# block 1

Block 1, cells by drive strength:
(6 px per um)
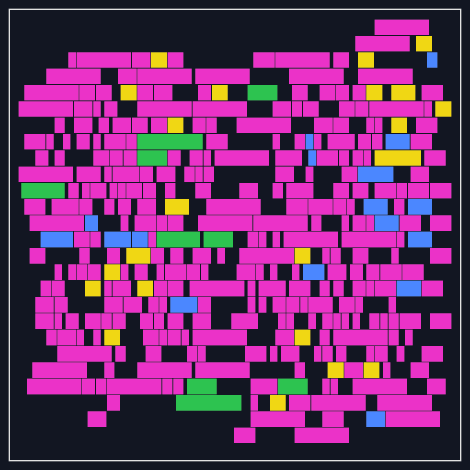

===== src/rtl/chip8_pkg.sv =====
`default_nettype none
// +-------------------------------------------------------------------+
// | chip8_pkg : shared constants for the CHIP-8 timer/refresh blocks  |
// | Rev 1.0                                                           |
// +-------------------------------------------------------------------+
package chip8_pkg;

    localparam int CHIP8_TICK_DIV_60HZ = 833333;
    localparam int DT_CH               = 0;
    localparam int ST_CH               = 1;
    localparam int CHIP8_TIMER_WIDTH   = 8;

    function automatic int clog2_min1(input int n);
        return (n > 1) ? $clog2(n) : 1;
    endfunction

endpackage
`default_nettype wire


===== src/rtl/chip8_timer_bank_if.sv =====
`default_nettype none
// +-------------------------------------------------------------------+
// | chip8_timer_bank_if : CPU-side write/read port of the timer bank  |
// | Rev 1.0                                                           |
// +-------------------------------------------------------------------+
interface chip8_timer_bank_if
    import chip8_pkg::*;
#(
    parameter int NUM_CH = 2,
    parameter int WIDTH  = CHIP8_TIMER_WIDTH
);
    localparam int CH_W = clog2_min1(NUM_CH);

    logic             wr_en;
    logic [CH_W-1:0]  wr_ch;
    logic [WIDTH-1:0] wr_data;
    logic [CH_W-1:0]  rd_ch;
    logic [WIDTH-1:0] rd_data;

    modport master (output wr_en, wr_ch, wr_data, rd_ch, input rd_data);
    modport slave  (input wr_en, wr_ch, wr_data, rd_ch, output rd_data);

endinterface
`default_nettype wire


===== src/rtl/chip8_prescaler.sv =====
`default_nettype none
// +-------------------------------------------------------------------+
// | chip8_prescaler : divides clk into a one-cycle tick every         |
// | TICK_DIV enabled cycles, with a synchronous phase restart.        |
// | Rev 1.0                                                           |
// +-------------------------------------------------------------------+
module chip8_prescaler
    import chip8_pkg::*;
#(
    parameter int TICK_DIV = CHIP8_TICK_DIV_60HZ
) (
    input  wire  clk,
    input  wire  reset,
    input  wire  run,
    input  wire  tick_sync,
    output logic tick
);
    localparam int              CNT_W = clog2_min1(TICK_DIV);
    localparam logic [CNT_W-1:0] LAST = CNT_W'(TICK_DIV - 1);

    logic [CNT_W-1:0] r_cnt;

    always_ff @(posedge clk or posedge reset) begin
        if (reset) begin
            r_cnt <= '0;
            tick  <= 1'b0;
        end else if (tick_sync) begin
            r_cnt <= '0;
            tick  <= 1'b0;
        end else if (run) begin
            if (r_cnt == LAST) begin
                r_cnt <= '0;
                tick  <= 1'b1;
            end else begin
                r_cnt <= r_cnt + CNT_W'(1);
                tick  <= 1'b0;
            end
        end else begin
            tick <= 1'b0;
        end
    end

endmodule
`default_nettype wire


===== src/rtl/chip8_timer_bank.sv =====
`default_nettype none
// +-------------------------------------------------------------------+
// | chip8_timer_bank : NUM_CH saturating down-counters decremented on |
// | prescaler ticks, with expiry pulses and a sound-timer beep.       |
// | Rev 1.0                                                           |
// +-------------------------------------------------------------------+
module chip8_timer_bank
    import chip8_pkg::*;
#(
    parameter int NUM_CH   = 2,
    parameter int WIDTH    = CHIP8_TIMER_WIDTH,
    parameter int TICK_DIV = CHIP8_TICK_DIV_60HZ,
    parameter int SOUND_CH = ST_CH
) (
    input  wire                clk,
    input  wire                reset,
    input  wire                run,
    input  wire                tick_sync,
    chip8_timer_bank_if.slave  bus,
    output logic [NUM_CH-1:0]  active,
    output logic [NUM_CH-1:0]  expired,
    output logic               tick,
    output logic               beep
);
    localparam int CH_W = clog2_min1(NUM_CH);

    logic [WIDTH-1:0] w_count [NUM_CH];

    chip8_prescaler #(
        .TICK_DIV (TICK_DIV)
    ) u_prescaler (
        .clk       (clk),
        .reset     (reset),
        .run       (run),
        .tick_sync (tick_sync),
        .tick      (tick)
    );

    for (genvar i = 0; i < NUM_CH; i++) begin : g_ch
        logic [WIDTH-1:0] r_cnt;
        logic             r_exp;
        logic             w_wr_hit;

        // Out-of-range wr_ch never matches any channel, so such writes vanish.
        assign w_wr_hit = bus.wr_en && (bus.wr_ch == CH_W'(i));

        always_ff @(posedge clk or posedge reset) begin
            if (reset) begin
                r_cnt <= '0;
                r_exp <= 1'b0;
            end else if (w_wr_hit) begin
                r_cnt <= bus.wr_data;
                r_exp <= 1'b0;
            end else if (tick && (r_cnt != '0)) begin
                r_cnt <= r_cnt - WIDTH'(1);
                r_exp <= (r_cnt == WIDTH'(1));
            end else begin
                r_exp <= 1'b0;
            end
        end

        assign w_count[i] = r_cnt;
        assign active[i]  = (r_cnt != '0);
        assign expired[i] = r_exp;
    end

    always_comb begin
        bus.rd_data = '0;
        for (int i = 0; i < NUM_CH; i++) begin
            if (bus.rd_ch == CH_W'(i)) begin
                bus.rd_data = w_count[i];
            end
        end
    end

    if (SOUND_CH < NUM_CH) begin : g_beep
        assign beep = active[SOUND_CH];
    end else begin : g_no_beep
        assign beep = 1'b0;
    end

endmodule
`default_nettype wire


===== src/flat_wrapper.sv =====
// flat-port wrapper written by rule: the top's interface ports become plain ports
module chip8_timer_bank_flat import chip8_pkg::*;
#(
    parameter int NUM_CH   = 2,
    parameter int WIDTH    = CHIP8_TIMER_WIDTH,
    parameter int TICK_DIV = CHIP8_TICK_DIV_60HZ,
    parameter int SOUND_CH = ST_CH
)
  (clk, reset, run, tick_sync, active, expired, tick, beep, bus_wr_en, bus_wr_ch, bus_wr_data, bus_rd_ch, bus_rd_data);
  chip8_timer_bank_if #(.NUM_CH(NUM_CH), .WIDTH(WIDTH)) bus_i ();
  input  wire clk;
  input  wire reset;
  input  wire run;
  input  wire tick_sync;
  output logic [NUM_CH-1:0] active;
  output logic [NUM_CH-1:0] expired;
  output logic tick;
  output logic beep;
  input wire logic [$bits(bus_i.wr_en)-1:0] bus_wr_en;
  input wire logic [$bits(bus_i.wr_ch)-1:0] bus_wr_ch;
  input wire logic [$bits(bus_i.wr_data)-1:0] bus_wr_data;
  input wire logic [$bits(bus_i.rd_ch)-1:0] bus_rd_ch;
  output wire logic [$bits(bus_i.rd_data)-1:0] bus_rd_data;
  assign bus_i.wr_en = bus_wr_en;
  assign bus_i.wr_ch = bus_wr_ch;
  assign bus_i.wr_data = bus_wr_data;
  assign bus_i.rd_ch = bus_rd_ch;
  assign bus_rd_data = bus_i.rd_data;
  chip8_timer_bank #(.NUM_CH(NUM_CH), .WIDTH(WIDTH), .TICK_DIV(TICK_DIV), .SOUND_CH(SOUND_CH)) u_core (.clk(clk), .reset(reset), .run(run), .tick_sync(tick_sync), .bus(bus_i), .active(active), .expired(expired), .tick(tick), .beep(beep));
endmodule

===== config.mk =====
export PLATFORM = sky130hd
export DESIGN_NAME = chip8_timer_bank_flat
export DESIGN_NICKNAME = d
export VERILOG_FILES = /design/src/rtl/chip8_pkg.sv /design/src/rtl/chip8_timer_bank_if.sv /design/src/rtl/chip8_prescaler.sv /design/src/rtl/chip8_timer_bank.sv /design/src/flat_wrapper.sv
export SDC_FILE = /design/constraint.sdc
export NUM_CORES = 1
export LEC_CHECK = 0
export CAP_MARGIN = 20
export CORE_UTILIZATION = 51
export CTS_CLUSTER_DIAMETER = 150
export DETAILED_ROUTE_END_ITERATION = 10
export PLACE_DENSITY = 0.85
export SLEW_MARGIN = 20
export SYNTH_ARGS = -nofsm -noshare
export SYNTH_HDL_FRONTEND = slang
export SYNTH_SLANG_ARGS = --single-unit

===== constraint.sdc =====
create_clock -name clk -period 2 [get_ports clk]
set_input_delay 0.2 -clock clk [delete_from_list [all_inputs] [get_ports clk]]
set_output_delay 0.2 -clock clk [all_outputs]
set_load 0.02 [all_outputs]

# block 2

===== src/rtl/n5_b2_serial_adder.sv =====
// Bit-serial base-2 adder: one full-adder cell plus a carry flip-flop
// produce x + y + cin one digit per clock, LSB first, with a start/busy/done
// handshake. The result (sum, carry out, two's-complement overflow) is
// held until the next accepted start.

module n5_b2_serial_adder #(
  parameter int N = 5
) (
  input  logic         clock,
  input  logic         reset,
  input  logic         start,
  input  logic [N-1:0] x,
  input  logic [N-1:0] y,
  input  logic         cin,
  output logic         busy,
  output logic         done,
  output logic [N-1:0] s,
  output logic         cout,
  output logic         ow
);

  typedef enum logic [1:0] {
    IDLE,
    BUSY,
    DONE
  } state_t;

  localparam int CW = (N > 2) ? $clog2(N) : 1;
  localparam logic [CW-1:0] LAST = CW'(N - 1);

  state_t        state;
  logic [N-1:0]  xr;
  logic [N-1:0]  yr;
  logic          carry;
  logic [CW-1:0] cnt;
  logic          digit;
  logic          carry_out;

  // Single full-adder cell working on the current low digits and the carry.
  always_comb begin
    digit     = xr[0] ^ yr[0] ^ carry;
    carry_out = (xr[0] & yr[0]) | (xr[0] & carry) | (yr[0] & carry);
  end

  // Sequencer: accept operands, shift one digit per clock, publish result.
  always_ff @(posedge clock) begin
    if (reset) begin
      state <= IDLE;
      xr    <= '0;
      yr    <= '0;
      carry <= 1'b0;
      cnt   <= '0;
      busy  <= 1'b0;
      done  <= 1'b0;
      s     <= '0;
      cout  <= 1'b0;
      ow    <= 1'b0;
    end else begin
      case (state)
        IDLE, DONE: begin
          done <= 1'b0;
          if (start) begin
            xr    <= x;
            yr    <= y;
            carry <= cin;
            cnt   <= '0;
            s     <= '0;
            busy  <= 1'b1;
            state <= BUSY;
          end else begin
            busy  <= 1'b0;
            state <= IDLE;
          end
        end
        BUSY: begin
          s     <= {digit, s[N-1:1]};
          carry <= carry_out;
          xr    <= xr >> 1;
          yr    <= yr >> 1;
          cnt   <= cnt + CW'(1);
          if (cnt == LAST) begin
            cout  <= carry_out;
            ow    <= carry ^ carry_out;
            busy  <= 1'b0;
            done  <= 1'b1;
            state <= DONE;
          end
        end
        default: begin
          busy  <= 1'b0;
          done  <= 1'b0;
          state <= IDLE;
        end
      endcase
    end
  end

endmodule


===== config.mk =====
export PLATFORM = sky130hd
export DESIGN_NAME = n5_b2_serial_adder
export DESIGN_NICKNAME = d
export VERILOG_FILES = /design/src/rtl/n5_b2_serial_adder.sv
export SDC_FILE = /design/constraint.sdc
export NUM_CORES = 1
export LEC_CHECK = 0
export ABC_AREA = 1
export CELL_PAD_IN_SITES_DETAIL_PLACEMENT = 2
export CELL_PAD_IN_SITES_GLOBAL_PLACEMENT = 2
export CORE_UTILIZATION = 29
export DETAILED_ROUTE_END_ITERATION = 10
export PLACE_DENSITY = 0.81
export SYNTH_ARGS = -nofsm -noshare
export SYNTH_HDL_FRONTEND = slang
export SYNTH_SLANG_ARGS = --single-unit

===== constraint.sdc =====
create_clock -name clock -period 2.8 [get_ports clock]
set_input_delay 0.56 -clock clock [delete_from_list [all_inputs] [get_ports clock]]
set_output_delay 0.56 -clock clock [all_outputs]
set_load 0.01 [all_outputs]

# block 3

[src/rtl/regfile_wr_arbiter.sv]
// rtl/regfile_wr_arbiter.sv - two-requester register-file write arbiter with round-robin priority and soft clear of r1..r31
module regfile_wr_arbiter (
    input  logic        clk,
    input  logic        rst,
    input  logic        clr,
    input  logic        a_valid,
    input  logic [4:0]  a_addr,
    input  logic [31:0] a_data,
    output logic        a_ready,
    input  logic        b_valid,
    input  logic [4:0]  b_addr,
    input  logic [31:0] b_data,
    output logic        b_ready,
    output logic [4:0]  wt_addr,
    output logic [31:0] wt_data,
    output logic        L_S,
    output logic        busy
);

    typedef enum logic {IDLE, CLEAR} state_t;

    state_t      state_q;
    logic [4:0]  cnt_q;
    logic        prio_q;
    logic [4:0]  wt_addr_q;
    logic [31:0] wt_data_q;
    logic        ls_q;

    logic can_grant;
    logic grant_a;
    logic grant_b;

    // clr beats any pending request; rst gates ready so it is low for the whole reset
    always_comb begin
        can_grant = (state_q == IDLE) && !clr && !rst;
        grant_a   = can_grant && a_valid && (!b_valid || !prio_q);
        grant_b   = can_grant && b_valid && (!a_valid || prio_q);
    end

    always_ff @(posedge clk or posedge rst) begin
        if (rst) begin
            state_q   <= IDLE;
            cnt_q     <= 5'd0;
            prio_q    <= 1'b0;
            wt_addr_q <= 5'd0;
            wt_data_q <= 32'd0;
            ls_q      <= 1'b0;
        end else begin
            case (state_q)
                IDLE: begin
                    if (clr) begin
                        wt_addr_q <= 5'd1;
                        wt_data_q <= 32'd0;
                        ls_q      <= 1'b1;
                        cnt_q     <= 5'd2;
                        state_q   <= CLEAR;
                    end else if (grant_a) begin
                        wt_addr_q <= a_addr;
                        wt_data_q <= a_data;
                        ls_q      <= (a_addr != 5'd0);
                        prio_q    <= 1'b1;
                    end else if (grant_b) begin
                        wt_addr_q <= b_addr;
                        wt_data_q <= b_data;
                        ls_q      <= (b_addr != 5'd0);
                        prio_q    <= 1'b0;
                    end else begin
                        ls_q      <= 1'b0;
                    end
                end
                CLEAR: begin
                    // clr is deliberately ignored here: one sweep of r1..r31 per trigger
                    wt_addr_q <= cnt_q;
                    wt_data_q <= 32'd0;
                    ls_q      <= 1'b1;
                    if (cnt_q == 5'd31) begin
                        cnt_q   <= 5'd0;
                        state_q <= IDLE;
                    end else begin
                        cnt_q   <= cnt_q + 5'd1;
                    end
                end
                default: state_q <= IDLE;
            endcase
        end
    end

    assign a_ready = grant_a;
    assign b_ready = grant_b;
    assign wt_addr = wt_addr_q;
    assign wt_data = wt_data_q;
    assign L_S     = ls_q;
    assign busy    = (state_q == CLEAR);

endmodule
[config.mk]
export PLATFORM = sky130hd
export DESIGN_NAME = regfile_wr_arbiter
export DESIGN_NICKNAME = d
export VERILOG_FILES = /design/src/rtl/regfile_wr_arbiter.sv
export SDC_FILE = /design/constraint.sdc
export NUM_CORES = 1
export LEC_CHECK = 0
export CAP_MARGIN = 20
export CORE_AREA = 5 5 84 86
export DETAILED_ROUTE_END_ITERATION = 10
export DIE_AREA = 0 0 89 91
export GPL_ROUTABILITY_DRIVEN = 1
export HOLD_SLACK_MARGIN = 0.15
export PLACE_DENSITY = 0.88
export SETUP_SLACK_MARGIN = 0.5
export SYNTH_ARGS = -nofsm -noshare
export SYNTH_HDL_FRONTEND = slang
export SYNTH_SLANG_ARGS = --single-unit
[constraint.sdc]
create_clock -name clk -period 2.27 [get_ports clk]
set_input_delay 0.227 -clock clk [delete_from_list [all_inputs] [get_ports clk]]
set_output_delay 0.227 -clock clk [all_outputs]
set_load 0.03 [all_outputs]
# block 4

### src/rtl/dsi_rx_pkg.sv
// Shared constants and state encoding for the D-PHY HS receive aligner.
package dsi_rx_pkg;

  localparam logic [7:0]  SYNC_BYTE_DEFAULT = 8'hB8;
  localparam int unsigned OFFSET_W          = 3;

  typedef enum logic [1:0] {
    IDLE,
    HUNT,
    SYNCED,
    WAIT_EOT
  } rx_state_e;

endpackage

### src/rtl/dsi_rx_sync_search.sv
// Finds the HS sync byte at any of the 8 bit offsets of a 16-bit window and
// reports the lowest matching offset.
module dsi_rx_sync_search
  import dsi_rx_pkg::*;
#(
  parameter logic [7:0] SYNC_BYTE = SYNC_BYTE_DEFAULT
) (
  input  logic [15:0]         w,
  output logic                hit,
  output logic [OFFSET_W-1:0] k
);

  logic [7:0] match;
  logic       unused_w15;

  // The top window bit never starts or ends a candidate byte.
  assign unused_w15 = w[15];

  generate
    for (genvar gi = 0; gi < 8; gi++) begin : g_cand
      assign match[gi] = (w[gi +: 8] == SYNC_BYTE);
    end
  endgenerate

  assign hit = |match;

  always_comb begin
    k = '0;
    for (int i = 7; i >= 0; i--) begin
      if (match[i]) begin
        k = OFFSET_W'(i);
      end
    end
  end

endmodule

### src/rtl/dsi_hs_rx_aligner.sv
// HS lane receive aligner: hunts for the sync byte across all bit offsets of the
// deserialized stream, locks the offset, and emits framed byte-aligned payload.
module dsi_hs_rx_aligner
  import dsi_rx_pkg::*;
#(
  parameter logic [7:0]  SYNC_BYTE    = SYNC_BYTE_DEFAULT,
  parameter int unsigned HUNT_TIMEOUT = 16
) (
  input  logic                rx_clock_logic,
  input  logic                rst,
  input  logic                rx_hs_en,
  input  logic [7:0]          rx_in,
  output logic [7:0]          rx_data,
  output logic                rx_valid,
  output logic                rx_sot,
  output logic                rx_eot,
  output logic                rx_sot_err,
  output logic                rx_active,
  output logic [OFFSET_W-1:0] rx_offset
);

  localparam logic [7:0] TIMER_LAST = 8'(HUNT_TIMEOUT - 1);

  rx_state_e           state_q;
  logic [7:0]          prev_q;
  logic [7:0]          timer_q;
  logic [7:0]          data_q;
  logic                valid_q;
  logic                sot_q;
  logic                eot_q;
  logic                err_q;
  logic [OFFSET_W-1:0] offset_q;

  logic [15:0]         window;
  logic                hit;
  logic [OFFSET_W-1:0] hit_k;
  logic [7:0]          timer_d;
  logic                timeout;

  assign window  = {rx_in, prev_q};
  assign timer_d = timer_q + 8'd1;
  assign timeout = (timer_d == TIMER_LAST);

  dsi_rx_sync_search #(
    .SYNC_BYTE (SYNC_BYTE)
  ) u_search (
    .w   (window),
    .hit (hit),
    .k   (hit_k)
  );

  always_ff @(posedge rx_clock_logic) begin
    if (rst) begin
      state_q  <= IDLE;
      prev_q   <= 8'h00;
      timer_q  <= 8'h00;
      data_q   <= 8'h00;
      valid_q  <= 1'b0;
      sot_q    <= 1'b0;
      eot_q    <= 1'b0;
      err_q    <= 1'b0;
      offset_q <= '0;
    end else begin
      prev_q  <= rx_in;
      valid_q <= 1'b0;
      sot_q   <= 1'b0;
      eot_q   <= 1'b0;
      err_q   <= 1'b0;
      unique case (state_q)
        IDLE: begin
          if (rx_hs_en) begin
            timer_q <= 8'h00;
            if (hit) begin
              offset_q <= hit_k;
              state_q  <= SYNCED;
            end else begin
              state_q <= HUNT;
            end
          end
        end
        HUNT: begin
          // Dropping HS beats a match, and a match beats the timeout.
          if (!rx_hs_en) begin
            state_q <= IDLE;
          end else if (hit) begin
            offset_q <= hit_k;
            state_q  <= SYNCED;
          end else if (timeout) begin
            err_q   <= 1'b1;
            state_q <= WAIT_EOT;
          end else begin
            timer_q <= timer_d;
          end
        end
        SYNCED: begin
          if (!rx_hs_en) begin
            eot_q   <= 1'b1;
            state_q <= IDLE;
          end else begin
            data_q  <= window[offset_q +: 8];
            valid_q <= 1'b1;
            // valid_q is low only during the first cycle after lock.
            sot_q   <= !valid_q;
          end
        end
        WAIT_EOT: begin
          if (!rx_hs_en) begin
            state_q <= IDLE;
          end
        end
        default: state_q <= IDLE;
      endcase
    end
  end

  assign rx_data    = data_q;
  assign rx_valid   = valid_q;
  assign rx_sot     = sot_q;
  assign rx_eot     = eot_q;
  assign rx_sot_err = err_q;
  assign rx_active  = (state_q == SYNCED);
  assign rx_offset  = offset_q;

endmodule

### config.mk
export PLATFORM = sky130hd
export DESIGN_NAME = dsi_hs_rx_aligner
export DESIGN_NICKNAME = d
export VERILOG_FILES = /design/src/rtl/dsi_rx_pkg.sv /design/src/rtl/dsi_rx_sync_search.sv /design/src/rtl/dsi_hs_rx_aligner.sv
export SDC_FILE = /design/constraint.sdc
export NUM_CORES = 1
export LEC_CHECK = 0
export CAP_MARGIN = 10
export CORE_MARGIN = 4
export CORE_UTILIZATION = 54
export CTS_BUF_LIST = sky130_fd_sc_hd__clkbuf_16
export CTS_CLUSTER_DIAMETER = 200
export DETAILED_ROUTE_END_ITERATION = 10
export PLACE_DENSITY = 0.79
export SLEW_MARGIN = 20
export SYNTH_ARGS = -nofsm -noshare
export SYNTH_HDL_FRONTEND = slang
export SYNTH_SLANG_ARGS = --single-unit
### constraint.sdc
create_clock -name rx_clock_logic -period 2.05 [get_ports rx_clock_logic]
set_input_delay 0.41 -clock rx_clock_logic [delete_from_list [all_inputs] [get_ports rx_clock_logic]]
set_output_delay 0.41 -clock rx_clock_logic [all_outputs]
set_load 0.05 [all_outputs]
Block 3, the metal 3 layer:
(4 px per um)
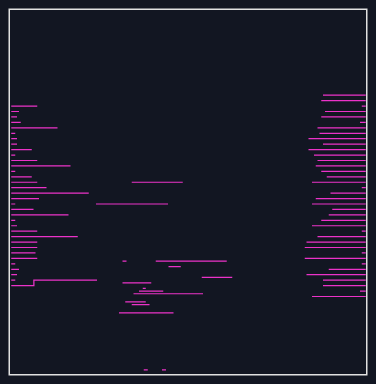
main direction = horizontal
share of all routed wire = 10%
longest straight run = 19.1 um
nets with wire on the layer = 83
M3 GR Usage: 4.16%
total number of vias: 2120
final wirelength: 6.58 mm

==> results.sh, block 3 <==
# physical design summary
export IMPL_post_place_cells=413
export IMPL_cp_required_ns=2.04
export IMPL_period_used_pct=73.8
export IMPL_fin_ws_ns=0.594
export IMPL_cp_arrival_ns=1.45
export IMPL_outcome="complete, no violations"
export IMPL_comb_power_share_pct=37.5
export IMPL_dominant_cells="non-clock buffers"
export IMPL_tool_warnings=28
export IMPL_route_met3_wl_um=672
export IMPL_post_cts_buffers=1
export IMPL_switchingPower_mw=0.787
export IMPL_antenna_cells=0
export IMPL_antenna_left=0
export IMPL_die_w_um=89
export IMPL_relSlewSlack_pct=61.0
export IMPL_finalNetCount=425
export IMPL_use_met2_pct=28.1
export IMPL_end_kind="output port"
export IMPL_reg2regPathDepth=5
export IMPL_cts_buffers=5
export IMPL_cts_sinks=45
export IMPL_rrSetupSlack_ns=0.65
export IMPL_htree_levels=2
export IMPL_yosysTopAreaCell="dfrtp_1"
export IMPL_ys_area_mm2=0.00243
export IMPL_worstReg2RegStart="busy$_DFF_PP0_"
export IMPL_synth_main_ff_cell="dfrtp_1"
export IMPL_edf_count=0
export IMPL_place_area_mm2=0.00371
export IMPL_drc=0
export IMPL_dp_hpwl_mm=5.06
export IMPL_lay_top_count="clkdlybuf4s50_1"
export IMPL_area_share_nonclk_buffers_pct=34.5
export IMPL_ir_drop_v=0.000320
export IMPL_drt_met1_wl_mm=2.56
export IMPL_synth_top_cell_area_share_pct=46.3
export IMPL_fp_utilization_pct=39.2
export IMPL_fin_cells=422
export IMPL_synthCells=222
export IMPL_nNonClkBuffers=130
export IMPL_r2r_end="wt_data[19]$_DFFE_PP0P_"
export IMPL_pre_cts_ws_ns=0.213
export IMPL_fin_util_pct=61.5
export IMPL_rsz0062_at_grt="true"
export IMPL_inv_count=6
export IMPL_ys_warnings_count=0
export IMPL_overflow=0
export IMPL_cts_repair_resized=6
export IMPL_drv_cap=0
-- block 3: state kept, by name (all words and copies together), names as in the netlist --
register,flops
wt_data,32
L_S,1
busy,1
cnt_q,5
wt_addr,5
prio_q,1
-- block 3: worst max-delay path, stage by stage, from the launching register on --
cell and delay (ns):
dfrtp_1 0.38, buf_4 0.19, nor3_4 0.27, and2_4 0.20
buf_12 0.11
-- block 3: cell families after synthesis --
group | synth area share, %
buffers and inverters | 6.54
DFF | 46.3
adders and majority gates | 1.03
AOI/OAI and AO/OA | 7.36
muxes | 26.8
and+or+nand+nor | 11.6
xor gates and xnor gates | 0.360
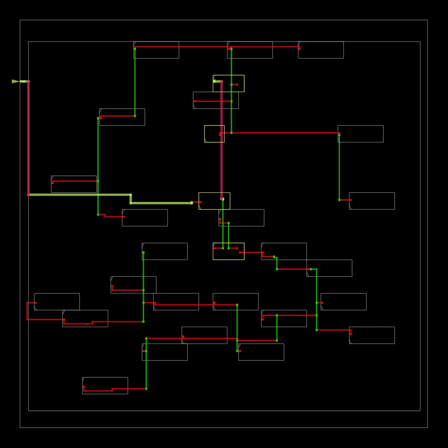
Block 2: clock wiring as the flow saved it
CTS buffer count: 3
clock buffer count: 3

==> results.sh, block 2 <==
# physical design summary
export IMPL_outcome="complete, no violations"
export IMPL_pg_comb_mw=0.130
export IMPL_finalInstanceArea_mm2=0.00147
export IMPL_finalPower_mw=0.757
export IMPL_hold_buffers=0
export IMPL_cts_root_buf="clkbuf_8"
export IMPL_gp_congestion=0.727
export IMPL_setup_violations=0
export IMPL_path_cells="clkdlybuf4s50_1, inv_1, nand2_2, nor2_4, nand2_1, nand2_1"
export IMPL_ys_cells=170
export IMPL_fp_utilization_pct=31.3
export IMPL_fin_util_pct=38.8
export IMPL_slowest_stage="inv_1"
export IMPL_hold_end="cout$_SDFFE_PP0P_"
export IMPL_critical_path_buf_inv_count=2
export IMPL_area_share_nonclk_buffers_pct=15.0
export IMPL_ys_flops=25
export IMPL_rrSetupSlack_ns=1.15
export IMPL_cp_arrival_ns=2.08
export IMPL_finalCriticalPeriod_ns=1.85
export IMPL_ys_area_mm2=0.00119
export IMPL_cts_tree="built"
export IMPL_synth_area_top_cells="dfxtp_1 42%, nand2_1 12%, nand3_1 11%, inv_1 8.5%, nor2_1 7.6%"
export IMPL_io_pins=23
export IMPL_clock_path_buffers=2
export IMPL_finalNetCount=208
export IMPL_lay_top_count="nand2_1"
export IMPL_relSlewSlack_pct=52.8
export IMPL_post_place_cells=234
export IMPL_ir_drop_v=0.000155
export IMPL_dp_hpwl_mm=2.34
export IMPL_syn_area_mm2=0.00119
export IMPL_rows=22
export IMPL_top_regs="s x5, xr x5, yr x5"
export IMPL_dominant_cells="combinational gates"
export IMPL_synth_main_ff_cell="dfxtp_1"
export IMPL_antenna_left=0
export IMPL_switchingPower_mw=0.222
export IMPL_cts_repair_resized=0
export IMPL_end_kind="flop"
export IMPL_comb_cells=110
export IMPL_common_cells="37 x nand2_1, 27 x inv_1, 25 x dfxtp_1, 25 x nand3_1, 24 x nor2_1"
export IMPL_grt_pass1_vias=1234
export IMPL_pg_seq_mw=0.390
export IMPL_fin_ws_ns=0.947
export IMPL_cp_required_ns=3.02
export IMPL_fmax_mhz=540
export IMPL_die_area_mm2=0.00436
export IMPL_place_area_mm2=0.00142
export IMPL_drt_initial_drc_count=19
-- block 2: cells by family (layout without fill, tap and decap cells) --
family	Yosys count	in the layout	synth area share, %
adder cells (fa/ha/maj)	3	3	3.79
buffers and inverters	35	55	13.4
AND-OR/OR-AND	14	14	6.10
AND/OR/NAND/NOR	93	93	34.7
flip-flops	25	25	42.1
-- block 2: routing by layer --
metal	up-vias	share of wire [%]	wire [um]
met1	540	46	1460
li1	564	-	-
met2	15	50	1580
met5	-	0	0
met3	6	2.6	82
met4	0	1.6	50
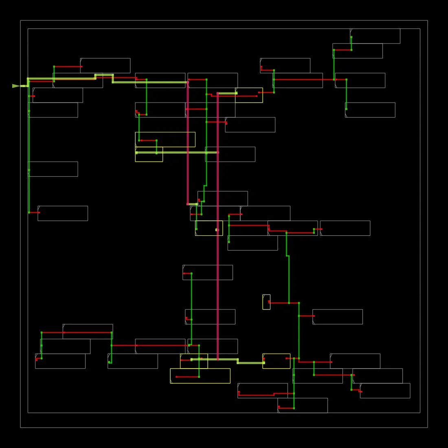
Block 1: clock wiring as the flow saved it
clock latency (worst-skew pair): 0.29 ns
layout sequential cell count: 39
Layout Skew: 0.00721 ns
clock buffer count: 6

Notes on 'cells by drive strength' of block 1 above:
blue -> drive 2  # cells 17, share 5.0%
yellow -> drive 3 to 4  # cells 22, share 6.4%
green -> drive 6 and up  # cells 9, share 2.6%
magenta -> drive 1 or less  # cells 294, share 86%
fin area: 0.00325 mm^2
number of buffers outside the clock class in the layout: 47

==> results.sh, block 1 <==
# physical design summary
export IMPL_die_area_mm2=0.00562
export IMPL_drv_cap=0
export IMPL_yosys_mux_area_fraction_pct=3.59
export IMPL_drc=0
export IMPL_intPower_mw=1.51
export IMPL_detail_route_wirelength_mm=6.82
export IMPL_lay_top_count="dfrtp_1"
export IMPL_gp_congestion=0.926
export IMPL_final_cell_mix="39 x dfrtp_1, 31 x nand2_1, 24 x nor2_1, 24 x clkdlybuf4s50_1, 18 x buf_4"
export IMPL_synth_nets=328
export IMPL_seq_share_pct=30.0
export IMPL_wl_per_cell_um=16.5
export IMPL_ys_top_logic_family="simple AND/OR/NAND/NOR gates"
export IMPL_port_buffers=28
export IMPL_layout_drive_gt1_share_pct=14.0
export IMPL_comb_area_share_pct=48.4
export IMPL_aoi_share_pct=16.6
export IMPL_htree_levels=2
export IMPL_drt_initial_drc_count=153
export IMPL_grt_max_degree=40
export IMPL_yosysUniqueCellTypes=63
export IMPL_io_pins=29
export IMPL_syn_area_mm2=0.00272
export IMPL_use_met3_pct=4.42
export IMPL_cpPeakStageDelay_ns=0.60
export IMPL_first_pass_iters=4
export IMPL_cp_endpoint="u_core.u_prescaler.r_cnt[10]$_DFFE_PP0P_"
export IMPL_comb_cells=234
export IMPL_logic_area_mm2=0.00157
export IMPL_die_h_um=75.0
export IMPL_rrSetupSlack_ns=0.06
export IMPL_place_area_mm2=0.00312
export IMPL_ys_seq_share_pct=35.9
export IMPL_ys_flops=39
export IMPL_area_share_nonclk_buffers_pct=13.1
export IMPL_dominant_cells="combinational gates"
export IMPL_gr_usage_met1_pct=30.3
export IMPL_critPathTopFamily="simple AND/OR/NAND/NOR gates"
export IMPL_setup_tns_ns=0
export IMPL_power_density_mw_per_mm2=633
export IMPL_ir_drop_v=0.000487
export IMPL_syn_to_final_growth_pct=19.6
export IMPL_outcome="complete, no violations"
export IMPL_yosysTopAreaCell="dfrtp_1"
export IMPL_cts_tree="built"
export IMPL_final_seq_area_um2=976
export IMPL_vias=2534
export IMPL_fill_cells=456
export IMPL_fp_coreArea_mm2=0.00511
block 1: layer usage:
metal  share of wire, %  up-vias
met5                  0        -
met4                2.0        0
met3                4.7       15
met2                 52       81
met1                 42     1228
li1                   -     1210
block 1: sequential cells by signal, summed over array words and instances (netlist names):
signal and count:
u_core.u_prescaler.r_cnt 20, u_core.u_prescaler.tick 1, u_core.g_ch.r_exp 2, u_core.g_ch.r_cnt 16
block 1: timing repair:
item / 4_1_cts / 5_1_grt
gates cloned: 0 / 0
hold buffers: 0 / 0
pin swaps: 0 / 0
gates resized: 7 / 3
setup endpoints to repair: 5 / 2
Block 4, the metal 3 layer:
(8 px per um)
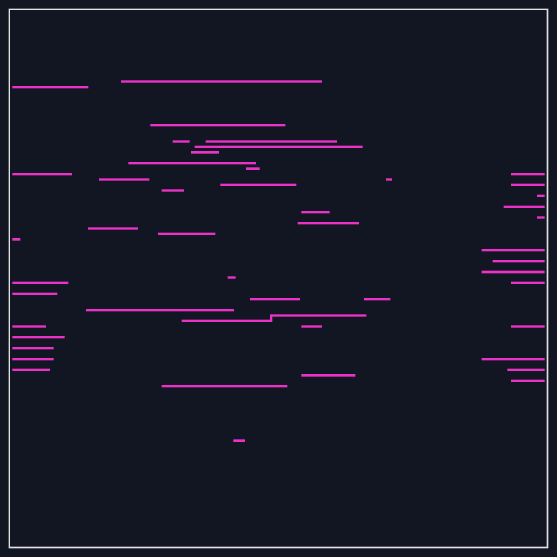
main direction = horizontal
share of all routed wire = 6.4%
longest straight run = 24.8 um
wire length on this layer = 331 um
nets with wire on the layer = 41
total number of vias: 1787
M3 GR Usage: 4.38%
final wirelength: 5.18 mm

==> results.sh, block 4 <==
# physical design summary
export IMPL_outcome="complete, no violations"
export IMPL_crit_type="reg -> reg"
export IMPL_first_pass_iters=4
export IMPL_synth_top_cell_area_share_pct=35.0
export IMPL_hold_viol_final=0
export IMPL_setup_tns_ns=0
export IMPL_use_met2_pct=39.9
export IMPL_async_flop_share_pct=0
export IMPL_path_cells="nor4bb_2, o21ai_2, nand4_4, buf_6, and2_1, nor2_1, a211oi_1"
export IMPL_worstMarginPinSlew_ns=0.552
export IMPL_yosysTopAreaCell="dfxtp_1"
export IMPL_rows=21
export IMPL_layout_drive_gt1_share_pct=29.3
export IMPL_grt_pass1_vias=1722
export IMPL_synth_main_ff_cell="dfxtp_1"
export IMPL_period_used_pct=98.3
export IMPL_fp_coreArea_mm2=0.00336
export IMPL_clock_latency_late_pin_ns=0.27
export IMPL_ys_cells=197
export IMPL_wl_per_cell_um=17.7
export IMPL_r2r_end="rx_offset[0]$_SDFFE_PP0P_"
export IMPL_critical_path_buf_inv_count=1
-- block 4: registers in the layout, indices dropped and copies added (netlist names) --
name        flops
prev_q          8
rx_data         8
rx_eot          1
rx_offset       3
rx_sot          1
rx_sot_err      1
rx_valid        1
state_q         2
timer_q         8
-- block 4: layout make-up --
cell class                 count  area (um^2)  area share, %
clock buffer                   5          125           4.72
clock inverter                 1         5.00          0.189
inverter                       3         11.3          0.425
multi-input combinational    149         1300           49.0
sequential                    33          671           25.3
tap                           46         57.6           2.17
timing repair buffer          55          483           18.2

==> notes/layouts.md <==
Pictures saved along the way, in no particular order.

Routed metal per tile.
(a)
(6 px per um) The die is cut into 13 by 13 equal tiles; black is low, pale yellow is high, scaled to the fullest tile. Values are wire area over tile area, all layers added.
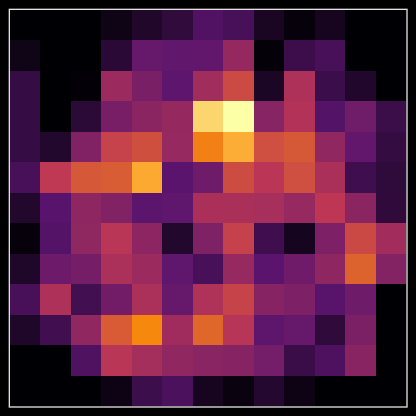
(b)
(6 px per um) The die is cut into 13 by 13 equal tiles; black is low, pale yellow is high, scaled to the fullest tile. Values are wire area over tile area, all layers added.
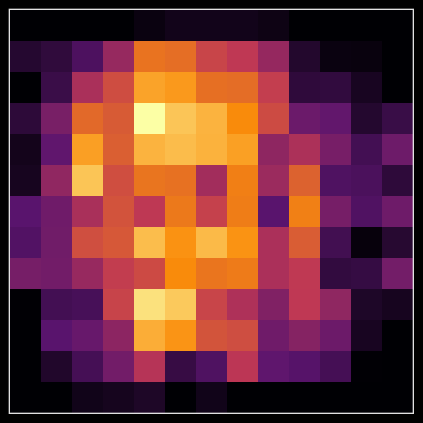
(c)
(4 px per um) The die is cut into 15 by 15 equal tiles; black is low, pale yellow is high, scaled to the fullest tile. Values are wire area over tile area, all layers added.
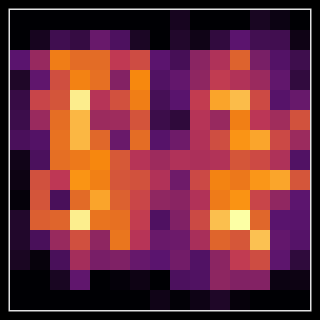
(d)
(4 px per um) The die is cut into 18 by 18 equal tiles; black is low, pale yellow is high, scaled to the fullest tile. Values are wire area over tile area, all layers added.
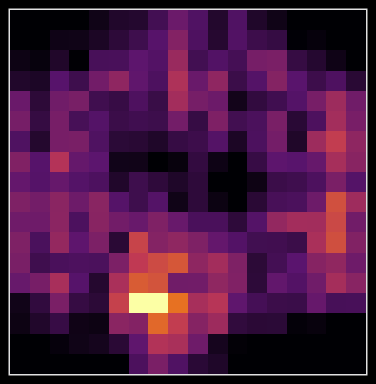
| from | picture |
|---|---|
| block 3 | (d) |
| block 2 | (a) |
| block 1 | (c) |
| block 4 | (b) |
The one with the largest die is (d).

Key to (b):
emptiest ninth of the die = north-east
densest ninth of the die = centre
tiles over half the peak = 34%
nearly empty tiles = 16%
fullest tile = 0.53


# block 5

Block 5, routed metal per tile:
(4 px per um) The die is cut into 18 by 18 equal tiles; black is low, pale yellow is high, scaled to the fullest tile. Values are wire area over tile area, all layers added.
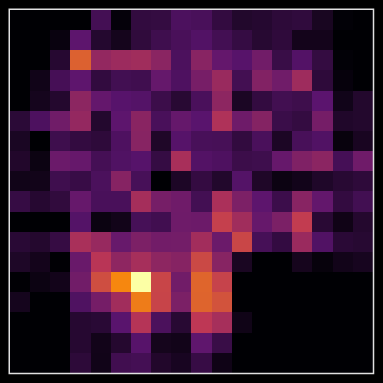

### src/rtl/instr_mem_loader.sv
`default_nettype none
// ============================================================================
//  Module   : instr_mem_loader
//  Purpose  : Assembles a serial byte stream into big-endian 32-bit words and
//             writes them into instruction memory while holding the core.
//             Optional macro LOADER_CHECKSUM_EN adds a trailing checksum byte
//             (two's complement of the modulo-256 byte sum) and an error flag.
//  Revision : 1.0 - initial release
// ============================================================================
module instr_mem_loader #(
    parameter int ADDR_W = 8,
    parameter int LEN_W  = 8
) (
    input  logic              clock,
    input  logic              reset,
    input  logic              start,
    input  logic [LEN_W-1:0]  length,
    input  logic [7:0]        byte_in,
    input  logic              byte_valid,
    output logic              byte_ready,
    output logic              imem_we,
    output logic [ADDR_W-1:0] imem_addr,
    output logic [31:0]       imem_wdata,
    output logic              core_hold,
    output logic              done,
    output logic              error
);

    typedef enum logic [2:0] {
        S_IDLE  = 3'd0,
        S_LOAD  = 3'd1,
        S_WRITE = 3'd2,
`ifdef LOADER_CHECKSUM_EN
        S_CHECK = 3'd3,
`endif
        S_DONE  = 3'd4
    } state_t;

    // State entered once all words are written (or at once for a zero-length load)
`ifdef LOADER_CHECKSUM_EN
    localparam state_t S_END = S_CHECK;
`else
    localparam state_t S_END = S_DONE;
`endif

    state_t              r_state;
    state_t              w_next;
    logic [LEN_W-1:0]    r_left;     // words still to be written, including the current one
    logic [ADDR_W-1:0]   r_idx;      // write address; wraps silently on long loads
    logic [1:0]          r_bcnt;     // byte position inside the current word
    logic [31:0]         r_word;
    logic                w_start_ok;
    logic                w_len_zero;
    logic                w_last;
    logic                w_load_acc;
`ifdef LOADER_CHECKSUM_EN
    logic [7:0]          r_sum;
    logic                r_error;
    logic [7:0]          w_check;
`endif

    assign w_start_ok = start && ((r_state == S_IDLE) || (r_state == S_DONE));
    assign w_len_zero = (length == '0);
    assign w_last     = (r_left == LEN_W'(1));
    assign w_load_acc = (r_state == S_LOAD) && byte_valid;

    assign imem_addr  = r_idx;
    assign imem_wdata = r_word;

    // State register
    always_ff @(posedge clock) begin
        if (reset) begin
            r_state <= S_IDLE;
        end else begin
            r_state <= w_next;
        end
    end

    // Next-state decode and state-derived outputs
    always_comb begin
        w_next     = r_state;
        byte_ready = 1'b0;
        imem_we    = 1'b0;
        core_hold  = 1'b0;
        done       = 1'b0;
        case (r_state)
            S_IDLE: begin
                if (start) begin
                    w_next = w_len_zero ? S_END : S_LOAD;
                end
            end
            S_LOAD: begin
                byte_ready = 1'b1;
                core_hold  = 1'b1;
                if (byte_valid && (r_bcnt == 2'd3)) begin
                    w_next = S_WRITE;
                end
            end
            S_WRITE: begin
                imem_we   = 1'b1;
                core_hold = 1'b1;
                w_next    = w_last ? S_END : S_LOAD;
            end
`ifdef LOADER_CHECKSUM_EN
            S_CHECK: begin
                byte_ready = 1'b1;
                core_hold  = 1'b1;
                if (byte_valid) begin
                    w_next = S_DONE;
                end
            end
`endif
            S_DONE: begin
                done = 1'b1;
                if (start) begin
                    w_next = w_len_zero ? S_END : S_LOAD;
                end
            end
            default: begin
                w_next = S_IDLE;
            end
        endcase
    end

    // Word assembly, counters and write address
    always_ff @(posedge clock) begin
        if (reset) begin
            r_left <= '0;
            r_idx  <= '0;
            r_bcnt <= 2'd0;
            r_word <= 32'd0;
        end else if (w_start_ok) begin
            r_left <= length;
            r_idx  <= '0;
            r_bcnt <= 2'd0;
            r_word <= 32'd0;
        end else if (w_load_acc) begin
            r_word <= {r_word[23:0], byte_in};
            r_bcnt <= r_bcnt + 2'd1;
        end else if (r_state == S_WRITE) begin
            r_left <= r_left - LEN_W'(1);
            if (!w_last) begin
                r_idx <= r_idx + ADDR_W'(1);
            end
        end
    end

`ifdef LOADER_CHECKSUM_EN
    // A correct checksum byte brings the running sum to zero
    assign w_check = r_sum + byte_in;

    // Running byte sum and sticky checksum error
    always_ff @(posedge clock) begin
        if (reset) begin
            r_sum   <= 8'd0;
            r_error <= 1'b0;
        end else if (w_start_ok) begin
            r_sum   <= 8'd0;
            r_error <= 1'b0;
        end else if (w_load_acc) begin
            r_sum <= r_sum + byte_in;
        end else if ((r_state == S_CHECK) && byte_valid) begin
            r_error <= (w_check != 8'd0);
        end
    end

    assign error = r_error;
`else
    assign error = 1'b0;
`endif

endmodule
`default_nettype wire

### config.mk
export PLATFORM = sky130hd
export DESIGN_NAME = instr_mem_loader
export DESIGN_NICKNAME = d
export VERILOG_FILES = /design/src/rtl/instr_mem_loader.sv
export SDC_FILE = /design/constraint.sdc
export NUM_CORES = 1
export LEC_CHECK = 0
export CELL_PAD_IN_SITES_DETAIL_PLACEMENT = 0
export CELL_PAD_IN_SITES_GLOBAL_PLACEMENT = 2
export CORE_MARGIN = 1
export CORE_UTILIZATION = 28
export DETAILED_ROUTE_END_ITERATION = 12
export PLACE_DENSITY = 0.88
export REMOVE_ABC_BUFFERS = 1
export SETUP_SLACK_MARGIN = 0.2
export SKIP_LAST_GASP = 1
export SYNTH_ARGS = -nofsm -noshare
export SYNTH_HDL_FRONTEND = slang
export SYNTH_SLANG_ARGS = --single-unit
### constraint.sdc
create_clock -name clock -period 4.69 [get_ports clock]
set_input_delay 0.938 -clock clock [delete_from_list [all_inputs] [get_ports clock]]
set_output_delay 0.938 -clock clock [all_outputs]
set_load 0.05 [all_outputs]
# block 6

$ cat src/rtl/mio_arbiter_if.sv
// Bundle of both master ports plus the shared decoder port of the two-master memory/IO arbiter.
// The arbiter takes the slave side; the masters and the decoder take the master side.
interface mio_arbiter_if;
    logic        m0_req, m0_lock, m0_we, m0_re;
    logic [31:0] m0_a, m0_d;
    logic        m0_ack;
    logic [31:0] m0_q;

    logic        m1_req, m1_lock, m1_we, m1_re;
    logic [31:0] m1_a, m1_d;
    logic        m1_ack;
    logic [31:0] m1_q;

    logic [31:0] mem_a, d_t_mem, d_f_mem;
    logic        wmem, rmem;

    modport slave (
        input  m0_req, m0_lock, m0_we, m0_re, m0_a, m0_d,
        input  m1_req, m1_lock, m1_we, m1_re, m1_a, m1_d,
        input  d_f_mem,
        output m0_ack, m0_q, m1_ack, m1_q,
        output mem_a, d_t_mem, wmem, rmem
    );

    modport master (
        output m0_req, m0_lock, m0_we, m0_re, m0_a, m0_d,
        output m1_req, m1_lock, m1_we, m1_re, m1_a, m1_d,
        output d_f_mem,
        input  m0_ack, m0_q, m1_ack, m1_q,
        input  mem_a, d_t_mem, wmem, rmem
    );
endinterface

$ cat src/rtl/mio_arbiter.sv
// Round-robin arbiter sharing the memory/IO decoder port between the CPU (master 0)
// and a secondary bus master (master 1), with bounded locked bursts.
module mio_arbiter #(
    parameter int MAX_BURST = 8
) (
    input  logic          clk,
    input  logic          clrn,
    mio_arbiter_if.slave  bus,
    output logic [1:0]    owner
);

    localparam int BW = $clog2(MAX_BURST) + 1;
    localparam logic [BW-1:0] BCAP = BW'(MAX_BURST - 1);

    typedef enum logic [1:0] {
        IDLE = 2'b00,
        G0   = 2'b01,
        G1   = 2'b10
    } state_t;

    state_t        state, state_nx;
    logic          last, last_nx;
    logic [BW-1:0] bcnt, bcnt_nx;

    // last resets to 1 so the CPU wins the very first contention.
    always_ff @(posedge clk or negedge clrn) begin
        if (!clrn) begin
            state <= IDLE;
            last  <= 1'b1;
            bcnt  <= '0;
        end else begin
            state <= state_nx;
            last  <= last_nx;
            bcnt  <= bcnt_nx;
        end
    end

    always_comb begin
        state_nx = state;
        last_nx  = last;
        bcnt_nx  = bcnt;
        case (state)
            IDLE: begin
                if (bus.m0_req && bus.m1_req)
                    state_nx = last ? G0 : G1;
                else if (bus.m0_req)
                    state_nx = G0;
                else if (bus.m1_req)
                    state_nx = G1;
            end
            G0: begin
                if (bus.m0_req && bus.m0_lock && (bcnt < BCAP)) begin
                    bcnt_nx = bcnt + BW'(1);
                end else begin
                    last_nx = 1'b0;
                    bcnt_nx = '0;
                    if (bus.m1_req)
                        state_nx = G1;
                    else if (bus.m0_req)
                        state_nx = G0;
                    else
                        state_nx = IDLE;
                end
            end
            G1: begin
                if (bus.m1_req && bus.m1_lock && (bcnt < BCAP)) begin
                    bcnt_nx = bcnt + BW'(1);
                end else begin
                    last_nx = 1'b1;
                    bcnt_nx = '0;
                    if (bus.m0_req)
                        state_nx = G0;
                    else if (bus.m1_req)
                        state_nx = G1;
                    else
                        state_nx = IDLE;
                end
            end
            default: state_nx = IDLE;
        endcase
    end

    // A simultaneous write and read from one master is treated as a write only.
    always_comb begin
        bus.mem_a   = '0;
        bus.d_t_mem = '0;
        bus.wmem    = 1'b0;
        bus.rmem    = 1'b0;
        bus.m0_ack  = 1'b0;
        bus.m1_ack  = 1'b0;
        case (state)
            G0: begin
                bus.mem_a   = bus.m0_a;
                bus.d_t_mem = bus.m0_d;
                bus.wmem    = bus.m0_req & bus.m0_we;
                bus.rmem    = bus.m0_req & bus.m0_re & ~bus.m0_we;
                bus.m0_ack  = bus.m0_req;
            end
            G1: begin
                bus.mem_a   = bus.m1_a;
                bus.d_t_mem = bus.m1_d;
                bus.wmem    = bus.m1_req & bus.m1_we;
                bus.rmem    = bus.m1_req & bus.m1_re & ~bus.m1_we;
                bus.m1_ack  = bus.m1_req;
            end
            default: ;
        endcase
    end

    assign bus.m0_q = bus.d_f_mem;
    assign bus.m1_q = bus.d_f_mem;
    assign owner    = state;

endmodule

$ cat src/flat_wrapper.sv
// flat-port wrapper written by rule: the top's interface ports become plain ports
module mio_arbiter_flat 
#(
    parameter int MAX_BURST = 8
)
  (clk, clrn, owner, bus_m0_req, bus_m0_lock, bus_m0_we, bus_m0_re, bus_m0_a, bus_m0_d, bus_m1_req, bus_m1_lock, bus_m1_we, bus_m1_re, bus_m1_a, bus_m1_d, bus_d_f_mem, bus_m0_ack, bus_m0_q, bus_m1_ack, bus_m1_q, bus_mem_a, bus_d_t_mem, bus_wmem, bus_rmem);
  mio_arbiter_if bus_i ();
  input  logic clk;
  input  logic clrn;
  output logic [1:0] owner;
  input wire logic [$bits(bus_i.m0_req)-1:0] bus_m0_req;
  input wire logic [$bits(bus_i.m0_lock)-1:0] bus_m0_lock;
  input wire logic [$bits(bus_i.m0_we)-1:0] bus_m0_we;
  input wire logic [$bits(bus_i.m0_re)-1:0] bus_m0_re;
  input wire logic [$bits(bus_i.m0_a)-1:0] bus_m0_a;
  input wire logic [$bits(bus_i.m0_d)-1:0] bus_m0_d;
  input wire logic [$bits(bus_i.m1_req)-1:0] bus_m1_req;
  input wire logic [$bits(bus_i.m1_lock)-1:0] bus_m1_lock;
  input wire logic [$bits(bus_i.m1_we)-1:0] bus_m1_we;
  input wire logic [$bits(bus_i.m1_re)-1:0] bus_m1_re;
  input wire logic [$bits(bus_i.m1_a)-1:0] bus_m1_a;
  input wire logic [$bits(bus_i.m1_d)-1:0] bus_m1_d;
  input wire logic [$bits(bus_i.d_f_mem)-1:0] bus_d_f_mem;
  output wire logic [$bits(bus_i.m0_ack)-1:0] bus_m0_ack;
  output wire logic [$bits(bus_i.m0_q)-1:0] bus_m0_q;
  output wire logic [$bits(bus_i.m1_ack)-1:0] bus_m1_ack;
  output wire logic [$bits(bus_i.m1_q)-1:0] bus_m1_q;
  output wire logic [$bits(bus_i.mem_a)-1:0] bus_mem_a;
  output wire logic [$bits(bus_i.d_t_mem)-1:0] bus_d_t_mem;
  output wire logic [$bits(bus_i.wmem)-1:0] bus_wmem;
  output wire logic [$bits(bus_i.rmem)-1:0] bus_rmem;
  assign bus_i.m0_req = bus_m0_req;
  assign bus_i.m0_lock = bus_m0_lock;
  assign bus_i.m0_we = bus_m0_we;
  assign bus_i.m0_re = bus_m0_re;
  assign bus_i.m0_a = bus_m0_a;
  assign bus_i.m0_d = bus_m0_d;
  assign bus_i.m1_req = bus_m1_req;
  assign bus_i.m1_lock = bus_m1_lock;
  assign bus_i.m1_we = bus_m1_we;
  assign bus_i.m1_re = bus_m1_re;
  assign bus_i.m1_a = bus_m1_a;
  assign bus_i.m1_d = bus_m1_d;
  assign bus_i.d_f_mem = bus_d_f_mem;
  assign bus_m0_ack = bus_i.m0_ack;
  assign bus_m0_q = bus_i.m0_q;
  assign bus_m1_ack = bus_i.m1_ack;
  assign bus_m1_q = bus_i.m1_q;
  assign bus_mem_a = bus_i.mem_a;
  assign bus_d_t_mem = bus_i.d_t_mem;
  assign bus_wmem = bus_i.wmem;
  assign bus_rmem = bus_i.rmem;
  mio_arbiter #(.MAX_BURST(MAX_BURST)) u_core (.clk(clk), .clrn(clrn), .bus(bus_i), .owner(owner));
endmodule
$ cat config.mk
export PLATFORM = sky130hd
export DESIGN_NAME = mio_arbiter_flat
export DESIGN_NICKNAME = d
export VERILOG_FILES = /design/src/rtl/mio_arbiter_if.sv /design/src/rtl/mio_arbiter.sv /design/src/flat_wrapper.sv
export SDC_FILE = /design/constraint.sdc
export NUM_CORES = 1
export LEC_CHECK = 0
export CAP_MARGIN = 15
export CELL_PAD_IN_SITES_DETAIL_PLACEMENT = 0
export CELL_PAD_IN_SITES_GLOBAL_PLACEMENT = 1
export CORE_MARGIN = 2
export CORE_UTILIZATION = 15
export DETAILED_ROUTE_END_ITERATION = 8
export GPL_TIMING_DRIVEN = 0
export PLACE_DENSITY_LB_ADDON = 0.1
export SETUP_SLACK_MARGIN = 0.4
export SYNTH_ARGS = -nofsm -noshare
export SYNTH_HDL_FRONTEND = slang
export SYNTH_SLANG_ARGS = --single-unit
$ cat constraint.sdc
create_clock -name clk -period 3.55 [get_ports clk]
set_input_delay 1.065 -clock clk [delete_from_list [all_inputs] [get_ports clk]]
set_output_delay 1.065 -clock clk [all_outputs]
set_load 0.03 [all_outputs]

==> screenshots <==
Cells by drive strength.
(4 px per um)
picture 1
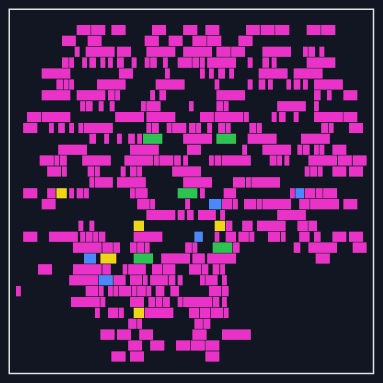
picture 2
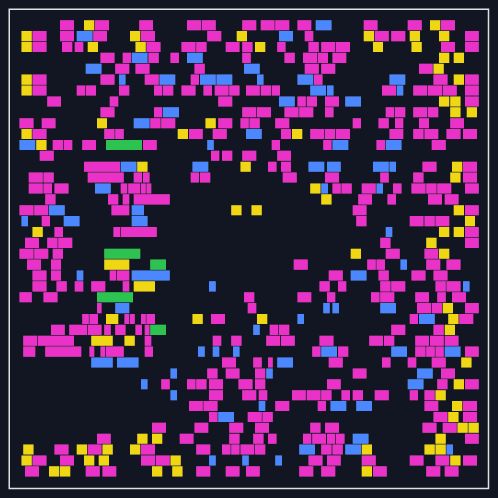
Of these, largest die: picture 2
- picture 2 = block 6
- picture 1 = block 5

Block 6, routed metal per tile:
(3 px per um) The die is cut into 24 by 24 equal tiles; black is low, pale yellow is high, scaled to the fullest tile. Values are wire area over tile area, all layers added.
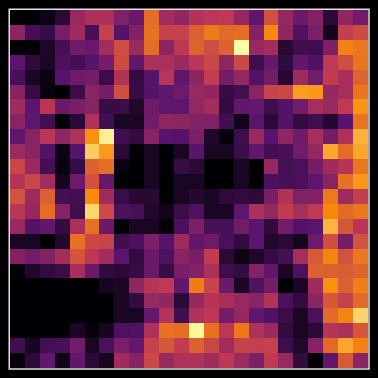
tiles over half the peak = 21%
nearly empty tiles = 9.2%
mean over tiles = 0.13
fullest tile = 0.40
total number of vias: 2937
total track usage: 14.7%
final wirelength: 11.5 mm
wire length per cell: 15.9 um

Block 6, sequential cells grouped by signal name:
(3 px per um) Other sequential cells in the stronger grey, the rest of the logic in the fainter grey.
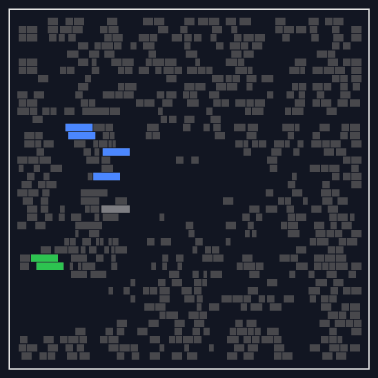
green -> u_core.owner  # sequential cells 2
blue -> u_core.bcnt  # sequential cells 4
not coloured = 1
fin util: 38.0%
Flop+latch power: 0.135 mW
sequential cell area share: 3.53%
Seq. cell area: 176 um^2

==> results.sh, block 6 <==
# physical design summary
export IMPL_critPathTopFamily="buffers and inverters"
export IMPL_inv_count=3
export IMPL_dp_hpwl_mm=9.71
export IMPL_start_kind="input pin"
export IMPL_dominant_cells="non-clock buffers"
export IMPL_ff_count=7
export IMPL_avgViaCountPerCell=4.08
export IMPL_overflow=0
export IMPL_htree_levels=1
export IMPL_end_kind="output port"
export IMPL_final_cell_mix="201 x clkdlybuf4s50_1, 73 x buf_4, 67 x nor2b_1"
export IMPL_ys_sh_simple_pct=26.2
export IMPL_gp_congestion=0.769
export IMPL_slowest_stage="clkdlybuf4s50_1"
export IMPL_comb_area_share_pct=24.6
export IMPL_largest_register="u_core.bcnt"
export IMPL_reg2regPathDepth=7
export IMPL_area_share_nonclk_buffers_pct=65.6
export IMPL_fp_coreArea_mm2=0.0131
export IMPL_first_pass_iters=4
export IMPL_drv_slew=0
export IMPL_min_from="u_core.bcnt[3]$_DFFE_PN0P_"
export IMPL_relSlewSlack_pct=71.3
export IMPL_yosysUniqueCellTypes=28
export IMPL_layout_drive_gt1_share_pct=30.9
export IMPL_ys_seq_share_pct=8.83
export IMPL_use_met3_pct=2.73
export IMPL_antenna_left=0
export IMPL_adder_share_pct=3.13
export IMPL_critical_path_buf_inv_count=2
export IMPL_ir_drop_v=0.000387
export IMPL_drt_met1_wl_mm=4.34
export IMPL_synthCells=268
export IMPL_grt_pass1_wl_mm=16.4
export IMPL_rows=42
export IMPL_edf_count=0
export IMPL_power_density_mw_per_mm2=598
export IMPL_aoi_share_pct=28.2
export IMPL_crit_type="in -> out"
export IMPL_ys_warnings_count=0
export IMPL_grt_max_degree=11
export IMPL_busiest_layer="met2"
export IMPL_hold_buffers=0
export IMPL_clock_area_share_pct=1.58
export IMPL_clk_power_mw=0.196
export IMPL_cp_required_ns=2.48
export IMPL_finalNetCount=719
export IMPL_path_cells="clkdlybuf4s50_1, a22oi_1, nor2b_1, clkdlybuf4s15_2"
export IMPL_comb_power_share_pct=88.9
export IMPL_fill_cells=1385
export IMPL_ys_area_mm2=0.00200
export IMPL_outcome="complete, no violations"
export IMPL_worstMarginPinSlew_ns=0.430
export IMPL_logic_area_mm2=0.00123
export IMPL_cts_repair_resized=224
export IMPL_pre_cts_ws_ns=-0.285
export IMPL_clock_latency_late_pin_ns=0.23
export IMPL_largest_register_ffs=4
export IMPL_die_h_um=119
export IMPL_hold_viol_final=0
[block 6: stage by stage]
step | instance area (um^2) | total power, mW | setup TNS (ns) | utilization (%) | std cells
3_5_place_dp | 4930 | 2.90 | -1.00 | 37.5 | 715
5_1_grt | 5000 | 3.18 | 0 | 38.0 | 719
6_report | 5000 | 2.99 | 0 | 38.0 | 719
2_1_floorplan | 2000 | 1.79 | 0 | - | 268
4_1_cts | 5110 | 3.07 | 0 | 38.9 | 719
3_3_place_gp | 4930 | 2.89 | -0.902 | 37.5 | 715
Block 5, the metal 3 layer:
(4 px per um)
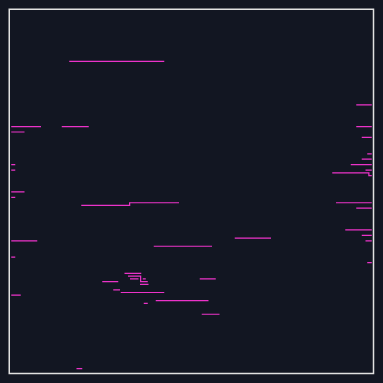
main direction = horizontal
share of all routed wire = 3.9%
nets with wire on the layer = 38
total number of vias: 2043
final wirelength: 5.28 mm
M3 GR Usage: 3.11%

Block 5, clock wiring as the flow saved it:
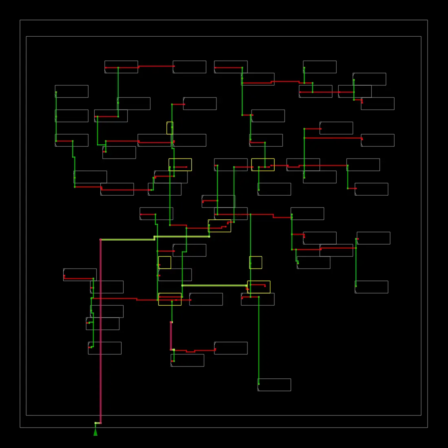
CTS Sinks: 53
clk pwr: 0.255 mW

Notes on 'routed metal per tile' of block 5 above:
emptiest ninth of the die = south-east
tiles over half the peak = 4.6%
mean over tiles = 0.10
wire length per cell: 12.2 um
total track usage: 13.1%

==> results.sh, block 5 <==
# physical design summary
export IMPL_synthCells=277
export IMPL_highest_layer="met4"
export IMPL_setup_violations=0
export IMPL_comb_power_share_pct=14.3
export IMPL_drc=0
export IMPL_reg2regPathDepth=5
export IMPL_pg_comb_mw=0.120
export IMPL_edf_count=0
export IMPL_crit_start="r_state[1]$_SDFFE_PP0P_"
export IMPL_ir_drop_v=0.000118
export IMPL_finalInstanceArea_mm2=0.00298
export IMPL_nNonClkBuffers=65
export IMPL_rows=31
export IMPL_post_place_cells=425
export IMPL_drv_cap=0
export IMPL_outcome="complete, no violations"
export IMPL_hp_class="reg -> reg"
export IMPL_final_seq_area_mm2=0.00106
export IMPL_route_met3_wl_um=205
export IMPL_cpPeakStageDelay_ns=0.84
export IMPL_hold_end="imem_wdata[25]$_SDFFE_PP0P_"
export IMPL_met2WireLength_mm=2.54
export IMPL_fill_cells=768
export IMPL_r2r_end="imem_wdata[27]$_SDFFE_PP0P_"
export IMPL_cp_arrival_ns=2.20
export IMPL_comb_area_share_pct=34.5
export IMPL_top_power_group="sequential cells"
==> block 5: kinds of logic (layout without fill, tap and decap cells) <==
logic type,Yosys count,after routing,share of synthesized area (%)
flip-flops,53,53,48.2
AND/OR/NAND/NOR,121,121,23.9
adder cells (fa/ha/maj),4,4,2.27
XOR/XNOR,5,5,1.99
buffers and inverters,25,82,5.06
AND-OR/OR-AND,68,68,18.5
other,1,1,0.170
==> block 5: flip-flops by register name, summed over array words and instances, names as in the netlist <==
| signal | flops |
|---|---|
| r_left | 8 |
| imem_wdata | 32 |
| r_state | 3 |
| imem_addr | 8 |
| r_bcnt | 2 |

# block 7

--- src/rtl/mem_burst_ctrl_pkg.sv ---
// Shared definitions for the burst controller: FSM states, default widths,
// macro mode encodings and read-buffer depth.
package mem_burst_ctrl_pkg;

    localparam int ADDR_W_DEF = 4;
    localparam int DATA_W_DEF = 8;

    localparam logic MEM_MODE_ROM = 1'b0;
    localparam logic MEM_MODE_RAM = 1'b1;

    // Read buffer depth; also the credit limit for reads in flight.
    localparam int FIFO_DEPTH = 2;

    typedef enum logic [1:0] {
        IDLE  = 2'd0,
        WRITE = 2'd1,
        READ  = 2'd2,
        DONE  = 2'd3
    } state_t;

endpackage

--- src/rtl/mem_burst_ctrl_rd_fifo2.sv ---
// Two-entry read-data buffer between the macro output and the read stream.
// Active-low synchronous reset flushes contents, pointers and count.
module mem_rd_fifo2
    import mem_burst_ctrl_pkg::*;
#(
    parameter int DATA_W = DATA_W_DEF
) (
    input  logic              clk,
    input  logic              reset,
    input  logic              push,
    input  logic [DATA_W-1:0] push_data,
    input  logic              pop,
    output logic [DATA_W-1:0] pop_data,
    output logic [1:0]        count
);

    logic [DATA_W-1:0] entry_reg [FIFO_DEPTH];
    logic              wr_ptr_reg;
    logic              rd_ptr_reg;
    logic [1:0]        count_reg;

    always_ff @(posedge clk) begin
        if (!reset) begin
            entry_reg[0] <= '0;
            entry_reg[1] <= '0;
            wr_ptr_reg   <= 1'b0;
            rd_ptr_reg   <= 1'b0;
            count_reg    <= 2'd0;
        end else begin
            if (push) begin
                entry_reg[wr_ptr_reg] <= push_data;
                wr_ptr_reg            <= ~wr_ptr_reg;
            end
            if (pop) begin
                rd_ptr_reg <= ~rd_ptr_reg;
            end
            case ({push, pop})
                2'b10:   count_reg <= count_reg + 2'd1;
                2'b01:   count_reg <= count_reg - 2'd1;
                default: count_reg <= count_reg;
            endcase
        end
    end

    assign pop_data = entry_reg[rd_ptr_reg];
    assign count    = count_reg;

endmodule

--- src/rtl/mem_burst_ctrl.sv ---
// Burst controller for the 16x8 single-port RAM/ROM macro: one write or read
// burst per command, valid/ready streams on both data sides.
module mem_burst_ctrl
    import mem_burst_ctrl_pkg::*;
#(
    parameter int ADDR_W = ADDR_W_DEF,
    parameter int DATA_W = DATA_W_DEF
) (
    input  logic              clk,
    input  logic              reset,
    input  logic              cmd_valid,
    output logic              cmd_ready,
    input  logic              cmd_write,
    input  logic [ADDR_W-1:0] cmd_addr,
    input  logic [ADDR_W-1:0] cmd_len,
    input  logic [DATA_W-1:0] wr_data,
    input  logic              wr_valid,
    output logic              wr_ready,
    output logic [DATA_W-1:0] rd_data,
    output logic              rd_valid,
    input  logic              rd_ready,
    output logic              busy,
    output logic              done,
    output logic              mem_mode,
    output logic              mem_we,
    output logic [ADDR_W-1:0] mem_addr,
    output logic [DATA_W-1:0] mem_din,
    input  logic [DATA_W-1:0] mem_dout
);

    localparam logic [ADDR_W:0]   CNT_ONE  = 1;
    localparam logic [ADDR_W-1:0] ADDR_ONE = 1;

    state_t state_reg, state_next;

    logic [ADDR_W-1:0] addr_reg;
    logic [ADDR_W:0]   words_left_reg;   // words still to accept (write) or issue (read)
    logic [ADDR_W:0]   beats_left_reg;   // read beats still to deliver
    logic              capture_reg;      // mem_dout holds an issued read this cycle
    logic              mem_we_reg;
    logic [ADDR_W-1:0] mem_addr_reg;
    logic [DATA_W-1:0] mem_din_reg;

    logic              cmd_fire;
    logic              wr_fire;
    logic              rd_pop;
    logic              issue_fire;
    logic              last_delivery;
    logic [2:0]        outstanding;
    logic [1:0]        fifo_count;
    logic [DATA_W-1:0] fifo_data;

    assign cmd_fire = cmd_valid && cmd_ready;
    assign wr_fire  = wr_valid && wr_ready;
    assign rd_valid = (fifo_count != 2'd0);
    assign rd_pop   = rd_valid && rd_ready;

    // mem_addr is presented one cycle ahead of the decision; an address only
    // counts as issued in the cycle its credit check passes, so a refused
    // cycle is just a harmless non-destructive read that gets repeated.
    assign outstanding = {1'b0, fifo_count} - {2'b00, rd_pop} + {2'b00, capture_reg};
    assign issue_fire  = (state_reg == READ) && (words_left_reg != '0) &&
                         (outstanding < 3'(FIFO_DEPTH));

    assign last_delivery = rd_pop && (beats_left_reg == CNT_ONE);

    always_ff @(posedge clk) begin
        if (!reset) begin
            state_reg <= IDLE;
        end else begin
            state_reg <= state_next;
        end
    end

    always_comb begin
        state_next = state_reg;
        cmd_ready  = 1'b0;
        wr_ready   = 1'b0;
        busy       = 1'b1;
        done       = 1'b0;
        mem_mode   = MEM_MODE_RAM;
        case (state_reg)
            IDLE: begin
                cmd_ready = 1'b1;
                busy      = 1'b0;
                mem_mode  = MEM_MODE_ROM;
                if (cmd_valid) begin
                    state_next = cmd_write ? WRITE : READ;
                end
            end
            WRITE: begin
                wr_ready = 1'b1;
                if (wr_valid && (words_left_reg == CNT_ONE)) begin
                    state_next = DONE;
                end
            end
            READ: begin
                if (last_delivery) begin
                    state_next = DONE;
                end
            end
            DONE: begin
                done       = 1'b1;
                state_next = IDLE;
            end
            default: begin
                state_next = IDLE;
            end
        endcase
    end

    always_ff @(posedge clk) begin
        if (!reset) begin
            addr_reg       <= '0;
            words_left_reg <= '0;
            beats_left_reg <= '0;
            capture_reg    <= 1'b0;
            mem_we_reg     <= 1'b0;
            mem_addr_reg   <= '0;
            mem_din_reg    <= '0;
        end else begin
            mem_we_reg  <= wr_fire;
            capture_reg <= issue_fire;
            if (cmd_fire) begin
                addr_reg       <= cmd_addr;
                mem_addr_reg   <= cmd_addr;
                words_left_reg <= {1'b0, cmd_len} + CNT_ONE;
                beats_left_reg <= {1'b0, cmd_len} + CNT_ONE;
            end
            if (wr_fire) begin
                mem_addr_reg   <= addr_reg;
                mem_din_reg    <= wr_data;
                addr_reg       <= addr_reg + ADDR_ONE;
                words_left_reg <= words_left_reg - CNT_ONE;
            end
            if (issue_fire) begin
                mem_addr_reg   <= addr_reg + ADDR_ONE;
                addr_reg       <= addr_reg + ADDR_ONE;
                words_left_reg <= words_left_reg - CNT_ONE;
            end
            if (rd_pop) begin
                beats_left_reg <= beats_left_reg - CNT_ONE;
            end
        end
    end

    mem_rd_fifo2 #(
        .DATA_W (DATA_W)
    ) u_rd_fifo (
        .clk       (clk),
        .reset     (reset),
        .push      (capture_reg),
        .push_data (mem_dout),
        .pop       (rd_pop),
        .pop_data  (fifo_data),
        .count     (fifo_count)
    );

    assign rd_data  = fifo_data;
    assign mem_we   = mem_we_reg;
    assign mem_addr = mem_addr_reg;
    assign mem_din  = mem_din_reg;

endmodule

--- config.mk ---
export PLATFORM = sky130hd
export DESIGN_NAME = mem_burst_ctrl
export DESIGN_NICKNAME = d
export VERILOG_FILES = /design/src/rtl/mem_burst_ctrl_pkg.sv /design/src/rtl/mem_burst_ctrl_rd_fifo2.sv /design/src/rtl/mem_burst_ctrl.sv
export SDC_FILE = /design/constraint.sdc
export NUM_CORES = 1
export LEC_CHECK = 0
export CAP_MARGIN = 40
export CORE_ASPECT_RATIO = 2
export CORE_MARGIN = 2
export CORE_UTILIZATION = 40
export DETAILED_ROUTE_END_ITERATION = 12
export GPL_ROUTABILITY_DRIVEN = 0
export PLACE_DENSITY = 0.71
export SLEW_MARGIN = 10
export SYNTH_ARGS = -nofsm -noshare
export SYNTH_HDL_FRONTEND = slang
export SYNTH_SLANG_ARGS = --single-unit
--- constraint.sdc ---
create_clock -name clk -period 2.93 [get_ports clk]
set_input_delay 0.293 -clock clk [delete_from_list [all_inputs] [get_ports clk]]
set_output_delay 0.293 -clock clk [all_outputs]
set_load 0.02 [all_outputs]
# block 8

==> src/rtl/id_ex_reg.sv <==
// ID/EX pipeline register: operands, immediate, PC, instruction and aging Tnew.
// Optional bubble counter output enabled by defining ID_EX_BUBBLE_CNT_EN.
module id_ex_reg #(
    parameter int WIDTH  = 32,
    parameter int TNEW_W = 2
) (
    input  logic              clk,
    input  logic              reset,
    input  logic              En,
    input  logic              Clr,
    input  logic [WIDTH-1:0]  Instr_D,
    input  logic [WIDTH-1:0]  PC_D,
    input  logic [WIDTH-1:0]  RS_Data_D,
    input  logic [WIDTH-1:0]  RT_Data_D,
    input  logic [WIDTH-1:0]  Ext_D,
    input  logic [TNEW_W-1:0] Tnew_D,
    output logic [WIDTH-1:0]  Instr_E,
    output logic [WIDTH-1:0]  PC_E,
    output logic [WIDTH-1:0]  RS_Data_E,
    output logic [WIDTH-1:0]  RT_Data_E,
    output logic [WIDTH-1:0]  Ext_E,
    output logic [TNEW_W-1:0] Tnew_E,
    output logic              Valid_E
`ifdef ID_EX_BUBBLE_CNT_EN
    ,
    output logic [31:0]       Bubble_Cnt
`endif
);

    always_ff @(posedge clk or posedge reset) begin
        if (reset) begin
            Instr_E   <= '0;
            PC_E      <= '0;
            RS_Data_E <= '0;
            RT_Data_E <= '0;
            Ext_E     <= '0;
            Tnew_E    <= '0;
            Valid_E   <= 1'b0;
        end else if (Clr) begin
            Instr_E   <= '0;
            PC_E      <= '0;
            RS_Data_E <= '0;
            RT_Data_E <= '0;
            Ext_E     <= '0;
            Tnew_E    <= '0;
            Valid_E   <= 1'b0;
        end else if (En) begin
            Instr_E   <= Instr_D;
            PC_E      <= PC_D;
            RS_Data_E <= RS_Data_D;
            RT_Data_E <= RT_Data_D;
            Ext_E     <= Ext_D;
            Tnew_E    <= Tnew_D;
            Valid_E   <= 1'b1;
        end else if (Tnew_E != '0) begin
            // a frozen E stage still lets the producer's result mature
            Tnew_E <= Tnew_E - TNEW_W'(1);
        end
    end

`ifdef ID_EX_BUBBLE_CNT_EN
    always_ff @(posedge clk or posedge reset) begin
        if (reset) begin
            Bubble_Cnt <= '0;
        end else if (Clr) begin
            Bubble_Cnt <= Bubble_Cnt + 32'd1;
        end
    end
`endif

endmodule

==> config.mk <==
export PLATFORM = sky130hd
export DESIGN_NAME = id_ex_reg
export DESIGN_NICKNAME = d
export VERILOG_FILES = /design/src/rtl/id_ex_reg.sv
export SDC_FILE = /design/constraint.sdc
export NUM_CORES = 1
export LEC_CHECK = 0
export CAP_MARGIN = 20
export CORE_MARGIN = 4
export CORE_UTILIZATION = 41
export CTS_CLUSTER_DIAMETER = 60
export CTS_CLUSTER_SIZE = 14
export DETAILED_ROUTE_END_ITERATION = 8
export HOLD_SLACK_MARGIN = 0.02
export PLACE_DENSITY = 0.81
export SLEW_MARGIN = 40
export SYNTH_ARGS = -nofsm -noshare
export SYNTH_HDL_FRONTEND = slang
export SYNTH_SLANG_ARGS = --single-unit
==> constraint.sdc <==
create_clock -name clk -period 6.7 [get_ports clk]
set_input_delay 1.005 -clock clk [delete_from_list [all_inputs] [get_ports clk]]
set_output_delay 1.005 -clock clk [all_outputs]
set_load 0.02 [all_outputs]
# block 9

### config.mk
export PLATFORM = sky130hd
export DESIGN_NAME = snake_move_sequencer
export DESIGN_NICKNAME = d
export VERILOG_FILES = /design/src/rtl/snake_move_sequencer.sv
export SDC_FILE = /design/constraint.sdc
export NUM_CORES = 1
export LEC_CHECK = 0
export ABC_CLOCK_PERIOD_IN_PS = 9050
export CORE_ASPECT_RATIO = 0.7
export CORE_MARGIN = 10
export CORE_UTILIZATION = 30
export DETAILED_ROUTE_END_ITERATION = 7
export PLACE_DENSITY_LB_ADDON = 0.1
export SYNTH_ARGS = -nofsm -noshare
export SYNTH_HDL_FRONTEND = slang
export SYNTH_SLANG_ARGS = --single-unit
### constraint.sdc
create_clock -name clk -period 9.05 [get_ports clk]
set_input_delay 1.81 -clock clk [delete_from_list [all_inputs] [get_ports clk]]
set_output_delay 1.81 -clock clk [all_outputs]
set_load 0.02 [all_outputs]
### src/rtl/snake_move_sequencer.sv
// snake_move_sequencer: game FSM, move-tick prescaler, heading register and
// one-entry turn latch feeding a valid/ready step interface to the snake datapath.
`default_nettype none

module snake_move_sequencer #(
  parameter int               CNT_W     = 16,
  parameter logic [CNT_W-1:0] TICK_DIV  = CNT_W'(50000),
  parameter logic [CNT_W-1:0] MIN_DIV   = CNT_W'(10000),
  parameter logic [CNT_W-1:0] SPEED_DEC = CNT_W'(1000)
) (
  input  logic       clk,
  input  logic       rst_n,
  input  logic       btn_start,
  input  logic       btn_pause,
  input  logic       btn_cw,
  input  logic       btn_ccw,
  output logic       step_valid,
  output logic [1:0] step_dir,
  input  logic       step_ready,
  input  logic       step_done,
  input  logic       collision,
  input  logic       grew,
  output logic       running,
  output logic       paused,
  output logic       game_over,
  output logic [7:0] score
);

  localparam int EW = CNT_W + 8;

  typedef enum logic [2:0] {
    IDLE  = 3'd0,
    RUN   = 3'd1,
    PAUSE = 3'd2,
    STEP  = 3'd3,
    WAIT  = 3'd4,
    OVER  = 3'd5
  } state_t;

  state_t           state, state_next;
  logic [1:0]       heading;
  logic             pend_valid;
  logic             pend_cw;
  logic [CNT_W-1:0] presc;

  logic [EW-1:0]    prod;
  logic [EW-1:0]    diff;
  logic [EW-1:0]    period;
  logic             at_period;
  logic             start_game;
  logic             tick;
  logic             turn_ok;

  // Widened arithmetic so a large score cannot wrap the period back up.
  assign prod      = EW'(score) * EW'(SPEED_DEC);
  assign diff      = EW'(TICK_DIV) - prod;
  assign period    = ((prod > EW'(TICK_DIV)) || (diff < EW'(MIN_DIV))) ? EW'(MIN_DIV) : diff;
  assign at_period = (EW'(presc) >= (period - EW'(1)));

  always_comb begin
    state_next = state;
    start_game = 1'b0;
    tick       = 1'b0;
    turn_ok    = 1'b0;
    case (state)
      IDLE: begin
        if (btn_start) begin
          state_next = RUN;
          start_game = 1'b1;
        end
      end
      RUN: begin
        turn_ok = 1'b1;
        if (btn_pause) begin
          state_next = PAUSE;
        end else if (at_period) begin
          state_next = STEP;
          tick       = 1'b1;
        end
      end
      PAUSE: begin
        turn_ok = 1'b1;
        if (btn_start) begin
          state_next = RUN;
          start_game = 1'b1;
        end else if (btn_pause) begin
          state_next = RUN;
        end
      end
      STEP: begin
        turn_ok = 1'b1;
        if (step_ready) state_next = WAIT;
      end
      WAIT: begin
        turn_ok = 1'b1;
        if (step_done) state_next = collision ? OVER : RUN;
      end
      OVER: begin
        if (btn_start) begin
          state_next = RUN;
          start_game = 1'b1;
        end
      end
      default: state_next = IDLE;
    endcase
  end

  always_ff @(posedge clk or negedge rst_n) begin
    if (!rst_n) begin
      state      <= IDLE;
      step_valid <= 1'b0;
      running    <= 1'b0;
      paused     <= 1'b0;
      game_over  <= 1'b0;
    end else begin
      state      <= state_next;
      step_valid <= (state_next == STEP);
      running    <= (state_next == RUN) || (state_next == STEP) || (state_next == WAIT);
      paused     <= (state_next == PAUSE);
      game_over  <= (state_next == OVER);
    end
  end

  always_ff @(posedge clk or negedge rst_n) begin
    if (!rst_n) begin
      heading    <= 2'b01;
      pend_valid <= 1'b0;
      pend_cw    <= 1'b0;
      presc      <= '0;
      score      <= 8'd0;
    end else if (start_game) begin
      heading    <= 2'b01;
      pend_valid <= 1'b0;
      presc      <= '0;
      score      <= 8'd0;
    end else begin
      if ((state == RUN) && !btn_pause) presc <= tick ? '0 : presc + CNT_W'(1);
      if (tick && pend_valid) begin
        heading    <= pend_cw ? heading + 2'd1 : heading - 2'd1;
        pend_valid <= 1'b0;
      end
      // A press in the tick cycle lands here after the apply, so it waits for the next step.
      if (turn_ok && (btn_cw ^ btn_ccw)) begin
        pend_valid <= 1'b1;
        pend_cw    <= btn_cw;
      end
      if ((state == WAIT) && step_done && !collision && grew && (score != 8'hFF))
        score <= score + 8'd1;
    end
  end

  assign step_dir = heading;

endmodule

`default_nettype wire


==> layout pictures side by side <==
Cells by drive strength.
panel A
(3 px per um)
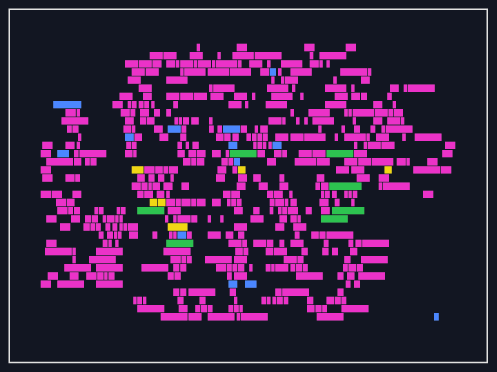
panel B
(3 px per um)
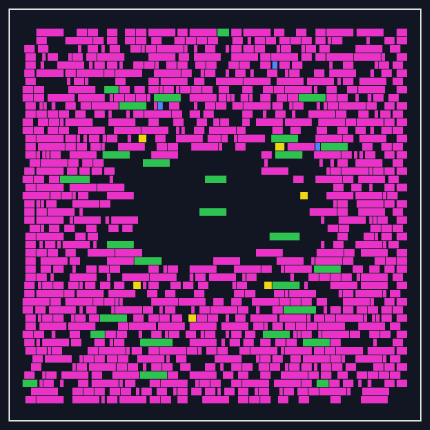
panel C
(4 px per um)
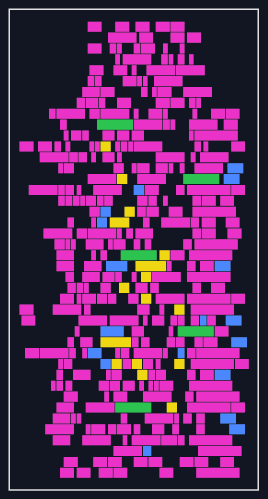
Panel C is block 7.
Panel B is block 8.
Panel A is block 9.
Of these, smallest die: panel C

Block 7, routed metal per tile:
(4 px per um) The die is cut into 12 by 24 equal tiles; black is low, pale yellow is high, scaled to the fullest tile. Values are wire area over tile area, all layers added.
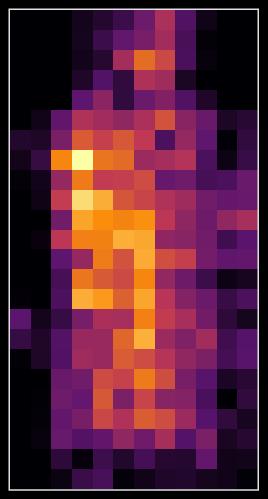
tiles over half the peak = 19%
fullest tile = 0.55
mean over tiles = 0.15
emptiest ninth of the die = north-east
densest ninth of the die = centre
wire length per cell: 16.2 um
total track usage: 20.3%

==> results.sh, block 7 <==
# physical design summary
export IMPL_outcome="complete, no violations"
export IMPL_clock_area_share_pct=4.13
export IMPL_path_cells="clkdlybuf4s50_1, nand2_1, mux2i_1, nand2_1, fa_1, xor2_1, buf_4, o311ai_0, o221ai_1, and2_1"
export IMPL_highest_layer="met4"
export IMPL_port_buffers=56
export IMPL_area_share_nonclk_buffers_pct=18.4
export IMPL_io_pins=57
export IMPL_comb_area_share_pct=39.4
export IMPL_finalPower_mw=2.73
export IMPL_fin_ws_ns=0.339
export IMPL_finalCriticalPeriod_ns=2.59
export IMPL_whs_path_depth=2
export IMPL_rsz0062_at_grt="false"
export IMPL_nClkBuffers=5
export IMPL_first_pass_iters=4
export IMPL_grt_max_degree=20
export IMPL_grt_pass1_vias=2357
export IMPL_syn_area_per_cell_um2=9.51
export IMPL_yosysUniqueCellTypes=49
export IMPL_die_h_um=120
export IMPL_relSlewSlack_pct=54.3
export IMPL_lay_top_count="clkdlybuf4s50_1"
export IMPL_slowest_stage="clkdlybuf4s50_1"
export IMPL_most_common_cell="dfxtp_1"
export IMPL_cts_tree="built"
export IMPL_ys_flops=51
export IMPL_cts_buffers=5
export IMPL_finalInstanceArea_mm2=0.00352
export IMPL_hp_class="reg -> reg"
export IMPL_fill_cells=622
export IMPL_use_met3_pct=3.99
export IMPL_ys_warnings_count=0
export IMPL_ys_area_mm2=0.00268
export IMPL_final_cell_mix="56 x clkdlybuf4s50_1, 35 x dfxtp_1, 31 x nand2_1"
export IMPL_ys_cells=282
export IMPL_synth_area_top_cells="dfxtp_1 26%, edfxtp_1 18%, ha_1 5.1%, and2_1 4.7%, nand2_1 4.3%"
export IMPL_cts_repair_resized=0
export IMPL_p_clk_share_pct=21.2
export IMPL_r2r_end="mem_addr[0]$_SDFFE_PN0P_"
export IMPL_period_used_pct=88.4
export IMPL_top_power_group="combinational logic"
export IMPL_cp_max_fo=7
export IMPL_clk_power_mw=0.579
export IMPL_ys_seq_share_pct=44.1
export IMPL_drv_slew=0
export IMPL_die_area_mm2=0.00741
-- block 7: kinds of logic (layout without fill, tap and decap cells) --
kind of cell             count (synthesis)  in the layout  synth area share, %
AND/OR/NAND/NOR                        106            106                 20.8
AND-OR/OR-AND                           66             66                 17.5
flip-flops                              51             51                 44.1
buffers and inverters                   28             89                 4.29
multiplexers                            13             13                 5.23
adder cells (fa/ha/maj)                 12             12                 5.88
XOR/XNOR                                 6              6                 2.24
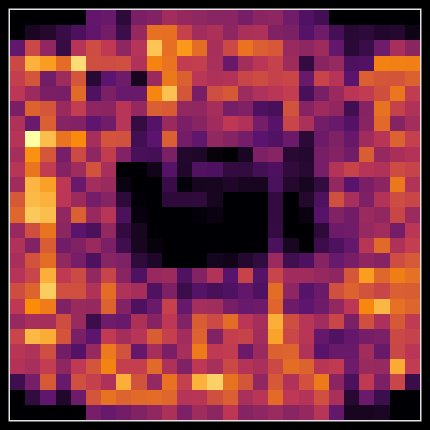
Block 8: routed metal per tile
(3 px per um) The die is cut into 27 by 27 equal tiles; black is low, pale yellow is high, scaled to the fullest tile. Values are wire area over tile area, all layers added.
fullest tile = 0.42
emptiest ninth of the die = centre
nearly empty tiles = 8.9%
tiles over half the peak = 30%
total track usage: 19.4%
wire length per cell: 17.1 um

Block 8, clock wiring as the flow saved it:
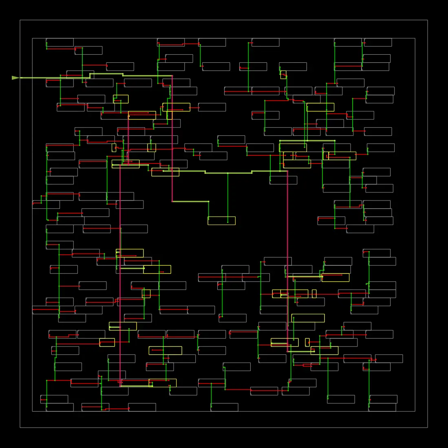
clk pwr: 0.948 mW
CTS Sinks: 163
Layout Skew: 0.00530 ns
layout sequential cell count: 163
clock latency (worst-skew pair): 0.42 ns

==> results.sh, block 8 <==
# physical design summary
export IMPL_detail_route_wirelength_mm=18.4
export IMPL_min_from="Ext_E[14]$_DFFE_PP0P_"
export IMPL_fmax_mhz=408
export IMPL_vias=5011
export IMPL_finalInstanceArea_mm2=0.0106
export IMPL_whs_path_depth=2
export IMPL_reg2regPathDepth=4
export IMPL_synthCells=533
export IMPL_use_met2_pct=33.1
export IMPL_ys_sh_xor_pct=0.129
export IMPL_pre_cts_ws_ns=3.81
export IMPL_area_share_nonclk_buffers_pct=31.9
export IMPL_inv_count=3
export IMPL_fin_ws_ns=4.25
export IMPL_outcome="complete, no violations"
export IMPL_final_cell_mix="326 x clkdlybuf4s50_1, 163 x dfrtp_1, 162 x nor2_1"
export IMPL_drc=0
export IMPL_post_cts_buffers=0
export IMPL_cts_root_buf="clkbuf_16"
export IMPL_path_cells="clkdlybuf4s50_1"
export IMPL_taps=216
export IMPL_grt_pass1_wl_mm=27.9
export IMPL_overflow=0
export IMPL_ys_seq_share_pct=60.1
export IMPL_yosysTopAreaCell="dfrtp_1"
export IMPL_lay_top_count="clkdlybuf4s50_1"
export IMPL_synth_nets=700
export IMPL_power_density_mw_per_mm2=233
export IMPL_crit_start="Ext_E[2]$_DFFE_PP0P_"
## block 8: synth_stat cells
master    count
o41ai_1       1
buf_8         2
buf_12       15
clkbuf_1     11
o31ai_1       1
buf_4         1
dfrtp_1     163
ha_1          1
nor2b_1       2
buf_6         1
nor2_1      162
mux2i_1     160
nand3b_1      2
buf_2         7
xor2_1        1
inv_1         3
## block 8: metal layers
metal / share of wire, % / wire [um] / vias up
li1: - / - / 2396
met1: 39 / 7110 / 2399
met2: 51 / 9360 / 194
met3: 8.7 / 1600 / 22
met4: 1.8 / 322 / 0
met5: 0 / 0 / -
Block 9, the metal 3 layer:
(3 px per um)
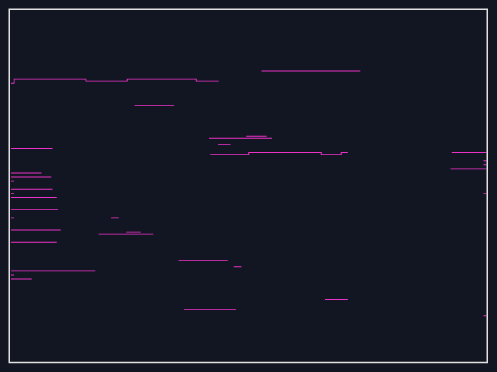
share of all routed wire = 4.3%
nets with wire on the layer = 33
longest straight run = 32.7 um
wire length on this layer = 439 um
main direction = horizontal
total number of vias: 3251
M3 GR Usage: 2.87%

==> results.sh, block 9 <==
# physical design summary
export IMPL_die_w_um=159
export IMPL_grt_max_degree=36
export IMPL_cp_max_fo=14
export IMPL_clock_area_share_pct=4.13
export IMPL_hp_class="reg -> reg"
export IMPL_detail_route_wirelength_mm=10.3
export IMPL_gp_congestion=0.813
export IMPL_fmax_mhz=119
export IMPL_overflow=0
export IMPL_synth_area_top_cells="dfrtp_1 21%, ha_1 16%, fa_1 10%, xnor2_1 5.0%, a21oi_1 4.2%"
export IMPL_r2r_end="presc[13]$_DFFE_PN0P_"
export IMPL_crit_start="score[1]$_DFFE_PN0P_"
export IMPL_nClkBuffers=5
export IMPL_wl_per_cell_um=15.4
export IMPL_min_from="presc[15]$_DFFE_PN0P_"
export IMPL_ys_warnings_count=0
export IMPL_fill_cells=1336
export IMPL_drv_slew=0
export IMPL_ys_sh_xor_pct=8.00
export IMPL_yosys_mux_area_fraction_pct=1.51
export IMPL_crit_type="reg -> reg"
export IMPL_cts_root_buf="clkbuf_16"
export IMPL_common_cells="53 x ha_1, 41 x inv_1, 34 x a21oi_1, 34 x dfrtp_1, 31 x nor2_1"
export IMPL_ff_count=35
export IMPL_total_leakage_power_nw=2.30
export IMPL_adder_share_pct=26.8
export IMPL_die_h_um=117
export IMPL_ys_cells=462
export IMPL_aoi_share_pct=17.9
export IMPL_hold_buffers=0
export IMPL_outcome="complete, no violations"
export IMPL_use_met2_pct=14.9
export IMPL_logic_area_mm2=0.00297
export IMPL_cp_endpoint="presc[13]$_DFFE_PN0P_"
export IMPL_final_seq_area_um2=877
export IMPL_path_clk_slew_ns=0.07
export IMPL_drc=0
export IMPL_hold_viol_final=0
export IMPL_synthCells=462
export IMPL_syn_area_mm2=0.00405
export IMPL_switchingPower_mw=0.253
export IMPL_seq_share_pct=18.8
export IMPL_dp_hpwl_mm=8.01
export IMPL_async_flop_share_pct=100
-- block 9: through the flow --
step / hold slack, ns / cell area, um^2 / worst slack (ns) / instances
2_1_floorplan: 0.457 / 4050 / 1.21 / 462
3_3_place_gp: 0.478 / 4460 / 0.704 / 660
3_5_place_dp: 0.479 / 4460 / 0.516 / 660
4_1_cts: 0.498 / 4650 / 0.459 / 668
5_1_grt: 0.518 / 4670 / 0.0516 / 669
6_report: 0.496 / 4670 / 0.680 / 669
-- block 9: registers in the layout, summed over array words and instances (netlist names), 2 cells and up --
| register | cells |
|---|---|
| presc | 16 |
| step_dir | 2 |
| score | 8 |
| state | 3 |

# block 10

Block 10, routed metal per tile:
(2 px per um) The die is cut into 29 by 29 equal tiles; black is low, pale yellow is high, scaled to the fullest tile. Values are wire area over tile area, all layers added.
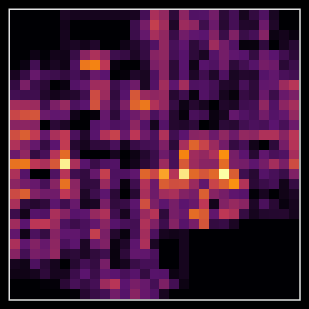

===== config.mk =====
export PLATFORM = sky130hd
export DESIGN_NAME = fpga_gpio_bridge_flat
export DESIGN_NICKNAME = d
export VERILOG_FILES = /design/src/rtl/fpga_io_pkg.sv /design/src/rtl/fpga_gpio_bridge_if.sv /design/src/rtl/fpga_debounce.sv /design/src/rtl/fpga_gpio_bridge.sv /design/src/flat_wrapper.sv
export SDC_FILE = /design/constraint.sdc
export NUM_CORES = 1
export LEC_CHECK = 0
export CAP_MARGIN = 10
export CORE_MARGIN = 2
export CORE_UTILIZATION = 28
export CTS_CLUSTER_DIAMETER = 150
export CTS_CLUSTER_SIZE = 10
export DETAILED_ROUTE_END_ITERATION = 6
export HOLD_SLACK_MARGIN = 0.12
export PLACE_DENSITY_LB_ADDON = 0.1
export SLEW_MARGIN = 40
export SYNTH_ARGS = -nofsm -noshare
export SYNTH_HDL_FRONTEND = slang
export SYNTH_SLANG_ARGS = --single-unit

===== constraint.sdc =====
create_clock -name wb_clk_i -period 10.8 [get_ports wb_clk_i]
set_input_delay 2.16 -clock wb_clk_i [delete_from_list [all_inputs] [get_ports wb_clk_i]]
set_output_delay 2.16 -clock wb_clk_i [all_outputs]
set_load 0.05 [all_outputs]

===== src/rtl/fpga_io_pkg.sv =====
// Shared encodings for the FPGA GPIO bridge: LED drive modes and debounce FSM states.
package fpga_io_pkg;

    typedef enum logic [1:0] {
        LED_DIRECT = 2'b00,
        LED_PWM    = 2'b01,
        LED_BLINK  = 2'b10,
        LED_OFF    = 2'b11
    } led_mode_e;

    typedef enum logic {
        DB_STABLE  = 1'b0,
        DB_PENDING = 1'b1
    } db_state_e;

    // The user button always crosses into the clock domain through two flops.
    localparam int BTN_SYNC_STAGES = 2;

endpackage


===== src/rtl/fpga_gpio_bridge_if.sv =====
// Board-side and core-side signal bundle of the GPIO bridge.
// slave is the bridge's view, master is the view of whoever drives the bridge.
interface fpga_gpio_bridge_if #(
    parameter int NUM_IO = 20,
    parameter int PWM_W  = 8
);
    logic [NUM_IO-1:0] core_io_out;
    logic [NUM_IO-1:0] core_io_oeb;
    logic [NUM_IO-1:0] core_io_in;
    logic [NUM_IO-1:0] pad_in;
    logic [NUM_IO-1:0] pad_out;
    logic [NUM_IO-1:0] pad_oe;
    logic              btn_i;
    logic              btn_o;
    logic              btn_rise;
    logic              led_i;
    logic [1:0]        led_mode;
    logic [PWM_W-1:0]  duty_r;
    logic [PWM_W-1:0]  duty_g;
    logic [PWM_W-1:0]  duty_b;
    logic              rgb_led_r;
    logic              rgb_led_g;
    logic              rgb_led_b;

    modport slave (
        input  core_io_out, core_io_oeb, pad_in, btn_i, led_i, led_mode,
               duty_r, duty_g, duty_b,
        output core_io_in, pad_out, pad_oe, btn_o, btn_rise,
               rgb_led_r, rgb_led_g, rgb_led_b
    );

    modport master (
        output core_io_out, core_io_oeb, pad_in, btn_i, led_i, led_mode,
               duty_r, duty_g, duty_b,
        input  core_io_in, pad_out, pad_oe, btn_o, btn_rise,
               rgb_led_r, rgb_led_g, rgb_led_b
    );

endinterface


===== src/rtl/fpga_debounce.sv =====
// Button synchroniser plus debounce FSM. A change on the synchronised button is
// accepted only after DEBOUNCE_CYCLES consecutive cycles of disagreement with
// the current debounced level; any earlier return to that level discards it.
module fpga_debounce
    import fpga_io_pkg::*;
#(
    parameter int DEBOUNCE_CYCLES = 65536
) (
    input  logic clk,
    input  logic rst,
    input  logic i_btn,
    output logic o_btn,
    output logic o_rise
);
    localparam int                CNT_W    = $clog2(DEBOUNCE_CYCLES + 1);
    localparam logic [CNT_W-1:0]  CNT_DONE = CNT_W'(DEBOUNCE_CYCLES);

    logic [BTN_SYNC_STAGES-1:0] r_btn_sync;
    db_state_e                  r_state;
    db_state_e                  w_state_n;
    logic [CNT_W-1:0]           r_cnt;
    logic [CNT_W-1:0]           w_cnt_n;
    logic [CNT_W-1:0]           w_cnt_inc;
    logic                       r_btn;
    logic                       w_btn_n;
    logic                       r_rise;
    logic                       w_rise_n;
    logic                       w_btn_s;

    assign w_btn_s   = r_btn_sync[BTN_SYNC_STAGES-1];
    assign w_cnt_inc = r_cnt + CNT_W'(1);
    assign o_btn     = r_btn;
    assign o_rise    = r_rise;

    // Bring the asynchronous button into the clock domain.
    always_ff @(posedge clk or posedge rst) begin
        if (rst) begin
            r_btn_sync <= '0;
        end else begin
            r_btn_sync <= {r_btn_sync[BTN_SYNC_STAGES-2:0], i_btn};
        end
    end

    // FSM state, stability counter and debounced level registers.
    always_ff @(posedge clk or posedge rst) begin
        if (rst) begin
            r_state <= DB_STABLE;
            r_cnt   <= '0;
            r_btn   <= 1'b0;
            r_rise  <= 1'b0;
        end else begin
            r_state <= w_state_n;
            r_cnt   <= w_cnt_n;
            r_btn   <= w_btn_n;
            r_rise  <= w_rise_n;
        end
    end

    // Next-state logic; the counter stops at CNT_DONE so it can never wrap.
    always_comb begin
        w_state_n = r_state;
        w_cnt_n   = r_cnt;
        w_btn_n   = r_btn;
        w_rise_n  = 1'b0;
        case (r_state)
            DB_STABLE: begin
                if (w_btn_s != r_btn) begin
                    w_state_n = DB_PENDING;
                    w_cnt_n   = CNT_W'(1);
                end
            end
            DB_PENDING: begin
                if (w_btn_s == r_btn) begin
                    w_state_n = DB_STABLE;
                end else if (w_cnt_inc == CNT_DONE) begin
                    w_state_n = DB_STABLE;
                    w_cnt_n   = CNT_DONE;
                    w_btn_n   = ~r_btn;
                    w_rise_n  = ~r_btn;
                end else begin
                    w_cnt_n   = w_cnt_inc;
                end
            end
            default: w_state_n = DB_STABLE;
        endcase
    end

endmodule


===== src/rtl/fpga_gpio_bridge.sv =====
// Bridges board GPIO pads, a user button and an RGB LED to an emulated
// user-project IO bus. Pad outputs are registered, pad inputs synchronised,
// the button debounced and the LEDs driven directly, by PWM or by blinking.
module fpga_gpio_bridge
    import fpga_io_pkg::*;
#(
    parameter int NUM_IO          = 20,
    parameter int SYNC_STAGES     = 2,
    parameter int DEBOUNCE_CYCLES = 65536,
    parameter int PWM_W           = 8,
    parameter int BLINK_DIV       = 4194304
) (
    input  logic         wb_clk_i,
    input  logic         wb_rst_i,
    fpga_gpio_bridge_if.slave bus
);
    localparam int                 BLINK_W    = (BLINK_DIV > 1) ? $clog2(BLINK_DIV) : 1;
    localparam logic [BLINK_W-1:0] BLINK_LAST = BLINK_W'(BLINK_DIV - 1);

    logic [NUM_IO-1:0]  r_pad_out;
    logic [NUM_IO-1:0]  r_pad_oe;
    logic [NUM_IO-1:0]  r_pad_sync [SYNC_STAGES];
    logic [PWM_W-1:0]   r_pwm_cnt;
    logic [BLINK_W-1:0] r_blink_cnt;
    logic               r_blink_phase;
    logic               r_led_r;
    logic               r_led_g;
    logic               r_led_b;
    logic               w_led_r;
    logic               w_led_g;
    logic               w_led_b;
    logic               w_btn_o;
    logic               w_btn_rise;

    assign bus.pad_out    = r_pad_out;
    assign bus.pad_oe     = r_pad_oe;
    assign bus.core_io_in = r_pad_sync[SYNC_STAGES-1];
    assign bus.btn_o      = w_btn_o;
    assign bus.btn_rise   = w_btn_rise;
    assign bus.rgb_led_r  = r_led_r;
    assign bus.rgb_led_g  = r_led_g;
    assign bus.rgb_led_b  = r_led_b;

    // Register core output data; active-low core enable becomes active-high pad drive.
    always_ff @(posedge wb_clk_i or posedge wb_rst_i) begin
        if (wb_rst_i) begin
            r_pad_out <= '0;
            r_pad_oe  <= '0;
        end else begin
            r_pad_out <= bus.core_io_out;
            r_pad_oe  <= ~bus.core_io_oeb;
        end
    end

    // Multi-flop synchroniser from the pads toward the core.
    always_ff @(posedge wb_clk_i or posedge wb_rst_i) begin
        if (wb_rst_i) begin
            for (int i = 0; i < SYNC_STAGES; i++) r_pad_sync[i] <= '0;
        end else begin
            r_pad_sync[0] <= bus.pad_in;
            for (int i = 1; i < SYNC_STAGES; i++) r_pad_sync[i] <= r_pad_sync[i-1];
        end
    end

    fpga_debounce #(
        .DEBOUNCE_CYCLES (DEBOUNCE_CYCLES)
    ) u_debounce (
        .clk    (wb_clk_i),
        .rst    (wb_rst_i),
        .i_btn  (bus.btn_i),
        .o_btn  (w_btn_o),
        .o_rise (w_btn_rise)
    );

    // Free-running PWM and blink timebases; unaffected by LED mode changes.
    always_ff @(posedge wb_clk_i or posedge wb_rst_i) begin
        if (wb_rst_i) begin
            r_pwm_cnt     <= '0;
            r_blink_cnt   <= '0;
            r_blink_phase <= 1'b0;
        end else begin
            r_pwm_cnt <= r_pwm_cnt + PWM_W'(1);
            if (r_blink_cnt == BLINK_LAST) begin
                r_blink_cnt   <= '0;
                r_blink_phase <= ~r_blink_phase;
            end else begin
                r_blink_cnt   <= r_blink_cnt + BLINK_W'(1);
            end
        end
    end

    // Select the LED drive for the current mode.
    always_comb begin
        w_led_r = 1'b0;
        w_led_g = 1'b0;
        w_led_b = 1'b0;
        case (led_mode_e'(bus.led_mode))
            LED_DIRECT: begin
                w_led_r = bus.led_i;
                w_led_g = bus.led_i;
                w_led_b = bus.led_i;
            end
            LED_PWM: begin
                w_led_r = bus.led_i & (r_pwm_cnt < bus.duty_r);
                w_led_g = bus.led_i & (r_pwm_cnt < bus.duty_g);
                w_led_b = bus.led_i & (r_pwm_cnt < bus.duty_b);
            end
            LED_BLINK: begin
                w_led_r = bus.led_i & r_blink_phase;
                w_led_g = bus.led_i & r_blink_phase;
                w_led_b = bus.led_i & r_blink_phase;
            end
            default: ;
        endcase
    end

    // Register the LED drives so the board sees glitch-free outputs.
    always_ff @(posedge wb_clk_i or posedge wb_rst_i) begin
        if (wb_rst_i) begin
            r_led_r <= 1'b0;
            r_led_g <= 1'b0;
            r_led_b <= 1'b0;
        end else begin
            r_led_r <= w_led_r;
            r_led_g <= w_led_g;
            r_led_b <= w_led_b;
        end
    end

endmodule


===== src/flat_wrapper.sv =====
// flat-port wrapper written by rule: the top's interface ports become plain ports
module fpga_gpio_bridge_flat import fpga_io_pkg::*;
#(
    parameter int NUM_IO          = 20,
    parameter int SYNC_STAGES     = 2,
    parameter int DEBOUNCE_CYCLES = 65536,
    parameter int PWM_W           = 8,
    parameter int BLINK_DIV       = 4194304
)
  (wb_clk_i, wb_rst_i, bus_core_io_out, bus_core_io_oeb, bus_pad_in, bus_btn_i, bus_led_i, bus_led_mode, bus_duty_r, bus_duty_g, bus_duty_b, bus_core_io_in, bus_pad_out, bus_pad_oe, bus_btn_o, bus_btn_rise, bus_rgb_led_r, bus_rgb_led_g, bus_rgb_led_b);
  fpga_gpio_bridge_if #(.NUM_IO(NUM_IO), .PWM_W(PWM_W)) bus_i ();
  input  logic wb_clk_i;
  input  logic wb_rst_i;
  input wire logic [$bits(bus_i.core_io_out)-1:0] bus_core_io_out;
  input wire logic [$bits(bus_i.core_io_oeb)-1:0] bus_core_io_oeb;
  input wire logic [$bits(bus_i.pad_in)-1:0] bus_pad_in;
  input wire logic [$bits(bus_i.btn_i)-1:0] bus_btn_i;
  input wire logic [$bits(bus_i.led_i)-1:0] bus_led_i;
  input wire logic [$bits(bus_i.led_mode)-1:0] bus_led_mode;
  input wire logic [$bits(bus_i.duty_r)-1:0] bus_duty_r;
  input wire logic [$bits(bus_i.duty_g)-1:0] bus_duty_g;
  input wire logic [$bits(bus_i.duty_b)-1:0] bus_duty_b;
  output wire logic [$bits(bus_i.core_io_in)-1:0] bus_core_io_in;
  output wire logic [$bits(bus_i.pad_out)-1:0] bus_pad_out;
  output wire logic [$bits(bus_i.pad_oe)-1:0] bus_pad_oe;
  output wire logic [$bits(bus_i.btn_o)-1:0] bus_btn_o;
  output wire logic [$bits(bus_i.btn_rise)-1:0] bus_btn_rise;
  output wire logic [$bits(bus_i.rgb_led_r)-1:0] bus_rgb_led_r;
  output wire logic [$bits(bus_i.rgb_led_g)-1:0] bus_rgb_led_g;
  output wire logic [$bits(bus_i.rgb_led_b)-1:0] bus_rgb_led_b;
  assign bus_i.core_io_out = bus_core_io_out;
  assign bus_i.core_io_oeb = bus_core_io_oeb;
  assign bus_i.pad_in = bus_pad_in;
  assign bus_i.btn_i = bus_btn_i;
  assign bus_i.led_i = bus_led_i;
  assign bus_i.led_mode = bus_led_mode;
  assign bus_i.duty_r = bus_duty_r;
  assign bus_i.duty_g = bus_duty_g;
  assign bus_i.duty_b = bus_duty_b;
  assign bus_core_io_in = bus_i.core_io_in;
  assign bus_pad_out = bus_i.pad_out;
  assign bus_pad_oe = bus_i.pad_oe;
  assign bus_btn_o = bus_i.btn_o;
  assign bus_btn_rise = bus_i.btn_rise;
  assign bus_rgb_led_r = bus_i.rgb_led_r;
  assign bus_rgb_led_g = bus_i.rgb_led_g;
  assign bus_rgb_led_b = bus_i.rgb_led_b;
  fpga_gpio_bridge #(.NUM_IO(NUM_IO), .SYNC_STAGES(SYNC_STAGES), .DEBOUNCE_CYCLES(DEBOUNCE_CYCLES), .PWM_W(PWM_W), .BLINK_DIV(BLINK_DIV)) u_core (.wb_clk_i(wb_clk_i), .wb_rst_i(wb_rst_i), .bus(bus_i));
endmodule

# block 11

--- config.mk ---
export PLATFORM = sky130hd
export DESIGN_NAME = uart_tx_scheduler
export DESIGN_NICKNAME = d
export VERILOG_FILES = /design/src/rtl/uart_tx_scheduler.sv
export SDC_FILE = /design/constraint.sdc
export NUM_CORES = 1
export LEC_CHECK = 0
export CAP_MARGIN = 0
export CORE_MARGIN = 1.5
export CORE_UTILIZATION = 42
export DETAILED_ROUTE_END_ITERATION = 12
export HOLD_SLACK_MARGIN = 0.03
export PLACE_DENSITY_LB_ADDON = 0.1
export SLEW_MARGIN = 25
export SYNTH_ARGS = -nofsm -noshare
export SYNTH_HDL_FRONTEND = slang
export SYNTH_SLANG_ARGS = --single-unit
export TNS_END_PERCENT = 50
--- constraint.sdc ---
create_clock -name clk -period 1.9 [get_ports clk]
set_input_delay 0.19 -clock clk [delete_from_list [all_inputs] [get_ports clk]]
set_output_delay 0.19 -clock clk [all_outputs]
set_load 0.05 [all_outputs]
--- src/rtl/uart_tx_scheduler.sv ---
// Drains a show-ahead TX FIFO into the UART transmitter one word per frame (start/busy handshake),
// with a programmable inter-frame gap and an acknowledge timeout. Optional macro UART_TX_SCHED_FRAME_COUNT_EN.
module uart_tx_scheduler #(
  parameter int DATA_SIZE   = 8,
  parameter int GAP_CYCLES  = 16,
  parameter int ACK_TIMEOUT = 15
) (
  input  logic                 clk,
  input  logic                 reset,
  input  logic                 enable,
  input  logic                 fifo_empty,
  input  logic [DATA_SIZE-1:0] fifo_data,
  output logic                 fifo_rd,
  output logic [DATA_SIZE-1:0] tx_data,
  output logic                 tx_start,
  input  logic                 tx_busy,
  output logic                 sched_busy,
  output logic                 ack_timeout
`ifdef UART_TX_SCHED_FRAME_COUNT_EN
  ,
  output logic [15:0]          frame_count
`endif
);

  localparam int GAP_W = (GAP_CYCLES > 0) ? $clog2(GAP_CYCLES + 1) : 1;
  localparam int TMO_W = $clog2(ACK_TIMEOUT + 1);
  localparam logic [GAP_W-1:0] GAP_LAST = GAP_W'((GAP_CYCLES > 0) ? GAP_CYCLES - 1 : 0);
  localparam logic [TMO_W-1:0] TMO_LAST = TMO_W'(ACK_TIMEOUT);

  typedef enum logic [2:0] {
    S_IDLE,
    S_POP,
    S_START,
    S_WAIT_ACK,
    S_WAIT_DONE,
    S_GAP
  } state_t;

  state_t                 state_q;
  logic [DATA_SIZE-1:0]   tx_data_q;
  logic                   fifo_rd_q;
  logic                   tx_start_q;
  logic                   ack_timeout_q;
  logic [GAP_W-1:0]       gap_cnt_q, gap_cnt_d;
  logic [TMO_W-1:0]       tmo_cnt_q, tmo_cnt_d;
`ifdef UART_TX_SCHED_FRAME_COUNT_EN
  logic [15:0]            frame_cnt_q;
`endif

  // Counters stop at their compare value instead of wrapping.
  function automatic logic [GAP_W-1:0] gap_sat_inc(input logic [GAP_W-1:0] v);
    return (v == GAP_LAST) ? v : v + GAP_W'(1);
  endfunction

  function automatic logic [TMO_W-1:0] tmo_sat_inc(input logic [TMO_W-1:0] v);
    return (v == TMO_LAST) ? v : v + TMO_W'(1);
  endfunction

  always_comb begin
    gap_cnt_d = gap_sat_inc(gap_cnt_q);
    tmo_cnt_d = tmo_sat_inc(tmo_cnt_q);
  end

  always_ff @(posedge clk or posedge reset) begin
    if (reset) begin
      state_q       <= S_IDLE;
      tx_data_q     <= '0;
      fifo_rd_q     <= 1'b0;
      tx_start_q    <= 1'b0;
      ack_timeout_q <= 1'b0;
      gap_cnt_q     <= '0;
      tmo_cnt_q     <= '0;
`ifdef UART_TX_SCHED_FRAME_COUNT_EN
      frame_cnt_q   <= '0;
`endif
    end else begin
      fifo_rd_q     <= 1'b0;
      tx_start_q    <= 1'b0;
      ack_timeout_q <= 1'b0;
      case (state_q)
        S_IDLE: begin
          // Head word is captured at the decision edge, so the pop may advance the FIFO freely.
          if (enable && !fifo_empty) begin
            tx_data_q <= fifo_data;
            fifo_rd_q <= 1'b1;
            state_q   <= S_POP;
          end
        end
        S_POP: begin
          tx_start_q <= 1'b1;
          state_q    <= S_START;
        end
        S_START: begin
          tmo_cnt_q <= '0;
          state_q   <= S_WAIT_ACK;
        end
        S_WAIT_ACK: begin
          if (tx_busy) begin
            state_q <= S_WAIT_DONE;
          end else begin
            tmo_cnt_q <= tmo_cnt_d;
            // Unacknowledged word is dropped, never retried.
            if (tmo_cnt_d == TMO_LAST) begin
              ack_timeout_q <= 1'b1;
              state_q       <= S_IDLE;
            end
          end
        end
        S_WAIT_DONE: begin
          if (!tx_busy) begin
`ifdef UART_TX_SCHED_FRAME_COUNT_EN
            frame_cnt_q <= frame_cnt_q + 16'd1;
`endif
            if (GAP_CYCLES > 0) begin
              gap_cnt_q <= '0;
              state_q   <= S_GAP;
            end else begin
              state_q <= S_IDLE;
            end
          end
        end
        S_GAP: begin
          if (gap_cnt_q == GAP_LAST) state_q <= S_IDLE;
          else                       gap_cnt_q <= gap_cnt_d;
        end
        default: state_q <= S_IDLE;
      endcase
    end
  end

  assign fifo_rd     = fifo_rd_q;
  assign tx_start    = tx_start_q;
  assign ack_timeout = ack_timeout_q;
  assign tx_data     = tx_data_q;
  assign sched_busy  = (state_q != S_IDLE);
`ifdef UART_TX_SCHED_FRAME_COUNT_EN
  assign frame_count = frame_cnt_q;
`endif

endmodule

# block 12

$ cat src/rtl/seq_mult32_pkg.sv
// seq_mult32_pkg: constants and state encodings shared by the multiplier and the ALU control FSM.
package seq_mult32_pkg;
    localparam int WIDTH = 32;
    localparam int CNT_W = 6;
    typedef enum logic [1:0] {
        S_IDLE = 2'd0,
        S_RUN  = 2'd1,
        S_DONE = 2'd2
    } state_t;
endpackage

$ cat src/rtl/seq_mult32_add32.sv
// add32: 32-bit unsigned ripple adder with carry in/out.
module add32 (
    input  logic [31:0] a,
    input  logic [31:0] b,
    input  logic        cin,
    output logic        cout,
    output logic [31:0] sum
);
    assign {cout, sum} = {1'b0, a} + {1'b0, b} + {32'b0, cin};
endmodule

$ cat src/rtl/seq_mult32.sv
// seq_mult32: multi-cycle unsigned shift-and-add multiplier reusing a single add32.
module seq_mult32
    import seq_mult32_pkg::*;
(
    input  logic                 clk,
    input  logic                 reset,
    input  logic                 start,
    input  logic [WIDTH-1:0]     multiplicand,
    input  logic [WIDTH-1:0]     multiplier,
    output logic                 busy,
    output logic                 done,
    output logic [2*WIDTH-1:0]   product
);
    state_t           state;
    logic [WIDTH-1:0] mcand, hi, lo, addSum;
    logic [CNT_W-1:0] cnt;
    logic             addCout;
    logic [WIDTH:0]   sum33;

    add32 uAdd (.a(hi), .b(mcand), .cin(1'b0), .cout(addCout), .sum(addSum));

    // Carry-out becomes the top bit so it lands in bit 63 after the shift.
    always_comb sum33 = lo[0] ? {addCout, addSum} : {1'b0, hi};

    always_ff @(posedge clk or posedge reset) begin
        if (reset) begin
            state   <= S_IDLE;
            mcand   <= '0;
            hi      <= '0;
            lo      <= '0;
            cnt     <= '0;
            busy    <= 1'b0;
            done    <= 1'b0;
            product <= '0;
        end else begin
            done <= 1'b0;
            case (state)
                S_IDLE: begin
                    busy <= start;
                    if (start) begin
                        mcand <= multiplicand;
                        hi    <= '0;
                        lo    <= multiplier;
                        cnt   <= '0;
                        state <= S_RUN;
                    end
                end
                S_RUN: begin
                    busy  <= 1'b1;
                    {hi, lo} <= {sum33, lo[WIDTH-1:1]};
                    cnt   <= cnt + 1'b1;
                    state <= (cnt == CNT_W'(WIDTH-1)) ? S_DONE : S_RUN;
                end
                S_DONE: begin
                    busy    <= 1'b1;
                    done    <= 1'b1;
                    product <= {hi, lo};
                    state   <= S_IDLE;
                end
                default: state <= S_IDLE;
            endcase
        end
    end
endmodule
$ cat config.mk
export PLATFORM = sky130hd
export DESIGN_NAME = seq_mult32
export DESIGN_NICKNAME = d
export VERILOG_FILES = /design/src/rtl/seq_mult32_pkg.sv /design/src/rtl/seq_mult32_add32.sv /design/src/rtl/seq_mult32.sv
export SDC_FILE = /design/constraint.sdc
export NUM_CORES = 1
export LEC_CHECK = 0
export CORE_ASPECT_RATIO = 0.75
export CORE_MARGIN = 2
export CORE_UTILIZATION = 56
export CTS_BUF_LIST = sky130_fd_sc_hd__clkbuf_2 sky130_fd_sc_hd__clkbuf_4 sky130_fd_sc_hd__clkbuf_8
export DETAILED_ROUTE_END_ITERATION = 8
export PLACE_DENSITY = 0.83
export SYNTH_ARGS = -nofsm -noshare
export SYNTH_HDL_FRONTEND = slang
export SYNTH_SLANG_ARGS = --single-unit
$ cat constraint.sdc
create_clock -name clk -period 8.1 [get_ports clk]
set_clock_uncertainty 0.1 [all_clocks]
set_input_delay 1.62 -clock clk [delete_from_list [all_inputs] [get_ports clk]]
set_output_delay 1.62 -clock clk [all_outputs]
set_load 0.05 [all_outputs]
Block 12, clock wiring as the flow saved it:
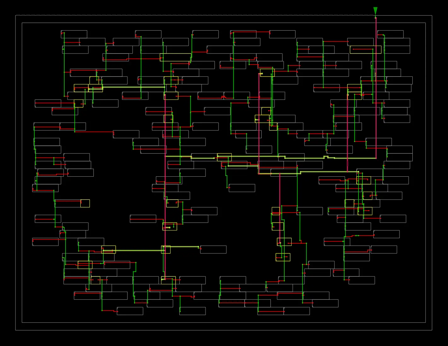
CTS Sinks: 170
CTS buffer count: 17
clock buffer count: 17
clock latency (worst-skew pair): 0.47 ns

Block 12, sequential cells grouped by signal name:
(2 px per um) Other sequential cells in the stronger grey, the rest of the logic in the fainter grey.
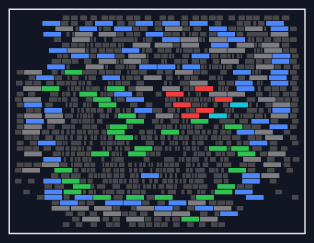
green -> hi  # sequential cells 32
cyan -> state  # sequential cells 2
red -> cnt  # sequential cells 6
blue -> product  # sequential cells 64, where widely spread
Seq. cell area: 0.00425 mm^2
sequential cell area share: 40.5%
fin util: 69.5%
Flop+latch power: 1.30 mW

==> results.sh, block 12 <==
# physical design summary
export IMPL_path_clk_slew_ns=0.10
export IMPL_aoi_share_pct=14.9
export IMPL_logic_area_mm2=0.00419
export IMPL_grt_usage_pct=24.6
export IMPL_reg2regPathDepth=9
export IMPL_inv_count=10
export IMPL_dominant_cells="flip-flops and latches"
export IMPL_cts_tree="built"
export IMPL_drv_slew=0
export IMPL_yosys_mux_area_fraction_pct=17.4
export IMPL_r2r_end="cnt[5]$_DFFE_PP0P_"
export IMPL_place_area_mm2=0.0101
export IMPL_syn_to_final_growth_pct=22.1
export IMPL_p_clk_share_pct=17.2
export IMPL_post_cts_buffers=0
export IMPL_outcome="complete, no violations"
export IMPL_hold_buffers=0
export IMPL_clock_path_buffers=2
export IMPL_fin_ws_ns=4.42
export IMPL_ys_area_mm2=0.00861
export IMPL_min_from="lo[18]$_DFFE_PP0P_"
export IMPL_die_h_um=111
export IMPL_final_cell_mix="170 x dfrtp_1, 132 x clkdlybuf4s50_1, 96 x mux2_2"
export IMPL_finalInstanceArea_mm2=0.0105
export IMPL_layout_drive_gt1_share_pct=16.6
export IMPL_ys_sh_xor_pct=2.85
export IMPL_clk_power_mw=0.633
export IMPL_start_kind="input pin"
export IMPL_synth_nets=879
export IMPL_synth_area_top_cells="dfrtp_1 49%, mux2_2 13%, ha_1 5.4%, mux2i_1 4.9%, o21ai_0 4.9%"
export IMPL_p_seq_share_pct=35.4
export IMPL_grt_pass1_vias=6374
export IMPL_switching_share_pct=43.1
export IMPL_drt_initial_drc_count=655
export IMPL_hp_class="reg -> reg"
export IMPL_finalNetCount=999
export IMPL_avgViaCountPerCell=5.86
export IMPL_antenna_left=0
block 12: layer usage:
metal  wire length, um  track usage (%)
met5                 0                0
met4               437             9.49
met3               975             4.02
met2              8550             36.4
met1              9430             36.6
block 12: flip-flops by register name, indices dropped and copies added, names as in the netlist:
signal	flops
lo	32
product	64
state	2
mcand	32
cnt	6
busy	1
done	1
hi	32
block 12: critical path, stage by stage:
cell and delay, ns:
clkdlybuf4s50_1 0.52, mux2i_4 0.52, buf_4 0.73, nor2_1 0.17, nand3_1 0.14, xor2_1 0.15
nor2_1 0.05
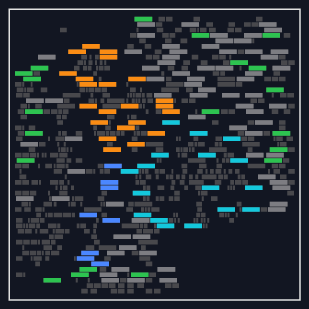
Block 10: sequential cells grouped by signal name
(2 px per um) Other sequential cells in the stronger grey, the rest of the logic in the fainter grey.
orange -> u_core.r_blink_cnt  # sequential cells 22
green -> u_core.bus.pad_oe  # sequential cells 20, where widely spread
cyan -> u_core.u_debounce.r_cnt  # sequential cells 17
blue -> u_core.r_pwm_cnt  # sequential cells 8
Flop+latch power: 0.541 mW
Seq. cell area: 0.00340 mm^2

## Picture notes: 'routed metal per tile' of block 10
fullest tile = 0.45
tiles over half the peak = 6.7%
nearly empty tiles = 21%
emptiest ninth of the die = south-east
mean over tiles = 0.092
wire length per cell: 13.6 um
total track usage: 12.3%
final wirelength: 12.1 mm
total number of vias: 3736

==> results.sh, block 10 <==
# physical design summary
export IMPL_async_flop_share_pct=100
export IMPL_rrSetupSlack_ns=8.13
export IMPL_p_clk_share_pct=44.7
export IMPL_gr_usage_met1_pct=15.9
export IMPL_power_density_mw_per_mm2=157
export IMPL_rows=51
export IMPL_largest_register_ffs=22
export IMPL_comb_power_share_pct=11.2
export IMPL_hold_end="u_core.bus.core_io_in[17]$_DFF_PP0_"
export IMPL_outcome="complete, no violations"
export IMPL_cts_repair_resized=0
export IMPL_yosysUniqueCellTypes=49
export IMPL_period_used_pct=36.9
export IMPL_die_area_mm2=0.0209
export IMPL_cp_required_ns=8.64
export IMPL_cpPeakStageDelay_ns=0.88
export IMPL_worstMarginPinSlew_ns=0.803
export IMPL_gp_congestion=0.749
export IMPL_finalCriticalPeriod_ns=3.98
export IMPL_post_place_cells=857
export IMPL_area_share_nonclk_buffers_pct=19.9
export IMPL_adder_share_pct=5.42
export IMPL_post_cts_buffers=0
export IMPL_switchingPower_mw=0.336
export IMPL_fmax_mhz=251
export IMPL_p_seq_share_pct=44.1
export IMPL_crit_type="reg -> out"
export IMPL_cts_root_buf="clkbuf_16"
export IMPL_critical_path_buf_inv_count=1
export IMPL_yosysTopAreaCell="dfrtp_1"
export IMPL_avgViaCountPerCell=4.20
export IMPL_synth_top_cell_area_share_pct=61.5
export IMPL_drv_cap=0
export IMPL_fill_cells=1836
export IMPL_seq_share_pct=43.7
export IMPL_ys_sh_xor_pct=4.74
export IMPL_slowest_stage="clkdlybuf4s50_1"
export IMPL_highest_layer="met4"
export IMPL_finalNetCount=725
export IMPL_grt_max_degree=71
export IMPL_use_met2_pct=18.9
export IMPL_fin_cells=889
export IMPL_path_cells="clkdlybuf4s50_1"
export IMPL_clk_power_mw=0.549
-- block 10: through the flow --
stage / utilization, % / area, um^2 / hold WS (ns) / setup slack, ns / total power, mW
final: 40.1 / 7800 / 0.341 / 6.82 / 1.23
after global placement: 37.1 / 7220 / 0.332 / 6.77 / 0.688
after floorplan: - / 5540 / 0.331 / 5.00 / 0.629
after global routing: 40.1 / 7800 / 0.356 / 6.76 / 1.29
after detailed placement: 37.2 / 7230 / 0.335 / 6.89 / 0.690
after CTS: 40.0 / 7790 / 0.347 / 6.82 / 1.25
Block 11, routed metal per tile:
(6 px per um) The die is cut into 11 by 11 equal tiles; black is low, pale yellow is high, scaled to the fullest tile. Values are wire area over tile area, all layers added.
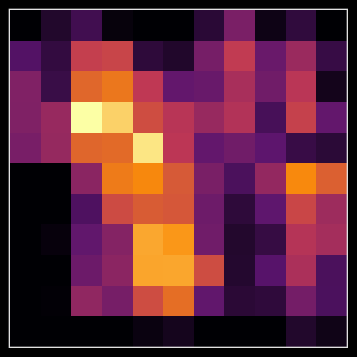
emptiest ninth of the die = south-west
fullest tile = 0.38
mean over tiles = 0.12
nearly empty tiles = 18%
tiles over half the peak = 24%
densest ninth of the die = centre
wire length per cell: 14.7 um
total number of vias: 870
total track usage: 17.0%
final wirelength: 2.35 mm

==> results.sh, block 11 <==
# physical design summary
export IMPL_synth_main_ff_cell="dfrtp_1"
export IMPL_final_seq_area_um2=576
export IMPL_syn_area_per_cell_um2=11.8
export IMPL_outcome="complete, no violations"
export IMPL_pg_comb_mw=1.46
export IMPL_setup_violations=0
export IMPL_dp_hpwl_mm=1.68
export IMPL_fin_util_pct=55.5
export IMPL_use_met2_pct=25.7
export IMPL_drv_cap=0
export IMPL_clock_path_buffers=2
export IMPL_ir_drop_v=0.00126
export IMPL_rsz0062_at_grt="false"
export IMPL_clk_power_mw=0.224
export IMPL_hp_class="in -> async"
export IMPL_worstReg2RegStart="gap_cnt_q[0]$_DFFE_PP0P_"
export IMPL_antenna_found_initial=0
export IMPL_yosysUniqueCellTypes=40
export IMPL_drc=0
export IMPL_cts_root_buf="clkbuf_4"
export IMPL_path_clk_slew_ns=0.12
export IMPL_final_cell_mix="23 x dfrtp_1, 23 x clkdlybuf4s50_1, 8 x mux2_4"
export IMPL_place_area_mm2=0.00147
export IMPL_overflow=0
export IMPL_ys_area_mm2=0.00118
export IMPL_finalPower_mw=2.51
export IMPL_drt_initial_drc_count=28
export IMPL_tool_warnings=26
export IMPL_yosys_mux_area_fraction_pct=13.5
export IMPL_setup_tns_ns=0
export IMPL_worstMarginPinSlew_ns=0.511
export IMPL_ys_sh_xor_pct=0.740
export IMPL_fill_cells=251
export IMPL_ys_sh_simple_pct=13.5
export IMPL_die_area_mm2=0.00315
export IMPL_synth_nets=116
export IMPL_comb_power_share_pct=58.1
export IMPL_fin_ws_ns=0.206
export IMPL_cp_required_ns=2.14
export IMPL_io_pins=25
export IMPL_yosysTopAreaCell="dfrtp_1"
export IMPL_finalNetCount=145
export IMPL_cts_tree="built"
export IMPL_top_power_group="combinational logic"
export IMPL_most_common_cell="dfrtp_1"
export IMPL_p_seq_share_pct=33.0
export IMPL_grt_max_degree=24
export IMPL_p_clk_share_pct=8.9
export IMPL_rrSetupSlack_ns=0.21
export IMPL_end_kind="flop"
export IMPL_htree_levels=1
export IMPL_grt_pass1_wl_mm=4.17
export IMPL_ys_seq_share_pct=48.6
export IMPL_gr_usage_met1_pct=24.0
export IMPL_first_pass_iters=4
export IMPL_finalCriticalPeriod_ns=1.69
export IMPL_reg2regPathDepth=6
export IMPL_ys_top_logic_family="AND-OR/OR-AND gates"
export IMPL_power_density_mw_per_mm2=1670
export IMPL_port_buffers=24
export IMPL_adder_share_pct=3.17
export IMPL_finalInstanceArea_mm2=0.00150
export IMPL_syn_to_final_growth_pct=27.1
-- block 11: cell type report --
cell class	instances	area share, %
clock buffer	4	1.75
inverter	8	2.00
multi-input combinational	64	37.1
sequential	23	38.3
tap	31	2.58
timing repair buffer	29	18.3
-- block 11: critical path, stage by stage (launching register included) --
cell and delay, ns:
dfrtp_1 0.44, ha_1 0.25, and3_1 0.19, ha_2 0.23, nor4bb_1 0.28, mux2i_1 0.10
o2bb2ai_1 0.14


## Gallery

Clock wiring as the flow saved it.
Plate I
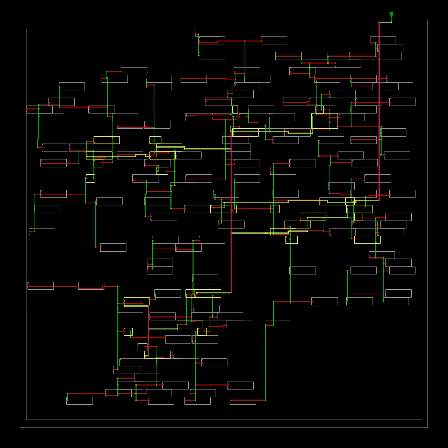
Plate II
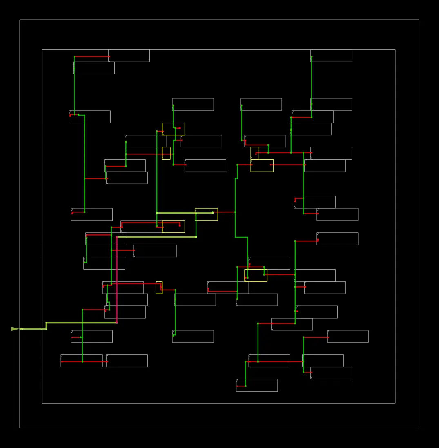
Plate III
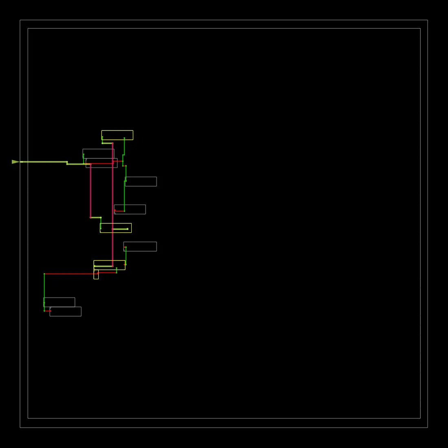
Plate IV
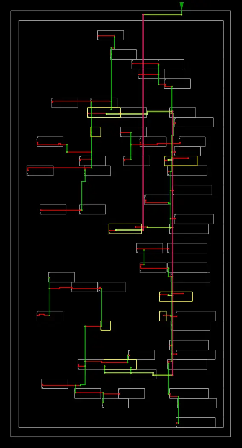
Plate V
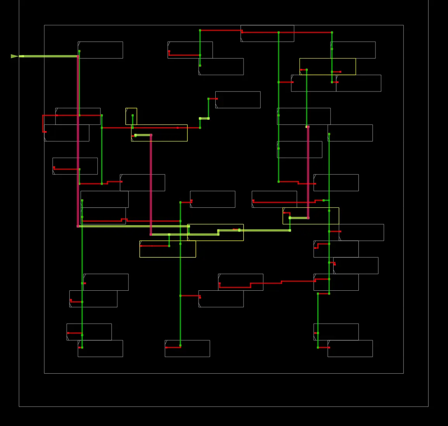
Plate VI
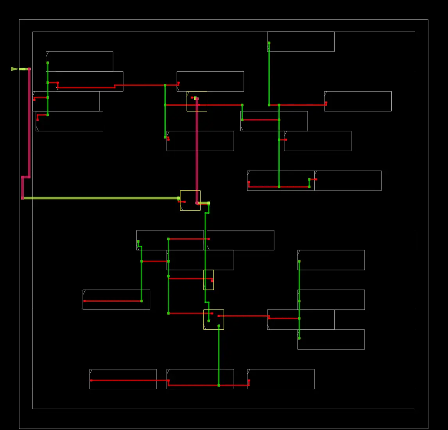
Of these, most clock buffers: Plate I
Of these, fewest sequential cells: Plate III
| from | picture |
|---|---|
| block 6 | Plate III |
| block 10 | Plate I |
| block 4 | Plate V |
| block 3 | Plate II |
| block 7 | Plate IV |
| block 11 | Plate VI |


## Gallery

Cells by drive strength.
image #1
(8 px per um)
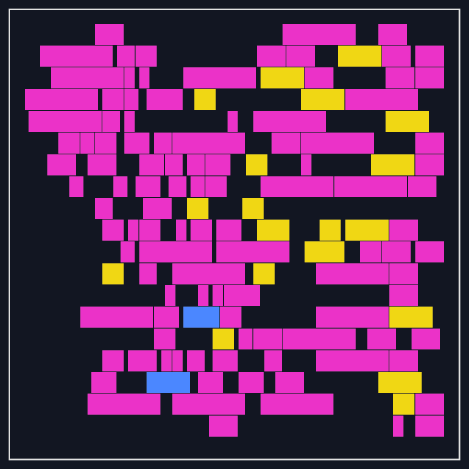
image #2
(3 px per um)
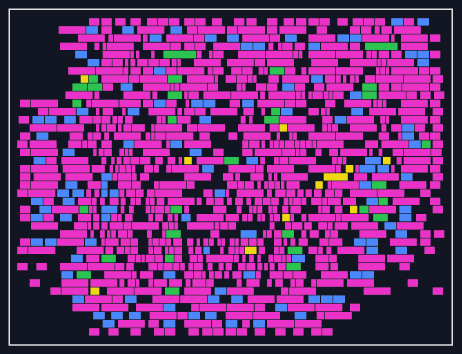
image #3
(4 px per um)
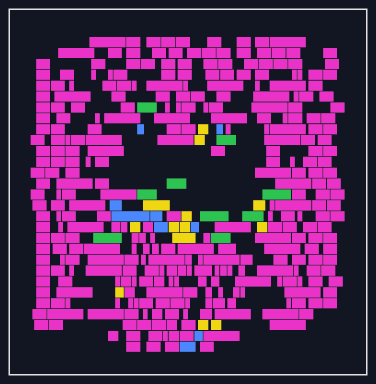
image #4
(8 px per um)
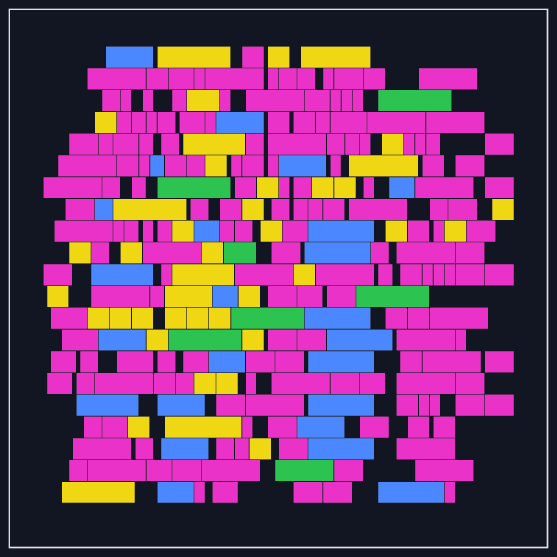
image #5
(3 px per um)
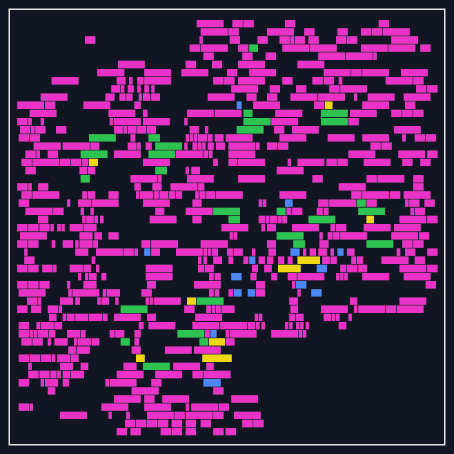
image #6
(8 px per um)
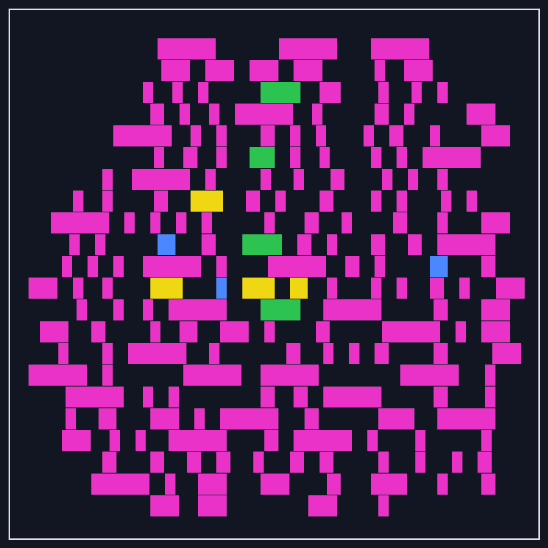
- smallest die: image #1
- fewest cells: image #1
Block 4 is image #4.
Block 3 is image #3.
Block 10 is image #5.
Block 12 is image #2.
Block 11 is image #1.
Block 2 is image #6.

Power figures rest on the tool's default switching activity, not on a simulated workload.
